==================== design 1
### Cells colored by class, design 1

Scale bar: 20 um.
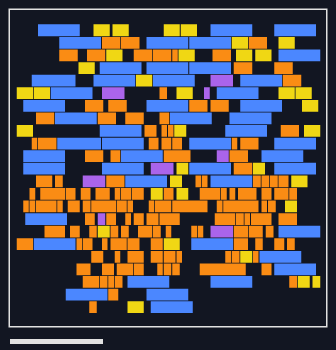

==> src/rtl/uart_rx_controller_pkg.sv <==
// Shared UART definitions: receiver state encodings and frame constants.
// Intended for reuse by the transmit side as well.
package uart_rx_controller_pkg;

    localparam int UART_DATA_BITS = 8;
    localparam int OVERSAMPLE_DEF = 16;

    typedef enum logic [2:0] {
        S_IDLE  = 3'd0,
        S_START = 3'd1,
        S_DATA  = 3'd2,
        S_STOP  = 3'd3,
        S_BREAK = 3'd4
    } rx_state_t;

endpackage

==> src/rtl/uart_rx_controller_baud_tick.sv <==
// Oversample enable generator: one-clk tick every DIV clocks.
// The count restarts on clr so sampling phase follows the start edge.
module uart_baud_tick #(
    parameter int DIV = 4
) (
    input  logic clk,
    input  logic btn0,
    input  logic clr,
    output logic tick
);

    localparam int W = (DIV > 1) ? $clog2(DIV) : 1;
    localparam logic [W-1:0] LAST = W'(DIV - 1);

    logic [W-1:0] r_cnt;

    always_ff @(posedge clk or negedge btn0) begin
        if (!btn0) begin
            r_cnt <= '0;
        end else if (clr || (r_cnt == LAST)) begin
            r_cnt <= '0;
        end else begin
            r_cnt <= r_cnt + 1'b1;
        end
    end

    assign tick = (r_cnt == LAST);

endmodule

==> src/rtl/uart_rx_controller.sv <==
// UART receiver: 16x oversampled framing, LSB-first deserialisation,
// valid/ready byte handshake with overrun tracking and a last-byte LED mirror.
module uart_rx_controller
    import uart_rx_controller_pkg::*;
#(
    parameter int CLK_HZ     = 50_000_000,
    parameter int BAUD       = 9600,
    parameter int OVERSAMPLE = OVERSAMPLE_DEF
) (
    input  logic       clk,
    input  logic       btn0,
    input  logic       rx_en,
    input  logic       onebit_data_in,
    input  logic       data_ready,
    output logic [7:0] data_out,
    output logic       data_valid,
    output logic       frame_err,
    output logic       overrun,
    output logic       busy,
    output logic [7:0] led
);

    localparam int DIV_RAW = CLK_HZ / (BAUD * OVERSAMPLE);
    localparam int DIV     = (DIV_RAW < 1) ? 1 : DIV_RAW;
    localparam int TW      = $clog2(OVERSAMPLE);

    localparam logic [TW-1:0] TC_LAST = TW'(OVERSAMPLE - 1);
    localparam logic [TW-1:0] TC_MID  = TW'(OVERSAMPLE / 2 - 1);
    localparam logic [2:0]    BC_LAST = 3'(UART_DATA_BITS - 1);

    logic            r_sync1;
    logic            r_sync2;
    rx_state_t       r_state;
    logic [TW-1:0]   r_tick_cnt;
    logic [2:0]      r_bit_cnt;
    logic [7:0]      r_shreg;
    logic [7:0]      r_data_out;
    logic            r_data_valid;
    logic            r_frame_err;
    logic            r_overrun;
    logic [7:0]      r_led;

    logic            w_rx_s;
    logic            w_tick;
    logic            w_clr;
    logic            w_deliver;
    logic            w_ferr;
    rx_state_t       w_state_nxt;
    logic [TW-1:0]   w_tick_nxt;
    logic [2:0]      w_bit_nxt;
    logic [7:0]      w_shreg_nxt;

    // Line is asynchronous to clk; idle-high reset avoids a false start.
    always_ff @(posedge clk or negedge btn0) begin
        if (!btn0) begin
            r_sync1 <= 1'b1;
            r_sync2 <= 1'b1;
        end else begin
            r_sync1 <= onebit_data_in;
            r_sync2 <= r_sync1;
        end
    end

    assign w_rx_s = r_sync2;

    uart_baud_tick #(
        .DIV (DIV)
    ) u_tick (
        .clk  (clk),
        .btn0 (btn0),
        .clr  (w_clr),
        .tick (w_tick)
    );

    always_ff @(posedge clk or negedge btn0) begin
        if (!btn0) begin
            r_state    <= S_IDLE;
            r_tick_cnt <= '0;
            r_bit_cnt  <= '0;
            r_shreg    <= '0;
        end else begin
            r_state    <= w_state_nxt;
            r_tick_cnt <= w_tick_nxt;
            r_bit_cnt  <= w_bit_nxt;
            r_shreg    <= w_shreg_nxt;
        end
    end

    always_comb begin
        w_state_nxt = r_state;
        w_tick_nxt  = r_tick_cnt;
        w_bit_nxt   = r_bit_cnt;
        w_shreg_nxt = r_shreg;
        w_clr       = 1'b0;
        w_deliver   = 1'b0;
        w_ferr      = 1'b0;
        if (!rx_en) begin
            w_state_nxt = S_IDLE;
        end else begin
            case (r_state)
                S_IDLE: begin
                    if (!w_rx_s) begin
                        w_state_nxt = S_START;
                        w_tick_nxt  = '0;
                        w_clr       = 1'b1;
                    end
                end
                S_START: begin
                    if (w_tick) begin
                        if (r_tick_cnt == TC_MID) begin
                            if (w_rx_s) begin
                                w_state_nxt = S_IDLE;
                            end else begin
                                w_state_nxt = S_DATA;
                                w_tick_nxt  = '0;
                                w_bit_nxt   = '0;
                            end
                        end else begin
                            w_tick_nxt = r_tick_cnt + 1'b1;
                        end
                    end
                end
                S_DATA: begin
                    if (w_tick) begin
                        if (r_tick_cnt == TC_LAST) begin
                            w_shreg_nxt = {w_rx_s, r_shreg[7:1]};
                            w_tick_nxt  = '0;
                            if (r_bit_cnt == BC_LAST) begin
                                w_state_nxt = S_STOP;
                            end else begin
                                w_bit_nxt = r_bit_cnt + 1'b1;
                            end
                        end else begin
                            w_tick_nxt = r_tick_cnt + 1'b1;
                        end
                    end
                end
                S_STOP: begin
                    if (w_tick) begin
                        if (r_tick_cnt == TC_LAST) begin
                            w_tick_nxt = '0;
                            if (w_rx_s) begin
                                w_deliver   = 1'b1;
                                w_state_nxt = S_IDLE;
                            end else begin
                                w_ferr      = 1'b1;
                                w_state_nxt = S_BREAK;
                            end
                        end else begin
                            w_tick_nxt = r_tick_cnt + 1'b1;
                        end
                    end
                end
                S_BREAK: begin
                    if (w_rx_s) begin
                        w_state_nxt = S_IDLE;
                    end
                end
                default: begin
                    w_state_nxt = S_IDLE;
                end
            endcase
        end
    end

    // A delivery coinciding with a handshake swaps the pending byte.
    always_ff @(posedge clk or negedge btn0) begin
        if (!btn0) begin
            r_data_out   <= '0;
            r_data_valid <= 1'b0;
            r_frame_err  <= 1'b0;
            r_overrun    <= 1'b0;
            r_led        <= '0;
        end else begin
            r_frame_err <= w_ferr;
            if (w_deliver) begin
                if (!r_data_valid) begin
                    r_data_out   <= r_shreg;
                    r_data_valid <= 1'b1;
                end else if (data_ready) begin
                    r_led      <= r_data_out;
                    r_data_out <= r_shreg;
                    r_overrun  <= 1'b0;
                end else begin
                    r_overrun <= 1'b1;
                end
            end else if (r_data_valid && data_ready) begin
                r_data_valid <= 1'b0;
                r_led        <= r_data_out;
                r_overrun    <= 1'b0;
            end
        end
    end

    assign data_out   = r_data_out;
    assign data_valid = r_data_valid;
    assign frame_err  = r_frame_err;
    assign overrun    = r_overrun;
    assign led        = r_led;
    assign busy       = (r_state != S_IDLE);

endmodule
==> config.mk <==
export PLATFORM = sky130hd
export DESIGN_NAME = uart_rx_controller
export DESIGN_NICKNAME = d
export VERILOG_FILES = /design/src/rtl/uart_rx_controller_pkg.sv /design/src/rtl/uart_rx_controller_baud_tick.sv /design/src/rtl/uart_rx_controller.sv
export SDC_FILE = /design/constraint.sdc
export NUM_CORES = 1
export LEC_CHECK = 0
export ABC_CLOCK_PERIOD_IN_PS = 2400
export CORE_MARGIN = 1
export CORE_UTILIZATION = 52
export CTS_BUF_LIST = sky130_fd_sc_hd__clkbuf_8
export CTS_CLUSTER_DIAMETER = 50
export DETAILED_ROUTE_END_ITERATION = 8
export PLACE_DENSITY = 0.77
export SLEW_MARGIN = 20
export SYNTH_ARGS = -nofsm -noshare
export SYNTH_HDL_FRONTEND = slang
export SYNTH_HIERARCHICAL = 1
export SYNTH_SLANG_ARGS = --single-unit
==> constraint.sdc <==
create_clock -name clk -period 2.4 [get_ports clk]
set_input_delay 0.36 -clock clk [delete_from_list [all_inputs] [get_ports clk]]
set_output_delay 0.36 -clock clk [all_outputs]
set_load 0.02 [all_outputs]
==================== design 2
<file path="src/rtl/rst_seq_if.sv">
// Reset-sequencer control/status bundle: lock and soft-reset requests in,
// per-channel active-low resets and sequence status out.
interface rst_seq_if #(
    parameter int NUM_CH = 4
);
    logic              pll_locked;
    logic              soft_rst_req;
    logic [NUM_CH-1:0] rst_n_out;
    logic              seq_done;
    logic              lock_lost;

    modport master (
        output pll_locked,
        output soft_rst_req,
        input  rst_n_out,
        input  seq_done,
        input  lock_lost
    );

    modport slave (
        input  pll_locked,
        input  soft_rst_req,
        output rst_n_out,
        output seq_done,
        output lock_lost
    );
endinterface

</file>
<file path="src/rtl/rst_seq.sv">
// Multi-channel reset sequencer: holds all resets for a minimum time after PLL
// lock, then releases each channel at its own delay; lock loss or soft reset re-runs it.
module rst_seq #(
    parameter int                      NUM_CH         = 4,
    parameter int                      CNT_W          = 28,
    parameter logic [NUM_CH*CNT_W-1:0] CH_DLY         = '0,
    parameter int                      MIN_ASSERT_CYC = 16,
    parameter int                      SYNC_STAGES    = 2
) (
    input  logic       sys_clk,
    input  logic       sys_rst_n,
    rst_seq_if.slave   bus
);
    localparam logic [CNT_W-1:0] HOLD_LAST = CNT_W'(MIN_ASSERT_CYC - 1);
    localparam logic [CNT_W-1:0] CNT_MAX   = '1;

    typedef enum logic [1:0] {
        WAIT_LOCK = 2'd0,
        ASSERT    = 2'd1,
        RELEASE   = 2'd2,
        DONE      = 2'd3
    } state_t;

    state_t                 state_q, state_d;
    logic [CNT_W-1:0]       cnt_q, cnt_d;
    logic [NUM_CH-1:0]      rst_n_q, rst_n_d;
    logic                   done_q, done_d;
    logic                   lost_q, lost_d;
    logic [SYNC_STAGES-1:0] sync_q;
    logic                   lock_s;
    logic [NUM_CH-1:0]      rel_hit;

    assign lock_s = sync_q[SYNC_STAGES-1];

    // Per-channel release compare against the shared sequence counter.
    for (genvar k = 0; k < NUM_CH; k++) begin : g_ch
        assign rel_hit[k] = (cnt_q >= CH_DLY[k*CNT_W +: CNT_W]);
    end

    always_comb begin
        state_d = state_q;
        cnt_d   = cnt_q;
        rst_n_d = rst_n_q;
        done_d  = done_q;
        lost_d  = lost_q;
        if (state_q == WAIT_LOCK) begin
            rst_n_d = '0;
            done_d  = 1'b0;
            cnt_d   = '0;
            if (bus.soft_rst_req) lost_d = 1'b0;
            if (lock_s) state_d = ASSERT;
        end else if (!lock_s) begin
            // Lock loss outranks a coincident soft reset so the sticky flag survives.
            state_d = WAIT_LOCK;
            rst_n_d = '0;
            done_d  = 1'b0;
            cnt_d   = '0;
            if (state_q == DONE) lost_d = 1'b1;
        end else if (bus.soft_rst_req) begin
            state_d = ASSERT;
            cnt_d   = '0;
            rst_n_d = '0;
            done_d  = 1'b0;
            lost_d  = 1'b0;
        end else begin
            case (state_q)
                ASSERT: begin
                    if (cnt_q == HOLD_LAST) begin
                        state_d = RELEASE;
                        cnt_d   = '0;
                    end else begin
                        cnt_d = cnt_q + 1'b1;
                    end
                end
                RELEASE: begin
                    if (cnt_q != CNT_MAX) cnt_d = cnt_q + 1'b1;
                    rst_n_d = rst_n_q | rel_hit;
                    if (&rst_n_q) begin
                        state_d = DONE;
                        done_d  = 1'b1;
                    end
                end
                default: ;
            endcase
        end
    end

    always_ff @(posedge sys_clk or negedge sys_rst_n) begin
        if (!sys_rst_n) begin
            state_q <= WAIT_LOCK;
            cnt_q   <= '0;
            rst_n_q <= '0;
            done_q  <= 1'b0;
            lost_q  <= 1'b0;
            sync_q  <= '0;
        end else begin
            state_q <= state_d;
            cnt_q   <= cnt_d;
            rst_n_q <= rst_n_d;
            done_q  <= done_d;
            lost_q  <= lost_d;
            sync_q  <= {sync_q[SYNC_STAGES-2:0], bus.pll_locked};
        end
    end

    assign bus.rst_n_out = rst_n_q;
    assign bus.seq_done  = done_q;
    assign bus.lock_lost = lost_q;

endmodule

</file>
<file path="src/flat_wrapper.sv">
// flat-port wrapper written by rule: the top's interface ports become plain ports
module rst_seq_flat 
#(
    parameter int                      NUM_CH         = 4,
    parameter int                      CNT_W          = 28,
    parameter logic [NUM_CH*CNT_W-1:0] CH_DLY         = '0,
    parameter int                      MIN_ASSERT_CYC = 16,
    parameter int                      SYNC_STAGES    = 2
)
  (sys_clk, sys_rst_n, bus_pll_locked, bus_soft_rst_req, bus_rst_n_out, bus_seq_done, bus_lock_lost);
  rst_seq_if #(.NUM_CH(NUM_CH)) bus_i ();
  input  logic sys_clk;
  input  logic sys_rst_n;
  input wire logic [$bits(bus_i.pll_locked)-1:0] bus_pll_locked;
  input wire logic [$bits(bus_i.soft_rst_req)-1:0] bus_soft_rst_req;
  output wire logic [$bits(bus_i.rst_n_out)-1:0] bus_rst_n_out;
  output wire logic [$bits(bus_i.seq_done)-1:0] bus_seq_done;
  output wire logic [$bits(bus_i.lock_lost)-1:0] bus_lock_lost;
  assign bus_i.pll_locked = bus_pll_locked;
  assign bus_i.soft_rst_req = bus_soft_rst_req;
  assign bus_rst_n_out = bus_i.rst_n_out;
  assign bus_seq_done = bus_i.seq_done;
  assign bus_lock_lost = bus_i.lock_lost;
  rst_seq #(.NUM_CH(NUM_CH), .CNT_W(CNT_W), .CH_DLY(CH_DLY), .MIN_ASSERT_CYC(MIN_ASSERT_CYC), .SYNC_STAGES(SYNC_STAGES)) u_core (.sys_clk(sys_clk), .sys_rst_n(sys_rst_n), .bus(bus_i));
endmodule
</file>
<file path="config.mk">
export PLATFORM = sky130hd
export DESIGN_NAME = rst_seq_flat
export DESIGN_NICKNAME = d
export VERILOG_FILES = /design/src/rtl/rst_seq_if.sv /design/src/rtl/rst_seq.sv /design/src/flat_wrapper.sv
export SDC_FILE = /design/constraint.sdc
export NUM_CORES = 1
export LEC_CHECK = 0
export ABC_AREA = 0
export CORE_MARGIN = 8
export CORE_UTILIZATION = 55
export DETAILED_ROUTE_END_ITERATION = 8
export DONT_BUFFER_PORTS = 1
export GPL_TIMING_DRIVEN = 0
export PLACE_DENSITY = 0.7
export SLEW_MARGIN = 15
export SYNTH_ARGS = -nofsm -noshare
export SYNTH_HDL_FRONTEND = slang
export SYNTH_SLANG_ARGS = --single-unit
</file>
<file path="constraint.sdc">
create_clock -name sys_clk -period 2.4 [get_ports sys_clk]
set_clock_uncertainty 0.05 [all_clocks]
set_input_delay 0.48 -clock sys_clk [delete_from_list [all_inputs] [get_ports sys_clk]]
set_output_delay 0.48 -clock sys_clk [all_outputs]
set_load 0.02 [all_outputs]
</file>
==================== design 3
File: config.mk
export PLATFORM = sky130hd
export DESIGN_NAME = friscv_axil_io_arbiter
export DESIGN_NICKNAME = d
export VERILOG_FILES = /design/src/rtl/friscv_axil_io_arbiter.sv
export SDC_FILE = /design/constraint.sdc
export NUM_CORES = 1
export LEC_CHECK = 0
export CORE_AREA = 2 2 458 460
export CTS_CLUSTER_DIAMETER = 200
export DETAILED_ROUTE_END_ITERATION = 8
export DIE_AREA = 0 0 460 462
export GPL_TIMING_DRIVEN = 0
export SLEW_MARGIN = 20
export SYNTH_ARGS = -nofsm -noshare
export SYNTH_HDL_FRONTEND = slang
export SYNTH_SLANG_ARGS = --single-unit
export TNS_END_PERCENT = 100
File: constraint.sdc
create_clock -name aclk -period 1.8 [get_ports aclk]
set_input_delay 0.36 -clock aclk [delete_from_list [all_inputs] [get_ports aclk]]
set_output_delay 0.36 -clock aclk [all_outputs]
set_load 0.1 [all_outputs]
File: src/rtl/friscv_axil_io_arbiter.sv
`timescale 1ns/1ps
`default_nettype none
// +--------------------------------------------------------------------------+
// | Module  : friscv_axil_io_arbiter                                         |
// | Purpose : Two-master to one-slave AXI4-lite arbiter for the IO           |
// |           subsystem. Write (AW/W/B) and read (AR/R) paths are arbitrated |
// |           independently, one outstanding transaction per path. A grant   |
// |           is held until its response handshake completes.               |
// | Ports   : aclk, aresetn (async, active-low), srst (sync, active-high)    |
// |           slv0_* / slv1_* : AXI4-lite slave ports (from masters 0/1)     |
// |           mst_*           : AXI4-lite master port to the IO subsystem    |
// | Config  : FRISCV_ARB_ROUND_ROBIN_EN defined -> round-robin per path,     |
// |           otherwise port 0 has fixed priority.                           |
// | Rev     : 1.0 - initial release                                          |
// +--------------------------------------------------------------------------+
module friscv_axil_io_arbiter #(
  parameter int ADDRW = 16,
  parameter int DATAW = 128,
  parameter int IDW   = 16
) (
  input  logic               aclk,
  input  logic               aresetn,
  input  logic               srst,
  // slave port 0
  input  logic               slv0_awvalid,
  output logic               slv0_awready,
  input  logic [ADDRW-1:0]   slv0_awaddr,
  input  logic [2:0]         slv0_awprot,
  input  logic [IDW-1:0]     slv0_awid,
  input  logic               slv0_wvalid,
  output logic               slv0_wready,
  input  logic [DATAW-1:0]   slv0_wdata,
  input  logic [DATAW/8-1:0] slv0_wstrb,
  output logic               slv0_bvalid,
  input  logic               slv0_bready,
  output logic [1:0]         slv0_bresp,
  output logic [IDW-1:0]     slv0_bid,
  input  logic               slv0_arvalid,
  output logic               slv0_arready,
  input  logic [ADDRW-1:0]   slv0_araddr,
  input  logic [2:0]         slv0_arprot,
  input  logic [IDW-1:0]     slv0_arid,
  output logic               slv0_rvalid,
  input  logic               slv0_rready,
  output logic [1:0]         slv0_rresp,
  output logic [DATAW-1:0]   slv0_rdata,
  output logic [IDW-1:0]     slv0_rid,
  // slave port 1
  input  logic               slv1_awvalid,
  output logic               slv1_awready,
  input  logic [ADDRW-1:0]   slv1_awaddr,
  input  logic [2:0]         slv1_awprot,
  input  logic [IDW-1:0]     slv1_awid,
  input  logic               slv1_wvalid,
  output logic               slv1_wready,
  input  logic [DATAW-1:0]   slv1_wdata,
  input  logic [DATAW/8-1:0] slv1_wstrb,
  output logic               slv1_bvalid,
  input  logic               slv1_bready,
  output logic [1:0]         slv1_bresp,
  output logic [IDW-1:0]     slv1_bid,
  input  logic               slv1_arvalid,
  output logic               slv1_arready,
  input  logic [ADDRW-1:0]   slv1_araddr,
  input  logic [2:0]         slv1_arprot,
  input  logic [IDW-1:0]     slv1_arid,
  output logic               slv1_rvalid,
  input  logic               slv1_rready,
  output logic [1:0]         slv1_rresp,
  output logic [DATAW-1:0]   slv1_rdata,
  output logic [IDW-1:0]     slv1_rid,
  // master port
  output logic               mst_awvalid,
  input  logic               mst_awready,
  output logic [ADDRW-1:0]   mst_awaddr,
  output logic [2:0]         mst_awprot,
  output logic [IDW-1:0]     mst_awid,
  output logic               mst_wvalid,
  input  logic               mst_wready,
  output logic [DATAW-1:0]   mst_wdata,
  output logic [DATAW/8-1:0] mst_wstrb,
  input  logic               mst_bvalid,
  output logic               mst_bready,
  input  logic [1:0]         mst_bresp,
  input  logic [IDW-1:0]     mst_bid,
  output logic               mst_arvalid,
  input  logic               mst_arready,
  output logic [ADDRW-1:0]   mst_araddr,
  output logic [2:0]         mst_arprot,
  output logic [IDW-1:0]     mst_arid,
  input  logic               mst_rvalid,
  output logic               mst_rready,
  input  logic [1:0]         mst_rresp,
  input  logic [DATAW-1:0]   mst_rdata,
  input  logic [IDW-1:0]     mst_rid
);

  typedef enum logic [1:0] {W_IDLE = 2'd0, W_XFER = 2'd1, W_RESP = 2'd2} wstate_t;
  typedef enum logic [1:0] {R_IDLE = 2'd0, R_ADDR = 2'd1, R_RESP = 2'd2} rstate_t;

  wstate_t wstate_q;
  rstate_t rstate_q;
  logic    wgnt_q, rgnt_q;      // 0 = slv0 granted, 1 = slv1 granted
  logic    aw_done_q, w_done_q;
  logic    w_pick, r_pick;      // port that wins if arbitration happens now

  // ---------------- grant selection ----------------
`ifdef FRISCV_ARB_ROUND_ROBIN_EN
  logic wlast_q, rlast_q;       // last granted port per path
  assign w_pick = (slv0_awvalid & slv1_awvalid) ? ~wlast_q : slv1_awvalid;
  assign r_pick = (slv0_arvalid & slv1_arvalid) ? ~rlast_q : slv1_arvalid;
`else
  assign w_pick = ~slv0_awvalid;
  assign r_pick = ~slv0_arvalid;
`endif

  // ---------------- state qualifiers (srst blanks outputs immediately) ----
  logic w_act, w_xfer, w_resp, r_act, r_addr, r_resp;
  assign w_act  = (wstate_q != W_IDLE) && !srst;
  assign w_xfer = (wstate_q == W_XFER) && !srst;
  assign w_resp = (wstate_q == W_RESP) && !srst;
  assign r_act  = (rstate_q != R_IDLE) && !srst;
  assign r_addr = (rstate_q == R_ADDR) && !srst;
  assign r_resp = (rstate_q == R_RESP) && !srst;

  // ---------------- write path mux ----------------
  logic aw_rdy, w_rdy, b_vld, b_hs, aw_hs, w_hs;

  assign mst_awvalid = w_xfer & ~aw_done_q & (wgnt_q ? slv1_awvalid : slv0_awvalid);
  assign mst_awaddr  = w_act ? (wgnt_q ? slv1_awaddr : slv0_awaddr) : '0;
  assign mst_awprot  = w_act ? (wgnt_q ? slv1_awprot : slv0_awprot) : '0;
  assign mst_awid    = w_act ? (wgnt_q ? slv1_awid   : slv0_awid)   : '0;
  assign mst_wvalid  = w_xfer & ~w_done_q & (wgnt_q ? slv1_wvalid : slv0_wvalid);
  assign mst_wdata   = w_act ? (wgnt_q ? slv1_wdata : slv0_wdata) : '0;
  assign mst_wstrb   = w_act ? (wgnt_q ? slv1_wstrb : slv0_wstrb) : '0;
  assign mst_bready  = w_resp & (wgnt_q ? slv1_bready : slv0_bready);

  assign aw_rdy       = w_xfer & mst_awready & ~aw_done_q;
  assign w_rdy        = w_xfer & mst_wready & ~w_done_q;
  assign b_vld        = w_resp & mst_bvalid;
  assign slv0_awready = aw_rdy & ~wgnt_q;
  assign slv1_awready = aw_rdy &  wgnt_q;
  assign slv0_wready  = w_rdy  & ~wgnt_q;
  assign slv1_wready  = w_rdy  &  wgnt_q;
  assign slv0_bvalid  = b_vld  & ~wgnt_q;
  assign slv1_bvalid  = b_vld  &  wgnt_q;
  assign slv0_bresp   = (w_resp & ~wgnt_q) ? mst_bresp : '0;
  assign slv1_bresp   = (w_resp &  wgnt_q) ? mst_bresp : '0;
  assign slv0_bid     = (w_resp & ~wgnt_q) ? mst_bid   : '0;
  assign slv1_bid     = (w_resp &  wgnt_q) ? mst_bid   : '0;

  assign aw_hs = mst_awvalid & mst_awready;
  assign w_hs  = mst_wvalid & mst_wready;
  assign b_hs  = mst_bvalid & mst_bready;

  // ---------------- read path mux ----------------
  logic ar_rdy, r_vld, ar_hs, r_hs;

  assign mst_arvalid = r_addr & (rgnt_q ? slv1_arvalid : slv0_arvalid);
  assign mst_araddr  = r_act ? (rgnt_q ? slv1_araddr : slv0_araddr) : '0;
  assign mst_arprot  = r_act ? (rgnt_q ? slv1_arprot : slv0_arprot) : '0;
  assign mst_arid    = r_act ? (rgnt_q ? slv1_arid   : slv0_arid)   : '0;
  assign mst_rready  = r_resp & (rgnt_q ? slv1_rready : slv0_rready);

  assign ar_rdy       = r_addr & mst_arready;
  assign r_vld        = r_resp & mst_rvalid;
  assign slv0_arready = ar_rdy & ~rgnt_q;
  assign slv1_arready = ar_rdy &  rgnt_q;
  assign slv0_rvalid  = r_vld  & ~rgnt_q;
  assign slv1_rvalid  = r_vld  &  rgnt_q;
  assign slv0_rresp   = (r_resp & ~rgnt_q) ? mst_rresp : '0;
  assign slv1_rresp   = (r_resp &  rgnt_q) ? mst_rresp : '0;
  assign slv0_rdata   = (r_resp & ~rgnt_q) ? mst_rdata : '0;
  assign slv1_rdata   = (r_resp &  rgnt_q) ? mst_rdata : '0;
  assign slv0_rid     = (r_resp & ~rgnt_q) ? mst_rid   : '0;
  assign slv1_rid     = (r_resp &  rgnt_q) ? mst_rid   : '0;

  assign ar_hs = mst_arvalid & mst_arready;
  assign r_hs  = mst_rvalid & mst_rready;

  // ---------------- write FSM ----------------
  always_ff @(posedge aclk or negedge aresetn) begin
    if (!aresetn) begin
      wstate_q  <= W_IDLE;
      wgnt_q    <= 1'b0;
      aw_done_q <= 1'b0;
      w_done_q  <= 1'b0;
`ifdef FRISCV_ARB_ROUND_ROBIN_EN
      wlast_q   <= 1'b1;
`endif
    end else if (srst) begin
      wstate_q  <= W_IDLE;
      wgnt_q    <= 1'b0;
      aw_done_q <= 1'b0;
      w_done_q  <= 1'b0;
`ifdef FRISCV_ARB_ROUND_ROBIN_EN
      wlast_q   <= 1'b1;
`endif
    end else begin
      case (wstate_q)
        W_IDLE: begin
          // Only AW requests arbitration; an early W waits for its AW.
          if (slv0_awvalid || slv1_awvalid) begin
            wgnt_q   <= w_pick;
            wstate_q <= W_XFER;
`ifdef FRISCV_ARB_ROUND_ROBIN_EN
            wlast_q  <= w_pick;
`endif
          end
        end
        W_XFER: begin
          if (aw_hs) aw_done_q <= 1'b1;
          if (w_hs)  w_done_q  <= 1'b1;
          if ((aw_done_q || aw_hs) && (w_done_q || w_hs)) wstate_q <= W_RESP;
        end
        W_RESP: begin
          if (b_hs) begin
            aw_done_q <= 1'b0;
            w_done_q  <= 1'b0;
            wstate_q  <= W_IDLE;
          end
        end
        default: wstate_q <= W_IDLE;
      endcase
    end
  end

  // ---------------- read FSM ----------------
  always_ff @(posedge aclk or negedge aresetn) begin
    if (!aresetn) begin
      rstate_q <= R_IDLE;
      rgnt_q   <= 1'b0;
`ifdef FRISCV_ARB_ROUND_ROBIN_EN
      rlast_q  <= 1'b1;
`endif
    end else if (srst) begin
      rstate_q <= R_IDLE;
      rgnt_q   <= 1'b0;
`ifdef FRISCV_ARB_ROUND_ROBIN_EN
      rlast_q  <= 1'b1;
`endif
    end else begin
      case (rstate_q)
        R_IDLE: begin
          if (slv0_arvalid || slv1_arvalid) begin
            rgnt_q   <= r_pick;
            rstate_q <= R_ADDR;
`ifdef FRISCV_ARB_ROUND_ROBIN_EN
            rlast_q  <= r_pick;
`endif
          end
        end
        R_ADDR:  if (ar_hs) rstate_q <= R_RESP;
        R_RESP:  if (r_hs)  rstate_q <= R_IDLE;
        default: rstate_q <= R_IDLE;
      endcase
    end
  end

endmodule
`default_nettype wire

==================== design 4
### config.mk
export PLATFORM = sky130hd
export DESIGN_NAME = frame_merge
export DESIGN_NICKNAME = d
export VERILOG_FILES = /design/src/rtl/net_pkg.sv /design/src/rtl/rr_arbiter.sv /design/src/rtl/frame_merge.sv
export SDC_FILE = /design/constraint.sdc
export NUM_CORES = 1
export LEC_CHECK = 0
export CAP_MARGIN = 20
export CORE_MARGIN = 10
export CORE_UTILIZATION = 30
export CTS_CLUSTER_SIZE = 20
export DETAILED_ROUTE_END_ITERATION = 7
export GPL_ROUTABILITY_DRIVEN = 0
export SYNTH_ARGS = -nofsm -noshare
export SYNTH_HDL_FRONTEND = slang
export SYNTH_SLANG_ARGS = --single-unit
### constraint.sdc
create_clock -name logic_clk -period 4 [get_ports logic_clk]
set_input_delay 0.6 -clock logic_clk [delete_from_list [all_inputs] [get_ports logic_clk]]
set_output_delay 0.6 -clock logic_clk [all_outputs]
set_load 0.01 [all_outputs]
### src/rtl/net_pkg.sv
// net_pkg: protocol type codes and merge FSM states shared by the tx merge and rx split blocks.
package net_pkg;
    typedef enum logic [2:0] {
        NET_TYPE_NONE = 3'b000,
        NET_TYPE_ARP  = 3'b001,
        NET_TYPE_UDP  = 3'b010,
        NET_TYPE_ICMP = 3'b100
    } net_type_t;
    typedef enum logic [1:0] {IDLE, SEND, DRAIN, GAP} merge_state_t;
endpackage

### src/rtl/rr_arbiter.sv
// rr_arbiter: one-hot round-robin grant; ptr is a one-hot marker of the highest-priority requester.
module rr_arbiter #(
    parameter int N = 2
) (
    input  logic         clk,
    input  logic         rst,
    input  logic [N-1:0] req,
    input  logic         upd,
    input  logic [N-1:0] last,
    output logic [N-1:0] gnt
);
    logic [N-1:0] ptr, masked, pick;
    // requesters at or above ptr win; otherwise wrap to the lowest requester
    assign masked = req & ~(ptr - N'(1));
    assign pick = |masked ? masked : req;
    assign gnt = pick & (~pick + N'(1));
    always_ff @(posedge clk) begin
        if (rst)
            ptr <= N'(1);
        else if (upd)
            ptr <= {last[N-2:0], last[N-1]};
    end
endmodule

### src/rtl/frame_merge.sv
// frame_merge: frame-granular round-robin merge of ARP/UDP tx streams (ICMP too with FRAME_MERGE_ICMP_EN),
// with per-frame type tag, inter-frame gap and truncation at MAX_FRAME_LEN.
module frame_merge
    import net_pkg::*;
#(
    parameter int IFG_CYCLES    = 12,
    parameter int MAX_FRAME_LEN = 1500
) (
    input  logic       logic_clk,
    input  logic       logic_rst,
    input  logic [7:0] arp_tdata_in,
    input  logic       arp_tvalid_in,
    output logic       arp_tready_out,
    input  logic       arp_tlast_in,
`ifdef FRAME_MERGE_ICMP_EN
    input  logic [7:0] icmp_tdata_in,
    input  logic       icmp_tvalid_in,
    output logic       icmp_tready_out,
    input  logic       icmp_tlast_in,
`endif
    input  logic [7:0] udp_tdata_in,
    input  logic       udp_tvalid_in,
    output logic       udp_tready_out,
    input  logic       udp_tlast_in,
    output logic [7:0] net_tdata_out,
    output logic       net_tvalid_out,
    input  logic       net_tready_in,
    output logic       net_tlast_out,
    output logic [2:0] net_ttype_out,
    output logic       frame_err_out
);
`ifdef FRAME_MERGE_ICMP_EN
    localparam int N = 3;
`else
    localparam int N = 2;
`endif
    localparam int CW = $clog2(MAX_FRAME_LEN + 1);
    // IDLE and the first SEND cycle are idle on the net side too, so they count toward the gap
    localparam int GAP_WAIT = IFG_CYCLES > 3 ? IFG_CYCLES - 3 : 0;
    localparam int GW = $clog2(GAP_WAIT + 1) + 1;

    merge_state_t  state;
    logic [N-1:0]  src_valid, src_last, src_ready, gnt, gnt_q;
    logic [7:0]    sel_data;
    net_type_t     gnt_type;
    logic [CW-1:0] cnt;
    logic [GW-1:0] gap;
    logic          out_free, sel_valid, sel_last, take, to_gap, trunc;

`ifdef FRAME_MERGE_ICMP_EN
    assign src_valid = {udp_tvalid_in, icmp_tvalid_in, arp_tvalid_in};
    assign src_last = {udp_tlast_in, icmp_tlast_in, arp_tlast_in};
    assign {udp_tready_out, icmp_tready_out, arp_tready_out} = src_ready;
    assign sel_data = gnt_q[0] ? arp_tdata_in : gnt_q[1] ? icmp_tdata_in : udp_tdata_in;
    assign gnt_type = gnt[0] ? NET_TYPE_ARP : gnt[1] ? NET_TYPE_ICMP : NET_TYPE_UDP;
`else
    assign src_valid = {udp_tvalid_in, arp_tvalid_in};
    assign src_last = {udp_tlast_in, arp_tlast_in};
    assign {udp_tready_out, arp_tready_out} = src_ready;
    assign sel_data = gnt_q[0] ? arp_tdata_in : udp_tdata_in;
    assign gnt_type = gnt[0] ? NET_TYPE_ARP : NET_TYPE_UDP;
`endif

    assign out_free = !net_tvalid_out || net_tready_in;
    assign sel_valid = |(src_valid & gnt_q);
    assign sel_last = |(src_last & gnt_q);
    assign take = state == DRAIN || (state == SEND && out_free);
    assign src_ready = take ? gnt_q : '0;
    assign to_gap = take && sel_valid && sel_last;
    assign trunc = cnt == CW'(MAX_FRAME_LEN - 1);

    rr_arbiter #(.N(N)) u_arb (
        .clk (logic_clk),
        .rst (logic_rst),
        .req (src_valid),
        .upd (to_gap),
        .last(gnt_q),
        .gnt (gnt)
    );

    always_ff @(posedge logic_clk) begin
        if (logic_rst) begin
            state <= IDLE;
            gnt_q <= '0;
            cnt <= '0;
            gap <= '0;
            net_tdata_out <= '0;
            net_tvalid_out <= 1'b0;
            net_tlast_out <= 1'b0;
            net_ttype_out <= '0;
            frame_err_out <= 1'b0;
        end else begin
            frame_err_out <= 1'b0;
            if (net_tready_in)
                net_tvalid_out <= 1'b0;
            case (state)
                IDLE: begin
                    gap <= '0;
                    cnt <= '0;
                    if (|src_valid) begin
                        gnt_q <= gnt;
                        net_ttype_out <= gnt_type;
                        state <= SEND;
                    end
                end
                SEND: if (out_free) begin
                    net_tvalid_out <= sel_valid;
                    if (sel_valid) begin
                        net_tdata_out <= sel_data;
                        cnt <= cnt + CW'(1);
                        net_tlast_out <= sel_last || trunc;
                        frame_err_out <= !sel_last && trunc;
                        state <= sel_last ? GAP : trunc ? DRAIN : SEND;
                    end
                end
                DRAIN: if (to_gap)
                    state <= GAP;
                GAP: if (!net_tvalid_out) begin
                    gap <= gap + GW'(1);
                    if (gap >= GW'(GAP_WAIT))
                        state <= IDLE;
                end
                default: state <= IDLE;
            endcase
        end
    end
endmodule
### Cells colored by class, design 2

Scale bar: 20 um.
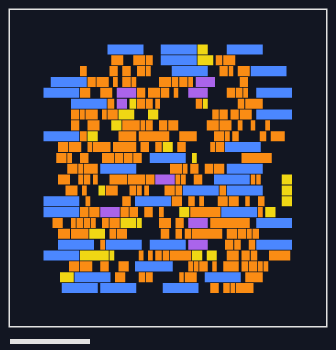
orange -> combinational and other logic  # cells 191, share of their area 53%
blue -> flops  # cells 35, share of their area 35%
purple -> clock drivers and dummy loads  # cells 8, share of their area 4.2%
yellow -> other buffers and delay cells  # cells 24, share of their area 7.7%

==> changes_impl.md, design 2 <==
### Changed

- CP endpoint kind: register
- First-pass GRT wire length: 9.70 mm
- Reg2reg path depth: 6
- Floorplan net count: 250
- YS chip area: 2200 sq um
- Fraction of cell area in non-clock buffers: 7.51%
- Synth top cell by count: dfrtp_1
- Worst Path Buf+Inv: 1
- Top power group: sequential cells
- Delay-heaviest family, CP: simple AND/OR/NAND/NOR gates
- Top Usage Layer GRT: met2
- Slowest stage cell, crit path: o41a_4
- Simple share: 25.5%
- Fin crit share: 97.8%
- Post-Syn Area per Cell: 9.09 sq um
- Cts bufs inserted: 5
- CP required: 2.52 ns
- Flops: 35
- Final nets: 265
- Main flop type: dfrtp_1
- Status: finished, final reports clean
- Net Switching: 0.656 mW
- Worst slew margin: 60.8%
- Hold WS: 0.157 ns
- Area of the mapped netlist: 2200 sq um
- DR pass1 iterations: 4
- Fin worst setup slack: 0.0532 ns
- Asr flop ratio synth: 100%
- CTS Sinks: 35
- Seq/total area: 34.6%
- Peak VDD IR: 0.514 mV
- Hold depth: 0
- Die ar.: 6280 sq um
- Fraction of layout cells with a size suffix above 1: 18.6%
- Tap Count: 50
- Clock network area share: 4.10%
- P_leak: 0.999 nW
- Met2 usage: 30.2%
- Worst R2R End: u_core.cnt_q[21]
- Post-DP HPWL: 3.96 mm
- Synth top area share: 39.8%
- Cells after Synth: 242
- Post-synth EDFFs: 0
- Crit Path Category: register to register
- Final Non-Filler Cells: 308
design 2: cells in the final DEF (no fill, tap or decap), types with 5 or more instances in the layout:
| cell type | Yosys | routed |
|---|---|---|
| o21ai_1 | 6 | 6 |
| buf_4 | 3 | 10 |
| nor4_2 | 1 | 5 |
| a32oi_1 | 6 | 5 |
| nand4_1 | 6 | 6 |
| nor2_1 | 19 | 17 |
| a22o_1 | 9 | 9 |
| o31ai_1 | 7 | 6 |
| a21oi_1 | 5 | 5 |
| clkbuf_8 | 0 | 7 |
| o22ai_1 | 12 | 12 |
| nand3_1 | 16 | 16 |
| nor3_1 | 9 | 8 |
| dfrtp_1 | 35 | 34 |
| nand2_1 | 18 | 18 |
| inv_1 | 12 | 12 |
| nor4_1 | 13 | 8 |
| a22oi_1 | 5 | 5 |
design 2: per-layer routing:
metal / part of all wire [%] / up-vias
li1: - / 969
met1: 46 / 1009
met2: 45 / 66
met3: 6.0 / 21
met4: 2.6 / 0
met5: 0 / -
design 2: worst register-to-register path: stages (launching register included):
cell and delay [ns]:
dfrtp_1 0.46, nor4_4 0.36, nand4_2 0.27, o41a_4 0.59
nand2_1 0.15, clkbuf_4 0.25, o31ai_1 0.10
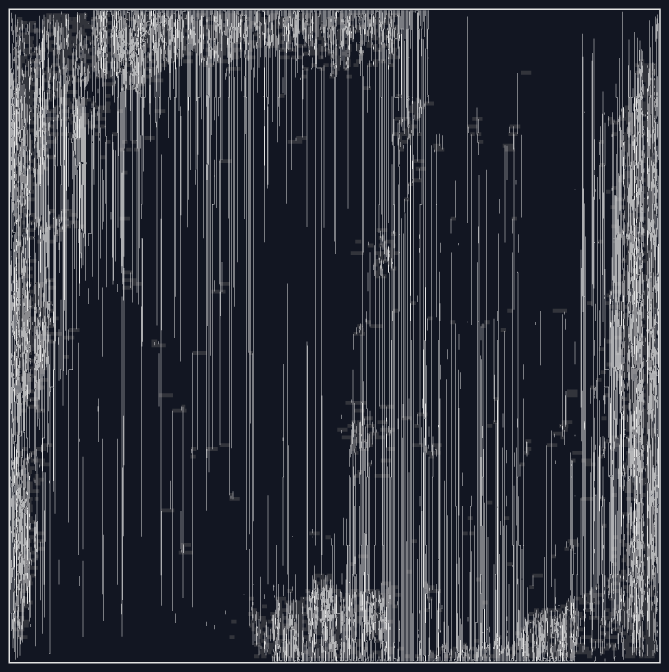
*Metal 2, design 3*
Cells faint in the background.
longest straight run = 379 um
nets with wire on the layer = 2,683
share of all routed wire = 52%
Vias: 14,178
Post-Route WL: 188 mm
met2 usage: 30.0%

### Cell outlines without signal wires, design 3

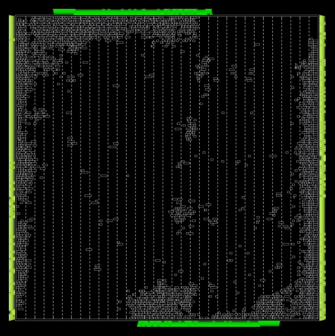
Tap Count: 2,720
final core utilization: 16.6%
num rows: 168
# fillers: 22,650

==> changes_impl.md, design 3 <==
### Changed

- Dpl ws: -2.29 ns
- Max Used Layer: met5
- Area after DPL: 23,300 sq um
- Setup Buffers After CTS: 39
- Power share of the clock group: 3.5%
- Global routing met3 resource utilization: 8.74%
- Worst-margin pin slew: 0.624 ns
- Area delta synth->final: 449%
- CP Max Fanout: 7
- Peak VDD IR: 0.267 mV
- Synth top cell by count: and2_1
- Worst setup path start: rstate_q[0]
- Worst R2R End: wstate_q[1]
- Net Switching: 6.28 mW
- Status: finished with violations
- Final setup violating endpoints: 558
- Failing checks: setup timing
- Fin worst setup slack: -0.711 ns
[design 3: logic make-up after synthesis]
| kind of cell | after synthesis | synth area share, % |
|---|---|---|
| compound gates | 14 | 1.62 |
| mux | 219 | 35.0 |
| flops | 8 | 3.19 |
| simple gates | 577 | 49.3 |
| buf+inv | 90 | 10.9 |
[design 3: cell type report]
type,instances,area share (%)
flip-flops and latches,8,0.588
well taps,2720,9.87
plain buffers,77,4.64
multi-input cells,810,27.7
clock buffers,3,0.218
inverters,4,0.0545
repair buffers,1340,56.4
diodes,72,0.523
[design 3: flip-flops by register name (all words and copies together), names as in the netlist]
signal,cells
aw_done_q,1
w_done_q,1
rstate_q,2
wstate_q,2
rgnt_q,1
wgnt_q,1
[design 3: worst max-delay path: stages, from the launching register on]
cell	delay [ns]
dfrtp_2	0.40
or3b_4	0.42
nor2_4	0.14
buf_12	0.17
buf_16	0.18
buf_12	0.12
buf_12	0.11
and2_4	0.16
buf_12	0.17
[design 3: power groups by stage]
stage               combinational [mW]  sequential (mW)  clock [mW]
floorplan                         4.41            0.205           0
global route                      10.9            0.210       0.403
detailed placement                7.79            0.208           0
CTS                               8.41            0.205       0.384
global placement                  7.81            0.207           0
finish                            10.7            0.209       0.395
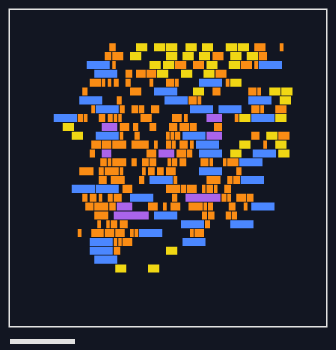
*Cells colored by class, design 4*
Scale bar: 20 um.
yellow -> other buffers and delay cells  # cells 37, share of their area 17%
orange -> combinational and other logic  # cells 159, share of their area 47%
blue -> flops  # cells 34, share of their area 31%
purple -> clock drivers and dummy loads  # cells 8, share of their area 6.2%

==> changes_impl.md, design 4 <==
### Changed

- P_leak: 0.774 nW
- Total power: 1.07 mW
- Yosys Warn Count: 0
- Cts bufs inserted: 5
- Initial antenna violation count: 0
- Worst setup path start: net_tready_in
- Max-cap viol count: 0
- Post-synth EDFFs: 0
- CTS Sinks: 34
- Overflow left after global routing: 0
- Final Non-Filler Cells: 313
- Floorplan net count: 237
- Startpoint Class: input port
- Largest net degree at the start of global routing: 30
- R2R Setup Slk: 1.89 ns
- CP Max Fanout: 5
- Synth top cell by count: dfxtp_1
- Status: finished, final reports clean
- Aoi share: 17.8%
- Post-Route WL: 4.04 mm
- Die X: 97.1 um
- Root Driver: clkbuf_8
- WL/cell: 12.9 um
- Area after DPL: 2180 sq um
- Final core utilization: 39.6%
- RSZ-0062 raised after global routing: false
- Drt initial violations: 54
- Reg2reg path depth: 7
- Top cell by count, worst path: clkdlybuf4s50_1
- Vias in the first global route: 1,442
- Met3 routed WL: 219 um
- Top cell excl fill/tap: clkdlybuf4s50_1
- Registers, synthesis: 34
- FMAX: 360 MHz
[design 4: how the worst min path moves through the flow]
stage,end,startpoint
final,net_ttype_out[1],net_ttype_out[1]
after global routing,u_arb.ptr[1],u_arb.ptr[1]
after global placement,net_ttype_out[1],net_ttype_out[1]
after CTS,net_ttype_out[1],net_ttype_out[1]
after floorplan,u_arb.ptr[1],u_arb.ptr[1]
after detailed placement,net_ttype_out[1],net_ttype_out[1]
[design 4: cell type report]
type	count	area, sq um	share of cell area [%]
multi-input cells	152	1010	43.5
flip-flops and latches	34	681	29.4
repair buffers	37	370	16.0
well taps	75	93.8	4.05
clock buffers	5	68.8	2.97
clock inverters	3	68.8	2.97
inverters	7	26.3	1.13
[design 4: power breakdown]
group | internal, mW | leakage, nW | total [mW] | switching, mW
combinational | 0.132 | 0.430 | 0.292 | 0.160
sequential | 0.364 | 0.275 | 0.395 | 0.0307
clock | 0.250 | 0.0683 | 0.381 | 0.131
[design 4: flip-flops by register name, indices dropped and copies added (netlist names), named ones only]
name            count
gap                 5
state               1
net_tdata_out       8
net_tvalid_out      1
net_tlast_out       1
net_ttype_out       1
frame_err_out       1
gnt_q               2
cnt                11
u_arb.ptr           2
### Metal 2, design 1

Cells faint in the background.
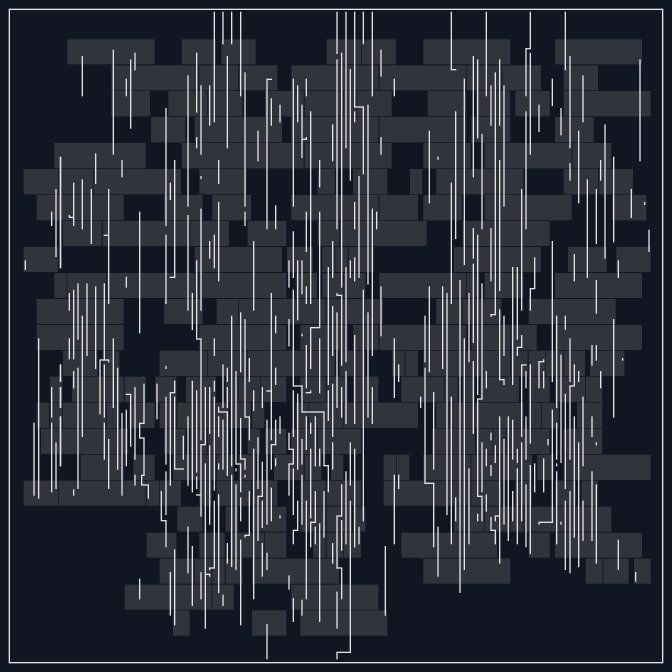
share of all routed wire = 52%
wire length on this layer = 2,360 um
longest straight run = 32.6 um
nets with wire on the layer = 220
met2 usage: 38.5%
Vias: 1,637

About 'Cells colored by class' of design 1:
purple -> clock drivers and dummy loads  # cells 8, share of their area 3.2%
orange -> combinational and other logic  # cells 138, share of their area 40%
blue -> flops  # cells 48, share of their area 45%
yellow -> other buffers and delay cells  # cells 34, share of their area 12%

==> changes_impl.md, design 1 <==
### Changed

- CP required: 2.59 ns
- Met2 routed WL: 2.36 mm
- Final nets: 237
- Top post-synthesis cells by area: dfrtp_1, mux2_2, ha_1, dfstp_2, nand2_1
- Combinational gate area: 1040 sq um
- Main flop type: dfrtp_1
- Area after DPL: 2610 sq um
- P per Cell Area: 592 nW/um^2
- R2R Setup Slk: 0.16 ns
- Reg2reg path depth: 9
- Floorplan net count: 203
- Diodes inserted: 0
- CTS clk-pin slew, worst paths: 0.09 ns
- Final hold violations: 0
- Final Non-Filler Cells: 278
- Max Buffers Root-to-Sink: 2
- Vias in the first global route: 1,651
- Post-synth seq share: 52.7%
- Synth mux share: 13.7%
- Total power: 1.61 mW
- Status: finished, final reports clean
- Global routing met3 resource utilization: 4.50%
- Largest net degree at the start of global routing: 49
- Post-Route WL: 4.58 mm
- Hold WS: 0.145 ns
- Registers, synthesis: 48
- Post-Syn Area per Cell: 11.8 sq um
- Flops: 48
- Main logic family after synthesis: simple AND/OR/NAND/NOR gates
- Synth top area share: 50.4%
- Initial antenna violation count: 0
- Worst setup endpoint: r_bit_cnt[0]
- Leading cell kind: sequential cells
- Core area: 4120 sq um
- Fa+ha+maj area frac: 2.74%
- Critical Path AT: 2.43 ns
- Num rows: 23
- Setup TNS: 0 ns
- OpenROAD warning count: 27
-- design 1: synthesized netlist by cell type, types with 3 or more instances --
| cell type | count |
|---|---|
| dfrtp_1 | 46 |
| a21oi_1 | 5 |
| inv_1 | 7 |
| and3_1 | 3 |
| nor2_1 | 10 |
| mux2_2 | 25 |
| nand3_1 | 7 |
| nand2b_1 | 6 |
| nand2_1 | 14 |
| buf_2 | 4 |
| o21ai_0 | 7 |
| or3_1 | 5 |
| ha_1 | 5 |
| nor3_1 | 3 |
-- design 1: power breakdown --
part           total, mW  switching (mW)  internal [mW]
sequential         0.898          0.0483          0.850
combinational      0.246           0.145          0.101
clock              0.470           0.270          0.200
total               1.61           0.463           1.15
-- design 1: sequential cells by signal, indices dropped and copies added, names as in the netlist, 3 cells and up --
register / count
r_bit_cnt: 3
data_out: 8
led: 8
r_shreg: 8
u_tick/r_cnt: 9
r_tick_cnt: 4
r_state: 3
-- design 1: critical path: stages, from the launching register on --
cell	delay, ns
dfrtp_1	0.41
inv_1	0.07
ha_1	0.13
nand2_1	0.13
nor4_4	0.36
buf_4	0.19
and3_1	0.17
and3_1	0.18
o221ai_2	0.16
mux2_1	0.33

==================== design 5
--- src/rtl/tlp_link_pkg.sv ---
// Shared link framing constants and scheduler state encoding for the TLP transmit path.
package tlp_link_pkg;
   localparam logic [7:0] STP_SYM = 8'hFB;
   localparam logic [7:0] END_SYM = 8'hFD;
   localparam logic [7:0] EDB_SYM = 8'hFE;
   localparam logic [7:0] IDL_SYM = 8'h00;

   localparam int TLP_BYTES = 20;
   localparam int TLP_W     = 8 * TLP_BYTES;

   localparam logic [1:0] IDLE = 2'd0;
   localparam logic [1:0] DATA = 2'd1;
   localparam logic [1:0] TAIL = 2'd2;
endpackage

--- src/rtl/tlp_rr_arbiter.sv ---
// Combinational round-robin pick: first requester at or after ptr_i; the pointer register lives in the parent.
module tlp_rr_arbiter #(
   parameter int N  = 2,
   parameter int PW = 1
) (
   input  logic [N-1:0]  req_i,
   input  logic [PW-1:0] ptr_i,
   output logic [N-1:0]  oh_o,
   output logic [PW-1:0] idx_o,
   output logic          vld_o
);
   logic found;

   always_comb begin
      oh_o  = '0;
      idx_o = '0;
      found = 1'b0;
      for (int k = 0; k < N; k++) begin
         if (!found && req_i[(int'(ptr_i) + k) % N]) begin
            found                          = 1'b1;
            oh_o[(int'(ptr_i) + k) % N]    = 1'b1;
            idx_o                          = PW'((int'(ptr_i) + k) % N);
         end
      end
   end

   assign vld_o = |req_i;
endmodule

--- src/rtl/tlp_tx_scheduler.sv ---
// Round-robin TLP transmit scheduler framing STP / payload / END onto an 8-bit K-flagged link.
// Define TLP_ABORT_EN to let abort replace the next payload byte with EDB and nullify the packet.
module tlp_tx_scheduler #(
   parameter int NUM_REQ   = 2,
   parameter int TLP_BYTES = 20
) (
   input  logic                           clk,
   input  logic                           reset,
   input  logic [NUM_REQ-1:0]             req,
   input  logic [NUM_REQ*8*TLP_BYTES-1:0] tlp_in,
   input  logic                           abort,
   output logic [NUM_REQ-1:0]             gnt,
   output logic [7:0]                     data_out,
   output logic                           datak,
   output logic                           busy,
   output logic [3:0]                     tx_count
);
   import tlp_link_pkg::*;

   localparam int TW = 8 * TLP_BYTES;
   localparam int CW = $clog2(TLP_BYTES);
   localparam int PW = (NUM_REQ > 1) ? $clog2(NUM_REQ) : 1;

   logic [1:0]         state_q, state_d;
   logic [CW-1:0]      cnt_q, cnt_d;
   logic [TW-1:0]      sh_q, sh_d;
   logic [PW-1:0]      ptr_q, ptr_d;
   logic [NUM_REQ-1:0] gnt_q, gnt_d;
   logic [7:0]         data_q, data_d;
   logic               k_q, k_d;
   logic               busy_q, busy_d;
   logic [3:0]         txc_q, txc_d;

   logic [NUM_REQ-1:0] win_oh;
   logic [PW-1:0]      win_idx;
   logic               win_vld;
   logic               abort_hit;

   tlp_rr_arbiter #(.N(NUM_REQ), .PW(PW)) u_arb (
      .req_i (req),
      .ptr_i (ptr_q),
      .oh_o  (win_oh),
      .idx_o (win_idx),
      .vld_o (win_vld)
   );

`ifdef TLP_ABORT_EN
   assign abort_hit = abort;
`else
   logic unused_abort;
   assign unused_abort = abort;
   assign abort_hit    = 1'b0;
`endif

   always_comb begin
      state_d = state_q;
      cnt_d   = cnt_q;
      sh_d    = sh_q;
      ptr_d   = ptr_q;
      gnt_d   = '0;
      data_d  = IDL_SYM;
      k_d     = 1'b0;
      busy_d  = 1'b0;
      txc_d   = txc_q;
      case (state_q)
         IDLE: if (win_vld) begin
            sh_d    = tlp_in[win_idx*TW +: TW];
            gnt_d   = win_oh;
            // pointer moves past the winner so it gets lowest priority next time
            ptr_d   = (win_idx == PW'(NUM_REQ-1)) ? '0 : win_idx + 1'b1;
            data_d  = STP_SYM;
            k_d     = 1'b1;
            busy_d  = 1'b1;
            cnt_d   = '0;
            state_d = DATA;
         end
         DATA: begin
            busy_d = 1'b1;
            if (abort_hit) begin
               data_d  = EDB_SYM;
               k_d     = 1'b1;
               state_d = IDLE;
            end else begin
               data_d = sh_q[TW-1 -: 8];
               sh_d   = {sh_q[TW-9:0], 8'h00};
               cnt_d  = cnt_q + 1'b1;
               if (cnt_q == CW'(TLP_BYTES-1)) state_d = TAIL;
            end
         end
         TAIL: begin
            data_d  = END_SYM;
            k_d     = 1'b1;
            busy_d  = 1'b1;
            txc_d   = txc_q + 1'b1;
            state_d = IDLE;
         end
         default: state_d = IDLE;
      endcase
   end

   always_ff @(posedge clk or posedge reset) begin
      if (reset) begin
         state_q <= IDLE;
         cnt_q   <= '0;
         sh_q    <= '0;
         ptr_q   <= '0;
         gnt_q   <= '0;
         data_q  <= IDL_SYM;
         k_q     <= 1'b0;
         busy_q  <= 1'b0;
         txc_q   <= '0;
      end else begin
         state_q <= state_d;
         cnt_q   <= cnt_d;
         sh_q    <= sh_d;
         ptr_q   <= ptr_d;
         gnt_q   <= gnt_d;
         data_q  <= data_d;
         k_q     <= k_d;
         busy_q  <= busy_d;
         txc_q   <= txc_d;
      end
   end

   assign gnt      = gnt_q;
   assign data_out = data_q;
   assign datak    = k_q;
   assign busy     = busy_q;
   assign tx_count = txc_q;
endmodule

--- config.mk ---
export PLATFORM = sky130hd
export DESIGN_NAME = tlp_tx_scheduler
export DESIGN_NICKNAME = d
export VERILOG_FILES = /design/src/rtl/tlp_link_pkg.sv /design/src/rtl/tlp_rr_arbiter.sv /design/src/rtl/tlp_tx_scheduler.sv
export SDC_FILE = /design/constraint.sdc
export NUM_CORES = 1
export LEC_CHECK = 0
export CORE_UTILIZATION = 46
export CTS_CLUSTER_SIZE = 12
export DETAILED_ROUTE_END_ITERATION = 10
export HOLD_SLACK_MARGIN = 0.12
export PLACE_DENSITY = 0.91
export SLEW_MARGIN = 15
export SYNTH_ARGS = -nofsm -noshare
export SYNTH_HDL_FRONTEND = slang
export SYNTH_SLANG_ARGS = --single-unit
--- constraint.sdc ---
create_clock -name clk -period 8.1 [get_ports clk]
set_clock_uncertainty 0.1 [all_clocks]
set_input_delay 1.62 -clock clk [delete_from_list [all_inputs] [get_ports clk]]
set_output_delay 1.62 -clock clk [all_outputs]
set_load 0.01 [all_outputs]
==================== design 6
### config.mk
export PLATFORM = sky130hd
export DESIGN_NAME = i2c_rr_ctrl_flat
export DESIGN_NICKNAME = d
export VERILOG_FILES = /design/src/rtl/i2c_rr_ctrl_pkg.sv /design/src/rtl/i2c_rr_ctrl_if.sv /design/src/rtl/i2c_rr_ctrl_rr_arbiter.sv /design/src/rtl/i2c_rr_ctrl.sv /design/src/flat_wrapper.sv
export SDC_FILE = /design/constraint.sdc
export NUM_CORES = 1
export LEC_CHECK = 0
export CORE_MARGIN = 1.5
export CORE_UTILIZATION = 41
export DETAILED_ROUTE_END_ITERATION = 10
export PLACE_DENSITY = 0.82
export SLEW_MARGIN = 20
export SYNTH_ARGS = -nofsm -noshare
export SYNTH_HDL_FRONTEND = slang
export SYNTH_HIERARCHICAL = 1
export SYNTH_SLANG_ARGS = --single-unit
### constraint.sdc
create_clock -name clk -period 4.7 [get_ports clk]
set_clock_uncertainty 0.2 [all_clocks]
set_input_delay 0.705 -clock clk [delete_from_list [all_inputs] [get_ports clk]]
set_output_delay 0.705 -clock clk [all_outputs]
set_load 0.02 [all_outputs]
### src/rtl/i2c_rr_ctrl_pkg.sv
// Shared types and constants for the round-robin i2c controller.
package i2c_ctrl_pkg;

  localparam int ADDR_W = 7;
  localparam int REG_W  = 8;
  localparam int DATA_W = 8;

  localparam logic I2C_RW_WRITE = 1'b1;
  localparam logic I2C_RW_READ  = 1'b0;

  typedef enum logic [1:0] {
    IDLE = 2'd0,
    LOAD = 2'd1,
    RUN  = 2'd2,
    DONE = 2'd3
  } ctrl_state_e;

  // Fields handed to the engine; held for the whole transaction.
  typedef struct packed {
    logic              rw;
    logic [ADDR_W-1:0] addr;
    logic [REG_W-1:0]  sreg;
    logic [DATA_W-1:0] wdata;
  } i2c_cmd_t;

  // Width of a requester index; never zero, even for a single requester.
  function automatic int idx_w(input int n);
    return (n > 1) ? $clog2(n) : 1;
  endfunction

endpackage

### src/rtl/i2c_rr_ctrl_if.sv
// Client-side request/response bus plus engine-side control bus.
// master = controller view, slave = clients/engine view.
interface i2c_rr_ctrl_if #(
  parameter int N_REQ = 4
);

  logic [N_REQ-1:0]                             req;
  logic [N_REQ-1:0]                             req_rw;
  logic [N_REQ-1:0][i2c_ctrl_pkg::ADDR_W-1:0]   req_addr;
  logic [N_REQ-1:0][i2c_ctrl_pkg::REG_W-1:0]    req_reg;
  logic [N_REQ-1:0][i2c_ctrl_pkg::DATA_W-1:0]   req_wdata;

  logic [N_REQ-1:0]                             resp_valid;
  logic [i2c_ctrl_pkg::DATA_W-1:0]              resp_rdata;
  logic                                         resp_nack;
  logic                                         resp_timeout;
  logic                                         ctrl_busy;

  logic                                         i2c_start;
  logic                                         i2c_rw;
  logic [i2c_ctrl_pkg::ADDR_W-1:0]              i2c_slave_address;
  logic [i2c_ctrl_pkg::REG_W-1:0]               i2c_slave_reg;
  logic [i2c_ctrl_pkg::DATA_W-1:0]              i2c_tx_data;
  logic                                         i2c_done;
  logic                                         i2c_ack;
  logic [i2c_ctrl_pkg::DATA_W-1:0]              i2c_rx_data;

  modport master (
    input  req, req_rw, req_addr, req_reg, req_wdata,
    output resp_valid, resp_rdata, resp_nack, resp_timeout, ctrl_busy,
    output i2c_start, i2c_rw, i2c_slave_address, i2c_slave_reg, i2c_tx_data,
    input  i2c_done, i2c_ack, i2c_rx_data
  );

  modport slave (
    output req, req_rw, req_addr, req_reg, req_wdata,
    input  resp_valid, resp_rdata, resp_nack, resp_timeout, ctrl_busy,
    input  i2c_start, i2c_rw, i2c_slave_address, i2c_slave_reg, i2c_tx_data,
    output i2c_done, i2c_ack, i2c_rx_data
  );

endinterface

### src/rtl/i2c_rr_ctrl_rr_arbiter.sv
// Combinational round-robin search: first set req bit after ptr, wrapping.
module rr_arbiter
  import i2c_ctrl_pkg::*;
#(
  parameter int N_REQ = 4,
  localparam int IW   = idx_w(N_REQ)
) (
  input  logic [N_REQ-1:0] req,
  input  logic [IW-1:0]    ptr,
  input  logic             en,
  output logic [N_REQ-1:0] gnt,
  output logic [IW-1:0]    idx,
  output logic             any
);

  int pos;

  // Walk ptr+1 .. ptr+N_REQ (mod N_REQ); the first hit wins.
  always_comb begin
    gnt = '0;
    idx = '0;
    any = 1'b0;
    pos = 0;
    for (int k = 1; k <= N_REQ; k++) begin
      pos = int'(ptr) + k;
      if (pos >= N_REQ) pos = pos - N_REQ;
      if (en && !any && req[pos[IW-1:0]]) begin
        any               = 1'b1;
        idx               = pos[IW-1:0];
        gnt[pos[IW-1:0]]  = 1'b1;
      end
    end
  end

endmodule

### src/rtl/i2c_rr_ctrl.sv
// Round-robin controller sharing one i2c byte engine between N_REQ clients.
// Optional watchdog: define I2C_CTRL_TIMEOUT_EN to abort a transaction after
// TIMEOUT_CYC RUN cycles; otherwise RUN waits for i2c_done indefinitely.
module i2c_rr_ctrl
  import i2c_ctrl_pkg::*;
#(
  parameter int N_REQ       = 4,
  parameter int TIMEOUT_CYC = 100000,
  parameter int TO_W        = 17
) (
  input  logic          clk,
  input  logic          reset_n,
  i2c_rr_ctrl_if.master bus
);

  localparam int IW = idx_w(N_REQ);

  // The watchdog counter must be able to reach TIMEOUT_CYC.
  if (longint'(TIMEOUT_CYC) >= (longint'(1) << TO_W)) begin : g_bad_to_w
    $error("TO_W too narrow for TIMEOUT_CYC");
  end

  ctrl_state_e          state_q, state_d;
  logic [IW-1:0]        ptr_q, ptr_d;
  logic [IW-1:0]        gidx_q, gidx_d;
  logic [N_REQ-1:0]     goh_q, goh_d;
  i2c_cmd_t             cmd_q, cmd_d;
  logic                 busy_q, busy_d;
  logic                 start_q, start_d;
  logic                 ack_seen_q, ack_seen_d;
  logic                 first_q, first_d;
  logic [N_REQ-1:0]     rv_q, rv_d;
  logic [DATA_W-1:0]    rdata_q, rdata_d;
  logic                 nack_q, nack_d;
  logic                 to_hit;

  logic [N_REQ-1:0]     arb_gnt;
  logic [IW-1:0]        arb_idx;
  logic                 arb_any;

  rr_arbiter #(.N_REQ(N_REQ)) u_arb (
    .req (bus.req),
    .ptr (ptr_q),
    .en  (state_q == IDLE),
    .gnt (arb_gnt),
    .idx (arb_idx),
    .any (arb_any)
  );

`ifdef I2C_CTRL_TIMEOUT_EN
  logic [TO_W-1:0] wd_q, wd_d;
  logic            tout_q, tout_d;

  assign to_hit = (wd_q == TO_W'(TIMEOUT_CYC - 1));

  // Watchdog counts RUN cycles; cleared in LOAD, flag lives for the DONE cycle.
  always_comb begin
    wd_d   = wd_q;
    tout_d = 1'b0;
    if (state_q == LOAD) wd_d = '0;
    else if (state_q == RUN) begin
      wd_d = wd_q + 1'b1;
      if ((first_q || !bus.i2c_done) && to_hit) tout_d = 1'b1;
    end
  end

  // Watchdog registers.
  always_ff @(posedge clk) begin
    if (!reset_n) begin
      wd_q   <= '0;
      tout_q <= 1'b0;
    end else begin
      wd_q   <= wd_d;
      tout_q <= tout_d;
    end
  end

  assign bus.resp_timeout = tout_q;
`else
  assign to_hit           = 1'b0;
  assign bus.resp_timeout = 1'b0;
`endif

  // Next-state and next-output logic; all outputs are registered.
  always_comb begin
    state_d    = state_q;
    ptr_d      = ptr_q;
    gidx_d     = gidx_q;
    goh_d      = goh_q;
    cmd_d      = cmd_q;
    busy_d     = busy_q;
    ack_seen_d = ack_seen_q;
    first_d    = first_q;
    rv_d       = '0;
    rdata_d    = '0;
    nack_d     = 1'b0;
    case (state_q)
      IDLE: begin
        if (arb_any) begin
          gidx_d      = arb_idx;
          goh_d       = arb_gnt;
          cmd_d.rw    = bus.req_rw[arb_idx];
          cmd_d.addr  = bus.req_addr[arb_idx];
          cmd_d.sreg  = bus.req_reg[arb_idx];
          cmd_d.wdata = bus.req_wdata[arb_idx];
          busy_d      = 1'b1;
          state_d     = LOAD;
        end
      end
      LOAD: begin
        ack_seen_d = 1'b0;
        first_d    = 1'b1;
        state_d    = RUN;
      end
      RUN: begin
        first_d = 1'b0;
        if (bus.i2c_ack) ack_seen_d = 1'b1;
        // done seen on the first RUN cycle may be left over from the last job
        if (!first_q && bus.i2c_done) begin
          state_d = DONE;
          busy_d  = 1'b0;
          rv_d    = goh_q;
          rdata_d = (cmd_q.rw == I2C_RW_READ) ? bus.i2c_rx_data : '0;
          nack_d  = !(ack_seen_q || bus.i2c_ack);
        end else if (to_hit) begin
          state_d = DONE;
          busy_d  = 1'b0;
          rv_d    = goh_q;
          nack_d  = 1'b1;
        end
      end
      DONE: begin
        ptr_d   = gidx_q;
        state_d = IDLE;
      end
      default: state_d = IDLE;
    endcase
    start_d = (state_d != RUN);
  end

  // State and output registers; reset parks the engine and drops any job.
  always_ff @(posedge clk) begin
    if (!reset_n) begin
      state_q    <= IDLE;
      ptr_q      <= IW'(N_REQ - 1);
      gidx_q     <= '0;
      goh_q      <= '0;
      cmd_q      <= '0;
      busy_q     <= 1'b0;
      start_q    <= 1'b1;
      ack_seen_q <= 1'b0;
      first_q    <= 1'b0;
      rv_q       <= '0;
      rdata_q    <= '0;
      nack_q     <= 1'b0;
    end else begin
      state_q    <= state_d;
      ptr_q      <= ptr_d;
      gidx_q     <= gidx_d;
      goh_q      <= goh_d;
      cmd_q      <= cmd_d;
      busy_q     <= busy_d;
      start_q    <= start_d;
      ack_seen_q <= ack_seen_d;
      first_q    <= first_d;
      rv_q       <= rv_d;
      rdata_q    <= rdata_d;
      nack_q     <= nack_d;
    end
  end

  assign bus.resp_valid        = rv_q;
  assign bus.resp_rdata        = rdata_q;
  assign bus.resp_nack         = nack_q;
  assign bus.ctrl_busy         = busy_q;
  assign bus.i2c_start         = start_q;
  assign bus.i2c_rw            = cmd_q.rw;
  assign bus.i2c_slave_address = cmd_q.addr;
  assign bus.i2c_slave_reg     = cmd_q.sreg;
  assign bus.i2c_tx_data       = cmd_q.wdata;

endmodule

### src/flat_wrapper.sv
// flat-port wrapper written by rule: the top's interface ports become plain ports
module i2c_rr_ctrl_flat import i2c_ctrl_pkg::*;
#(
  parameter int N_REQ       = 4,
  parameter int TIMEOUT_CYC = 100000,
  parameter int TO_W        = 17
)
  (clk, reset_n, bus_req, bus_req_rw, bus_req_addr, bus_req_reg, bus_req_wdata, bus_resp_valid, bus_resp_rdata, bus_resp_nack, bus_resp_timeout, bus_ctrl_busy, bus_i2c_start, bus_i2c_rw, bus_i2c_slave_address, bus_i2c_slave_reg, bus_i2c_tx_data, bus_i2c_done, bus_i2c_ack, bus_i2c_rx_data);
  i2c_rr_ctrl_if #(.N_REQ(N_REQ)) bus_i ();
  input  logic clk;
  input  logic reset_n;
  input wire logic [$bits(bus_i.req)-1:0] bus_req;
  input wire logic [$bits(bus_i.req_rw)-1:0] bus_req_rw;
  input wire logic [$bits(bus_i.req_addr)-1:0] bus_req_addr;
  input wire logic [$bits(bus_i.req_reg)-1:0] bus_req_reg;
  input wire logic [$bits(bus_i.req_wdata)-1:0] bus_req_wdata;
  output wire logic [$bits(bus_i.resp_valid)-1:0] bus_resp_valid;
  output wire logic [$bits(bus_i.resp_rdata)-1:0] bus_resp_rdata;
  output wire logic [$bits(bus_i.resp_nack)-1:0] bus_resp_nack;
  output wire logic [$bits(bus_i.resp_timeout)-1:0] bus_resp_timeout;
  output wire logic [$bits(bus_i.ctrl_busy)-1:0] bus_ctrl_busy;
  output wire logic [$bits(bus_i.i2c_start)-1:0] bus_i2c_start;
  output wire logic [$bits(bus_i.i2c_rw)-1:0] bus_i2c_rw;
  output wire logic [$bits(bus_i.i2c_slave_address)-1:0] bus_i2c_slave_address;
  output wire logic [$bits(bus_i.i2c_slave_reg)-1:0] bus_i2c_slave_reg;
  output wire logic [$bits(bus_i.i2c_tx_data)-1:0] bus_i2c_tx_data;
  input wire logic [$bits(bus_i.i2c_done)-1:0] bus_i2c_done;
  input wire logic [$bits(bus_i.i2c_ack)-1:0] bus_i2c_ack;
  input wire logic [$bits(bus_i.i2c_rx_data)-1:0] bus_i2c_rx_data;
  assign bus_i.req = bus_req;
  assign bus_i.req_rw = bus_req_rw;
  assign bus_i.req_addr = bus_req_addr;
  assign bus_i.req_reg = bus_req_reg;
  assign bus_i.req_wdata = bus_req_wdata;
  assign bus_resp_valid = bus_i.resp_valid;
  assign bus_resp_rdata = bus_i.resp_rdata;
  assign bus_resp_nack = bus_i.resp_nack;
  assign bus_resp_timeout = bus_i.resp_timeout;
  assign bus_ctrl_busy = bus_i.ctrl_busy;
  assign bus_i2c_start = bus_i.i2c_start;
  assign bus_i2c_rw = bus_i.i2c_rw;
  assign bus_i2c_slave_address = bus_i.i2c_slave_address;
  assign bus_i2c_slave_reg = bus_i.i2c_slave_reg;
  assign bus_i2c_tx_data = bus_i.i2c_tx_data;
  assign bus_i.i2c_done = bus_i2c_done;
  assign bus_i.i2c_ack = bus_i2c_ack;
  assign bus_i.i2c_rx_data = bus_i2c_rx_data;
  i2c_rr_ctrl #(.N_REQ(N_REQ), .TIMEOUT_CYC(TIMEOUT_CYC), .TO_W(TO_W)) u_core (.clk(clk), .reset_n(reset_n), .bus(bus_i));
endmodule
==================== design 7
==> src/rtl/zbus_port_dec.sv <==
// Z80 I/O cycle decoder for the AY/YM ports #FFFD and #BFFD: synchronises the
// async Z80 bus, filters strobe glitches and emits one write strobe per cycle.
module zbus_port_dec #(
  parameter int FILT = 2
) (
  input  logic       clk,
  input  logic       rst_n,
  input  logic       iorq_n,
  input  logic       wr_n,
  input  logic       rd_n,
  input  logic       m1_n,
  input  logic       a15,
  input  logic       a14,
  input  logic       a1,
  input  logic [7:0] zd,
  output logic [7:0] d,
  output logic       cfg_wrstb,
  output logic       reg_wrstb,
  output logic       dat_wrstb,
  output logic       rd_fffd,
  output logic       rd_bffd
);

  localparam int SW = 15;
  localparam logic [SW-1:0] SYNC_RST = {4'b1111, 3'b000, 8'h00};
  localparam logic [2:0] FILT_M1 = 3'(FILT - 1);

  typedef enum logic [1:0] {
    IDLE   = 2'd0,
    DECODE = 2'd1,
    HOLD   = 2'd2
  } state_t;

  state_t          state;
  logic [2:0]      cnt;
  logic [1:0]      warm;
  logic [SW-1:0]   sync1;
  logic [SW-1:0]   sync2;

  logic       s_iorq_n, s_wr_n, s_rd_n, s_m1_n, s_a15, s_a14, s_a1;
  logic [7:0] s_zd;
  logic       active, is_wr, is_rd, hit_fffd, hit_bffd;

  // Data and address share the strobes' two flops so they stay aligned.
  always_ff @(posedge clk or negedge rst_n) begin
    if (!rst_n) begin
      sync1 <= SYNC_RST;
      sync2 <= SYNC_RST;
    end else begin
      sync1 <= {iorq_n, wr_n, rd_n, m1_n, a15, a14, a1, zd};
      sync2 <= sync1;
    end
  end

  assign {s_iorq_n, s_wr_n, s_rd_n, s_m1_n, s_a15, s_a14, s_a1, s_zd} = sync2;

  assign is_wr    = !s_wr_n && s_rd_n;
  assign is_rd    = s_wr_n && !s_rd_n;
  assign active   = !s_iorq_n && s_m1_n && (is_wr || is_rd);
  assign hit_fffd = s_a15 && s_a14 && !s_a1;
  assign hit_bffd = s_a15 && !s_a14 && !s_a1;

  always_ff @(posedge clk or negedge rst_n) begin
    if (!rst_n) begin
      state     <= HOLD;
      cnt       <= 3'd0;
      warm      <= 2'b00;
      d         <= 8'h00;
      cfg_wrstb <= 1'b0;
      reg_wrstb <= 1'b0;
      dat_wrstb <= 1'b0;
      rd_fffd   <= 1'b0;
      rd_bffd   <= 1'b0;
    end else begin
      warm      <= {warm[0], 1'b1};
      cfg_wrstb <= 1'b0;
      reg_wrstb <= 1'b0;
      dat_wrstb <= 1'b0;
      case (state)
        IDLE: begin
          if (active) begin
            if (cnt == FILT_M1) begin
              state <= DECODE;
              cnt   <= 3'd0;
            end else begin
              cnt <= cnt + 3'd1;
            end
          end else begin
            cnt <= 3'd0;
          end
        end
        DECODE: begin
          state <= HOLD;
          cnt   <= 3'd0;
          if (is_wr && (hit_fffd || hit_bffd)) d <= s_zd;
          cfg_wrstb <= is_wr && hit_fffd && (s_zd[7:4] == 4'hF);
          reg_wrstb <= is_wr && hit_fffd && (s_zd[7:4] != 4'hF);
          dat_wrstb <= is_wr && hit_bffd;
          rd_fffd   <= is_rd && hit_fffd;
          rd_bffd   <= is_rd && hit_bffd;
        end
        HOLD: begin
          // The synchroniser resets to "iorq high"; those reset values must not
          // count as a real gap, or a cycle in flight at reset would re-arm.
          if (s_iorq_n && warm[1]) begin
            if (cnt == FILT_M1) begin
              state   <= IDLE;
              cnt     <= 3'd0;
              rd_fffd <= 1'b0;
              rd_bffd <= 1'b0;
            end else begin
              cnt <= cnt + 3'd1;
            end
          end else begin
            cnt <= 3'd0;
          end
        end
        default: begin
          state <= HOLD;
          cnt   <= 3'd0;
        end
      endcase
    end
  end

endmodule
==> config.mk <==
export PLATFORM = sky130hd
export DESIGN_NAME = zbus_port_dec
export DESIGN_NICKNAME = d
export VERILOG_FILES = /design/src/rtl/zbus_port_dec.sv
export SDC_FILE = /design/constraint.sdc
export NUM_CORES = 1
export LEC_CHECK = 0
export CAP_MARGIN = 20
export CORE_ASPECT_RATIO = 0.7
export CORE_MARGIN = 2
export CORE_UTILIZATION = 45
export CTS_BUF_LIST = sky130_fd_sc_hd__clkbuf_4
export CTS_CLUSTER_DIAMETER = 60
export DETAILED_ROUTE_END_ITERATION = 8
export PLACE_DENSITY = 0.67
export SETUP_SLACK_MARGIN = 0.5
export SYNTH_ARGS = -nofsm -noshare
export SYNTH_HDL_FRONTEND = slang
export SYNTH_SLANG_ARGS = --single-unit
==> constraint.sdc <==
create_clock -name clk -period 3.7 [get_ports clk]
set_input_delay 0.74 -clock clk [delete_from_list [all_inputs] [get_ports clk]]
set_output_delay 0.74 -clock clk [all_outputs]
set_load 0.05 [all_outputs]
==================== design 8
==> config.mk <==
export PLATFORM = sky130hd
export DESIGN_NAME = traffic_phase_ctrl
export DESIGN_NICKNAME = d
export VERILOG_FILES = /design/src/rtl/traffic_pkg.sv /design/src/rtl/phase_timer.sv /design/src/rtl/traffic_phase_ctrl.sv
export SDC_FILE = /design/constraint.sdc
export NUM_CORES = 1
export LEC_CHECK = 0
export ABC_CLOCK_PERIOD_IN_PS = 2700
export CAP_MARGIN = 15
export CORE_MARGIN = 3
export CORE_UTILIZATION = 54
export DETAILED_ROUTE_END_ITERATION = 8
export GPL_ROUTABILITY_DRIVEN = 0
export MAX_ROUTING_LAYER = met4
export PLACE_DENSITY = 0.86
export SLEW_MARGIN = 20
export SYNTH_ARGS = -nofsm -noshare
export SYNTH_HDL_FRONTEND = slang
export SYNTH_SLANG_ARGS = --single-unit
export TNS_END_PERCENT = 20
==> constraint.sdc <==
create_clock -name clk_main -period 2.7 [get_ports clk_main]
set_input_delay 0.405 -clock clk_main [delete_from_list [all_inputs] [get_ports clk_main]]
set_output_delay 0.405 -clock clk_main [all_outputs]
set_load 0.02 [all_outputs]
==> src/rtl/traffic_pkg.sv <==
// traffic_pkg: light encodings and phase state type for the timed traffic controller
package traffic_pkg;
  localparam logic [1:0] LIGHT_GREEN  = 2'b00;
  localparam logic [1:0] LIGHT_YELLOW = 2'b01;
  localparam logic [1:0] LIGHT_RED    = 2'b10;
  localparam logic [1:0] LIGHT_DARK   = 2'b11;
  typedef enum logic [1:0] {
    ST_GREEN  = 2'b00,
    ST_YELLOW = 2'b01,
    ST_RED    = 2'b10,
    ST_FLASH  = 2'b11
  } state_t;
endpackage

==> src/rtl/phase_timer.sv <==
// phase_timer: per-phase tick counter with clear, hold-at-zero and enable, plus end-of-phase compare
module phase_timer
  import traffic_pkg::*;
#(
  parameter int GREEN_TICKS  = 8,
  parameter int YELLOW_TICKS = 3,
  parameter int RED_TICKS    = 6,
  parameter int CNT_W        = 8
) (
  input  logic             clk,
  input  logic             rst,
  input  logic             clr,
  input  logic             hold,
  input  logic             en,
  input  state_t           sel,
  output logic [CNT_W-1:0] cnt,
  output logic             last
);
  localparam logic [CNT_W-1:0] G_LAST = CNT_W'(GREEN_TICKS - 1);
  localparam logic [CNT_W-1:0] Y_LAST = CNT_W'(YELLOW_TICKS - 1);
  localparam logic [CNT_W-1:0] R_LAST = CNT_W'(RED_TICKS - 1);
  logic [CNT_W-1:0] cnt_d, cnt_q, lim;
  always_comb begin
    lim   = sel == ST_GREEN ? G_LAST : sel == ST_YELLOW ? Y_LAST : R_LAST;
    cnt_d = (clr || hold) ? '0 : en ? cnt_q + 1'b1 : cnt_q;
  end
  always_ff @(posedge clk) begin
    if (rst) cnt_q <= '0;
    else     cnt_q <= cnt_d;
  end
  assign cnt  = cnt_q;
  assign last = cnt_q == lim;
endmodule

==> src/rtl/traffic_phase_ctrl.sv <==
// traffic_phase_ctrl: tick-timed Green/Yellow/Red sequencer with pedestrian hold and flashing maintenance mode
module traffic_phase_ctrl
  import traffic_pkg::*;
#(
  parameter int GREEN_TICKS     = 8,
  parameter int YELLOW_TICKS    = 3,
  parameter int RED_TICKS       = 6,
  parameter int MIN_GREEN_TICKS = 2,
  parameter int CNT_W           = 8
) (
  input  logic             clk_main,
  input  logic             rst_main,
  input  logic             tick_en,
  input  logic             hold_red,
  input  logic             flash_mode,
  output logic [1:0]       traffic_light,
  output logic             ped_walk,
  output logic [CNT_W-1:0] phase_cnt,
  output logic             phase_start
);
  localparam int MAX_T = GREEN_TICKS > YELLOW_TICKS
                       ? (GREEN_TICKS > RED_TICKS ? GREEN_TICKS : RED_TICKS)
                       : (YELLOW_TICKS > RED_TICKS ? YELLOW_TICKS : RED_TICKS);
  localparam logic [CNT_W-1:0] MIN_LAST = CNT_W'(MIN_GREEN_TICKS - 1);
  if (longint'(MAX_T - 1) >= (longint'(1) << CNT_W)) begin : g_cnt_w_err
    $error("CNT_W too narrow for the longest phase");
  end
  if (MIN_GREEN_TICKS < 1 || MIN_GREEN_TICKS > GREEN_TICKS) begin : g_min_err
    $error("MIN_GREEN_TICKS out of range");
  end
  state_t     state_q, state_d;
  logic       flash_q, flash_d, walk_q, walk_d, ps_q, ps_d, clr, hold, last;
  logic [1:0] light_q, light_d;
  phase_timer #(
    .GREEN_TICKS (GREEN_TICKS),
    .YELLOW_TICKS(YELLOW_TICKS),
    .RED_TICKS   (RED_TICKS),
    .CNT_W       (CNT_W)
  ) u_timer (
    .clk (clk_main),
    .rst (rst_main),
    .clr (clr),
    .hold(hold),
    .en  (tick_en),
    .sel (state_q),
    .cnt (phase_cnt),
    .last(last)
  );
  // flash request outranks the pedestrian hold, which outranks normal expiry
  always_comb begin
    state_d = state_q;
    flash_d = flash_q;
    clr     = 1'b0;
    hold    = 1'b0;
    if (tick_en && flash_mode) begin
      state_d = ST_FLASH;
      clr     = state_q != ST_FLASH;
      flash_d = state_q == ST_FLASH ? !flash_q : 1'b0;
    end else if (state_q == ST_FLASH) begin
      clr     = tick_en;
      state_d = tick_en ? ST_RED : ST_FLASH;
      flash_d = tick_en ? 1'b0 : flash_q;
    end else if (state_q == ST_GREEN) begin
      clr     = tick_en && (last || (hold_red && phase_cnt >= MIN_LAST));
      state_d = clr ? ST_YELLOW : ST_GREEN;
    end else if (state_q == ST_YELLOW) begin
      clr     = tick_en && last;
      state_d = clr ? ST_RED : ST_YELLOW;
    end else begin
      hold    = hold_red;
      clr     = tick_en && last && !hold_red;
      state_d = clr ? ST_GREEN : ST_RED;
    end
    light_d = state_d == ST_GREEN  ? LIGHT_GREEN
            : state_d == ST_YELLOW ? LIGHT_YELLOW
            : state_d == ST_RED    ? LIGHT_RED
            : flash_d              ? LIGHT_DARK : LIGHT_YELLOW;
    walk_d  = state_d == ST_RED && state_q == ST_RED && hold_red;
    ps_d    = state_d != state_q;
  end
  always_ff @(posedge clk_main) begin
    if (rst_main) begin
      state_q <= ST_GREEN;
      flash_q <= 1'b0;
      light_q <= LIGHT_GREEN;
      walk_q  <= 1'b0;
      ps_q    <= 1'b0;
    end else begin
      state_q <= state_d;
      flash_q <= flash_d;
      light_q <= light_d;
      walk_q  <= walk_d;
      ps_q    <= ps_d;
    end
  end
  assign traffic_light = light_q;
  assign ped_walk      = walk_q;
  assign phase_start   = ps_q;
endmodule

### Gate families picked out, design 7

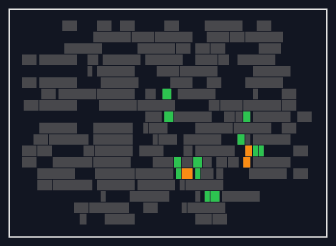
green -> NAND gates  # cells 12, most used nand2_1
orange -> inverting AOI/OAI gates  # cells 3, most used o21ai_0

==> changes_impl.md, design 7 <==
### Changed

- Status: finished, final reports clean
- Main flop type: dfrtp_1
- Worst-margin pin slew: 0.501 ns
- Area of the mapped netlist: 1610 sq um
- Area after DPL: 1950 sq um
- Drt via density: 4.33
- Vias: 783
- Top cell excl fill/tap: dfrtp_1
- Worst slew margin: 66.5%
- Root Driver: clkbuf_4
- First-pass GRT wire length: 3.56 mm
- Worst R2R End: cnt[1]
- Final nets: 149
- Worst setup path start: d[4]
- Number of port buffers: 29
- Met2 usage: 16.2%
- Core area: 3470 sq um
-- design 7: worst min-delay path by stage --
stage,startpoint,to,cells after the start
3_3_place_gp,sync1[1],sync2[1],0
6_report,rst_n,warm[1],1
2_1_floorplan,sync1[0],sync2[0],0
4_1_cts,sync1[5],sync2[5],0
3_5_place_dp,sync1[5],sync2[5],0
5_1_grt,rst_n,warm[1],1
-- design 7: cell type report --
class	count	area, sq um
clock buffers	5	37.5
clock inverters	3	16.3
fillers	280	1450
inverters	3	11.3
multi-input cells	40	327
flip-flops and latches	50	1260
well taps	50	62.6
repair buffers	30	305
-- design 7: report_power, final --
part           internal (mW)  switching [mW]
registers              0.582          0.0173
clock network         0.0709           0.153
logic                 0.0386          0.0406
-- design 7: through the flow --
step                      setup WS, ns  utilization [%]  total power, mW
final                             1.43             58.3            0.903
after global routing              1.34             58.3            0.958
after CTS                         1.40             57.7            0.913
after detailed placement          1.81             56.2            0.688
after global placement            1.81             56.2            0.685
after floorplan                   2.07                -            0.644
-- design 7: registers in the layout, indices dropped and copies added (netlist names) --
name       flops
cfg_wrstb      1
rd_fffd        1
warm           2
reg_wrstb      1
sync1         15
dat_wrstb      1
cnt            3
d              8
rd_bffd        1
sync2         15
state          2
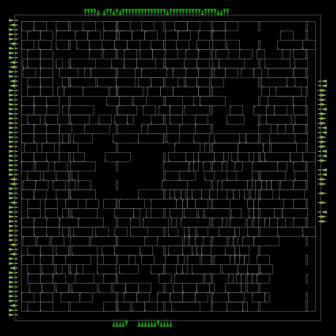
*Cell outlines without signal wires, design 6*
num rows: 31
Flops: 51

### Gate families picked out, design 6

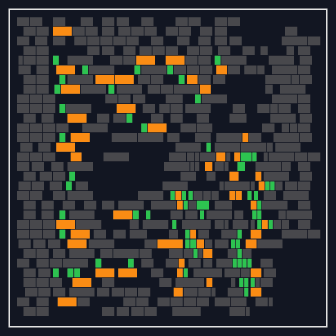
green -> NAND gates  # cells 62, most used nand2_1, where all over the die
orange -> inverting AOI/OAI gates  # cells 49, most used o221ai_2

==> changes_impl.md, design 6 <==
### Changed

- Nonclk inv count: 11
- Status: finished, final reports clean
- Yosys Warn Count: 6
- Critical path cell sequence: buf_4, inv_2, ha_1, mux2_2, nor3b_1, nor2_1, o31a_1, and2_1, nand3_2, o221ai_1
- Reg2reg path depth: 10
- Worst slew margin: 49.0%
- Critical R2R Launch: u_core/ptr_q[0]
- P_int: 1.27 mW
- Cells after Synth: 306
- Power share of the clock group: 12.3%
- Post-synthesis cell count from yosys: 306
- Synth top cell by count: mux2i_1
- CLK BUF: 5
- Final setup violating endpoints: 0
- Hold WS: 0.231 ns
- Crit Path Category: register to register
- Nonclk buf count: 156
- Worst R2R End: u_core/bus.i2c_slave_address[3]
- OpenROAD warning count: 37
- Hold path startpoint: u_core/ack_seen_q
- Comb pwr share: 57.3%
- Fraction of cell area in non-clock buffers: 33.5%
- Vias in the first global route: 2,623
- Count of final max-slew check failures: 0
- Drt via density: 5.15
- Min-Delay Endpoint: u_core/bus.resp_nack
- Resized Gates After CTS: 0
- Residual DRC: 0
## design 6: power by group through the flow
stage          Clock, mW  Combinational, mW  Sequential [mW]
4_1_cts            0.273               1.24            0.655
2_1_floorplan          0              0.645            0.793
6_report           0.267               1.24            0.656
5_1_grt            0.289               1.33            0.672
3_3_place_gp           0               1.21            0.662
3_5_place_dp           0               1.24            0.658
## design 6: stage by stage
step / setup WS (ns) / total power, mW / instances / cell area [sq um]
detailed placement: 0.913 / 1.90 / 538 / 4600
finish: 1.16 / 2.16 / 546 / 4690
global route: 0.874 / 2.29 / 546 / 4690
global placement: 1.03 / 1.88 / 538 / 4600
floorplan: 1.42 / 1.44 / 306 / 3030
CTS: 1.17 / 2.17 / 546 / 4690
## design 6: cell families (layout without fill, tap and decap cells)
| family | after synthesis | after routing | synth area share, % |
|---|---|---|---|
| compound gates | 55 | 55 | 17.7 |
| fa+ha+maj | 13 | 13 | 5.37 |
| buf+inv | 34 | 175 | 5.99 |
| flops | 51 | 51 | 33.7 |
| mux | 64 | 64 | 22.9 |
| other cells | 1 | 1 | 0.124 |
| simple gates | 88 | 88 | 14.2 |
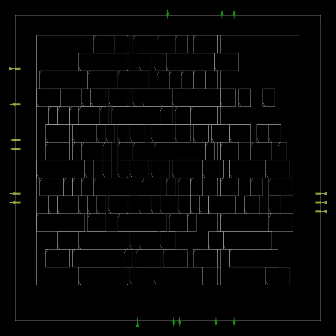
*Cell outlines without signal wires, design 8*
num rows: 14
Tap Count: 16
final core utilization: 70.4%
Seq/total area: 28.0%
core area: 1520 sq um

==> changes_impl.md, design 8 <==
### Changed

- Status: finished, final reports clean
- Worst-margin pin slew: 0.429 ns
- Met2 usage: 34.1%
- Most frequent cells in the layout: clkdlybuf4s50_1, dfxtp_1, nor2_1, nand2_1, o21ai_0
- Die X: 46.6 um
- Fraction of layout cells with a size suffix above 1: 10.7%
- Max Buffers Root-to-Sink: 2
- Min-Delay Endpoint: u_timer.cnt[6]
- Resized Gates After CTS: 0
- P_int: 0.326 mW
- Critical path cell sequence: nor4bb_1, and4_1, o21ai_2, a221oi_2, o221a_1
- Xor/xnor share: 4.93%
- DR pass1 iterations: 4
- Seq power: 0.241 mW
- Clock distribution power: 0.135 mW
- Worst slew margin: 71.4%
- Comb pwr: 0.0920 mW
- R2R Setup Slk: 0.59 ns
- Cts bufs inserted: 3
- OpenROAD warning count: 28
- Largest net degree at the start of global routing: 14
- CTS clk-pin slew, worst paths: 0.10 ns
- CP Max Fanout: 12
- Drt via density: 5.93
- First-pass GRT wire length: 3.26 mm
- CP endpoint kind: register
- Registers, synthesis: 15
- Slowest stage cell, crit path: dfxtp_1
- Hold-fix buffers, CTS: 0
- Net Switching: 0.142 mW
- Vias: 819
- Asr flop ratio synth: 0%
- Fp util: 58.3%
- Crit-path max cell delay: 0.58 ns
- Worst Path Buf+Inv: 0
- YS chip area: 888 sq um
- CP required: 2.93 ns
- Fin crit share: 78.0%
- M1 GR Usage: 26.7%
- Yosys Warn Count: 0
- FMAX: 475 MHz
- Met3 routed WL: 94 um
- Area after DPL: 1040 sq um
-- design 8: cells by family after synthesis --
logic type | count (synthesis)
AND-OR/OR-AND | 24
adder cells (fa/ha/maj) | 3
buffers and inverters | 9
XOR/XNOR | 5
flip-flops | 15
AND/OR/NAND/NOR | 49
-- design 8: synthesized netlist by cell type (3+ instances only) --
master / instances / area, sq um
a21oi_1: 3 / 15.0
dfxtp_1: 15 / 300
ha_1: 3 / 37.5
inv_1: 4 / 15.0
nand2_1: 11 / 41.3
nand3_1: 6 / 30.0
nand4_1: 3 / 18.8
nor2_1: 13 / 48.8
nor3_1: 3 / 15.0
nor3b_1: 3 / 22.5
o21ai_0: 7 / 35.0
xnor2_1: 3 / 26.3
-- design 8: sequential cells by signal (all words and copies together) (netlist names) --
signal / cells
flash_q: 1
ped_walk: 1
phase_start: 1
traffic_light: 2
u_timer.cnt: 8
state_q: 2
-- design 8: final cells by class --
class,count,area [sq um],area share [%]
clock inverter,1,7.51,0.699
timing repair buffer,18,175,16.3
multi-input combinational,81,533,49.7
sequential,15,300,28.0
tap,16,20.0,1.86
inverter,4,15.0,1.40
clock buffer,3,22.5,2.10
### Metal 2, design 5

Cells faint in the background.
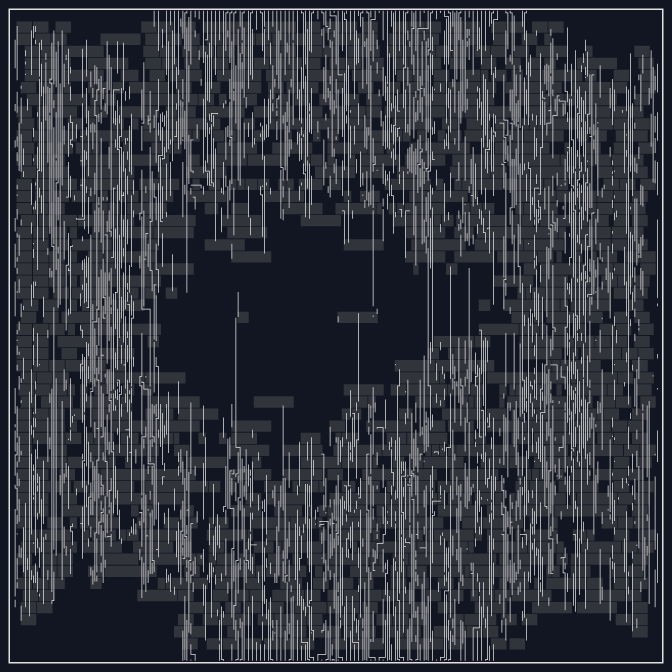
share of all routed wire = 51%
longest straight run = 70.7 um
main direction = vertical
wire length on this layer = 13,400 um
Vias: 8,140
met2 usage: 42.3%
Post-Route WL: 26.1 mm

==> changes_impl.md, design 5 <==
### Changed

- Power share of the clock group: 18.7%
- Setup Buffers After CTS: 0
- Max-cap viol count: 0
- Top Usage Layer GRT: met2
- Hold depth: 1
- Area of the mapped netlist: 9630 sq um
- CTS tree: done
- Cts bufs inserted: 17
- Status: finished, final reports clean
- Synth top area share: 47.8%
- Synth top cell by count: dfrtp_1
- Post-synthesis cell count from yosys: 885
- OpenROAD warning count: 34
- Latency at later pin: 0.43 ns
- Top post-synthesis cells by area: dfrtp_1, mux2i_1, a22oi_1, o211ai_2, o21ai_1
- CTS clk-pin slew, worst paths: 0.07 ns
- Final hold violations: 0
- DR pass1 iterations: 5
- Worst setup endpoint: sh_q[23]
- Root Driver: clkbuf_16
- Die ar.: 21,500 sq um
- RSZ-0062 raised after global routing: false
- CP Max Fanout: 88
- Overflow left after global routing: 0
- Post-Syn Area per Cell: 10.9 sq um
- Yosys Warn Count: 0
- Initial antenna violation count: 0
- Comb pwr share: 43.6%
- Setup TNS: 0 ns
- Xor/xnor share: 0.546%
- P_leak: 6.04 nW
design 5: logic make-up after synthesis:
group	count (synthesis)
xor gates and xnor gates	6
DFF	184
adders and majority gates	8
and+or+nand+nor	157
muxes	168
AOI/OAI and AO/OA	276
buffers and inverters	86
design 5: layer usage:
| layer | vias up | part of all wire [%] |
|---|---|---|
| met3 | 46 | 6.1 |
| li1 | 3853 | - |
| met2 | 299 | 51 |
| met4 | 0 | 2.5 |
| met1 | 3942 | 40 |
| met5 | - | 0 |
design 5: stage by stage:
step	cells	setup WS (ns)	hold WS, ns	util, %
after floorplan	885	1.38	0.354	-
after global placement	1421	3.12	0.368	64.0
after detailed placement	1421	3.06	0.363	64.0
after CTS	1453	3.51	0.376	66.9
after global routing	1453	3.26	0.406	66.9
final	1453	3.50	0.372	66.9
design 5: power by group through the flow:
stage               Clock, mW  Combinational [mW]  Sequential, mW
global route            0.875                2.13            1.70
global placement            0                1.86            1.64
detailed placement          0                1.93            1.66
CTS                     0.838                1.94            1.65
finish                  0.825                1.92            1.66
floorplan                   0                1.49            1.57


## Gallery

Metal 2.
Cells faint in the background.
(a)
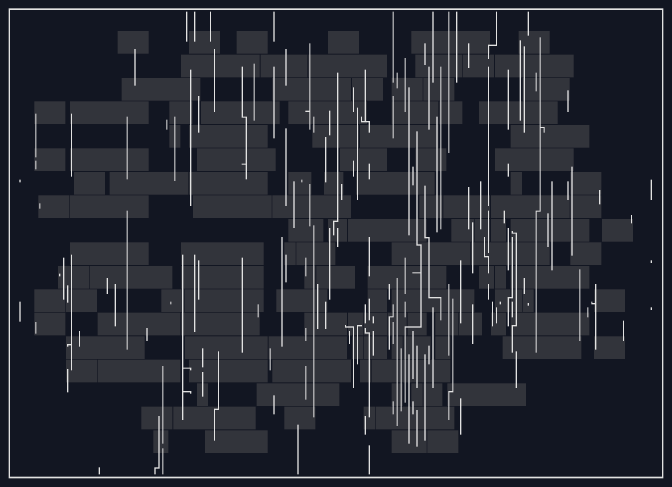
(b)
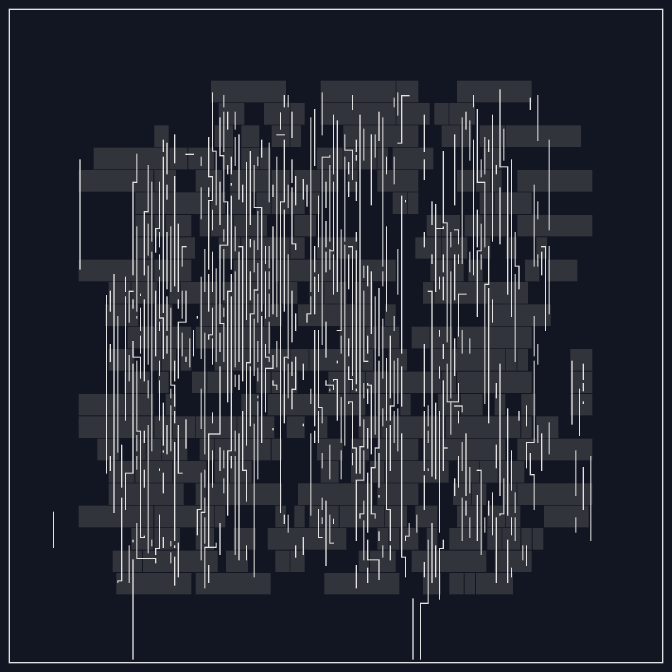
(c)
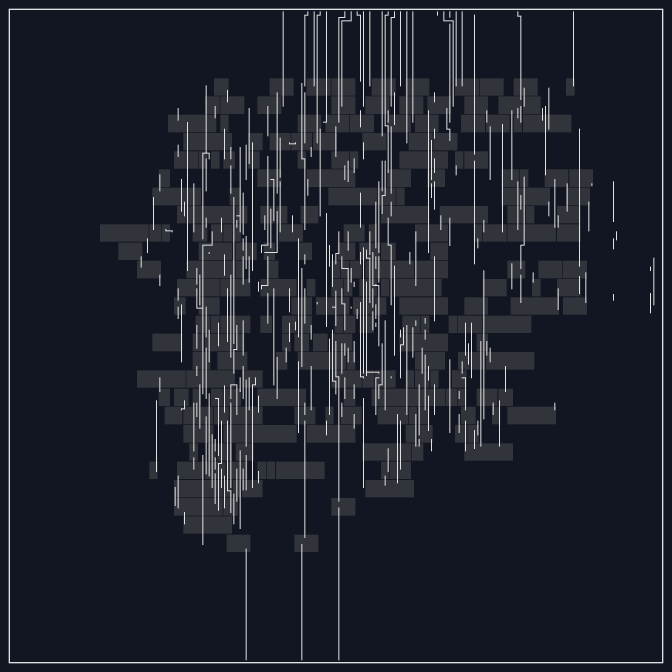
(d)
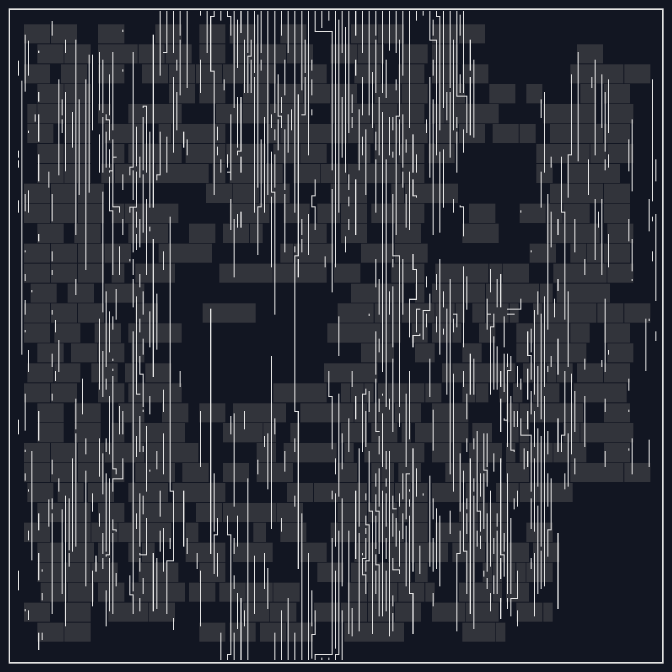
(e)
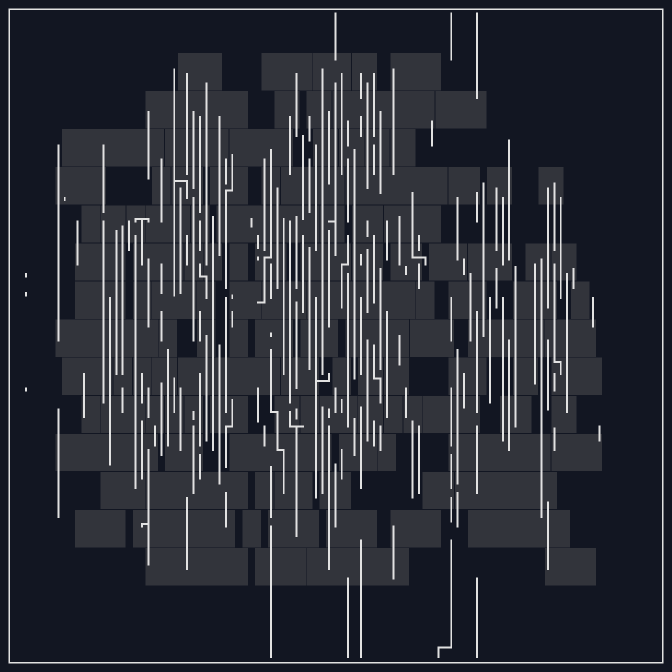
design 2: (b)
design 7: (a)
design 4: (c)
design 6: (d)
design 8: (e)

Key to (e):
share of all routed wire = 49%
main direction = vertical
longest straight run = 21.8 um
nets with wire on the layer = 117
wire length on this layer = 966 um


==> notes/layouts.md <==
Pictures saved along the way, in no particular order.

Cell outlines without signal wires.
image #1
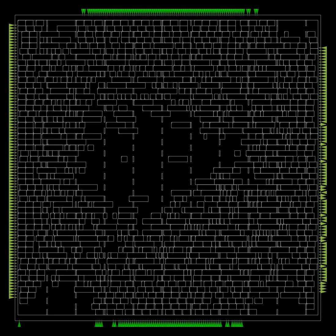
image #2
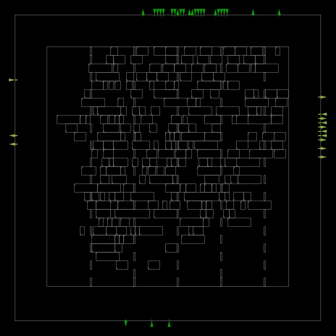
image #3
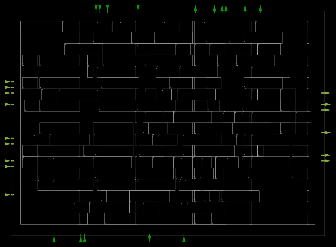
image #4
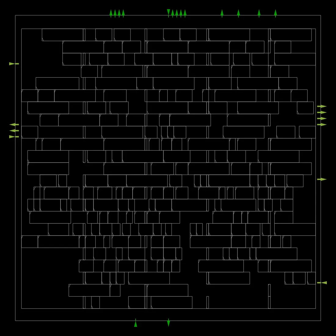
- fewest sequential cells: image #2
- fewest cells: image #3
| from | picture |
|---|---|
| design 7 | image #3 |
| design 5 | image #1 |
| design 4 | image #2 |
| design 1 | image #4 |

Power and IR drop assume default switching activity.
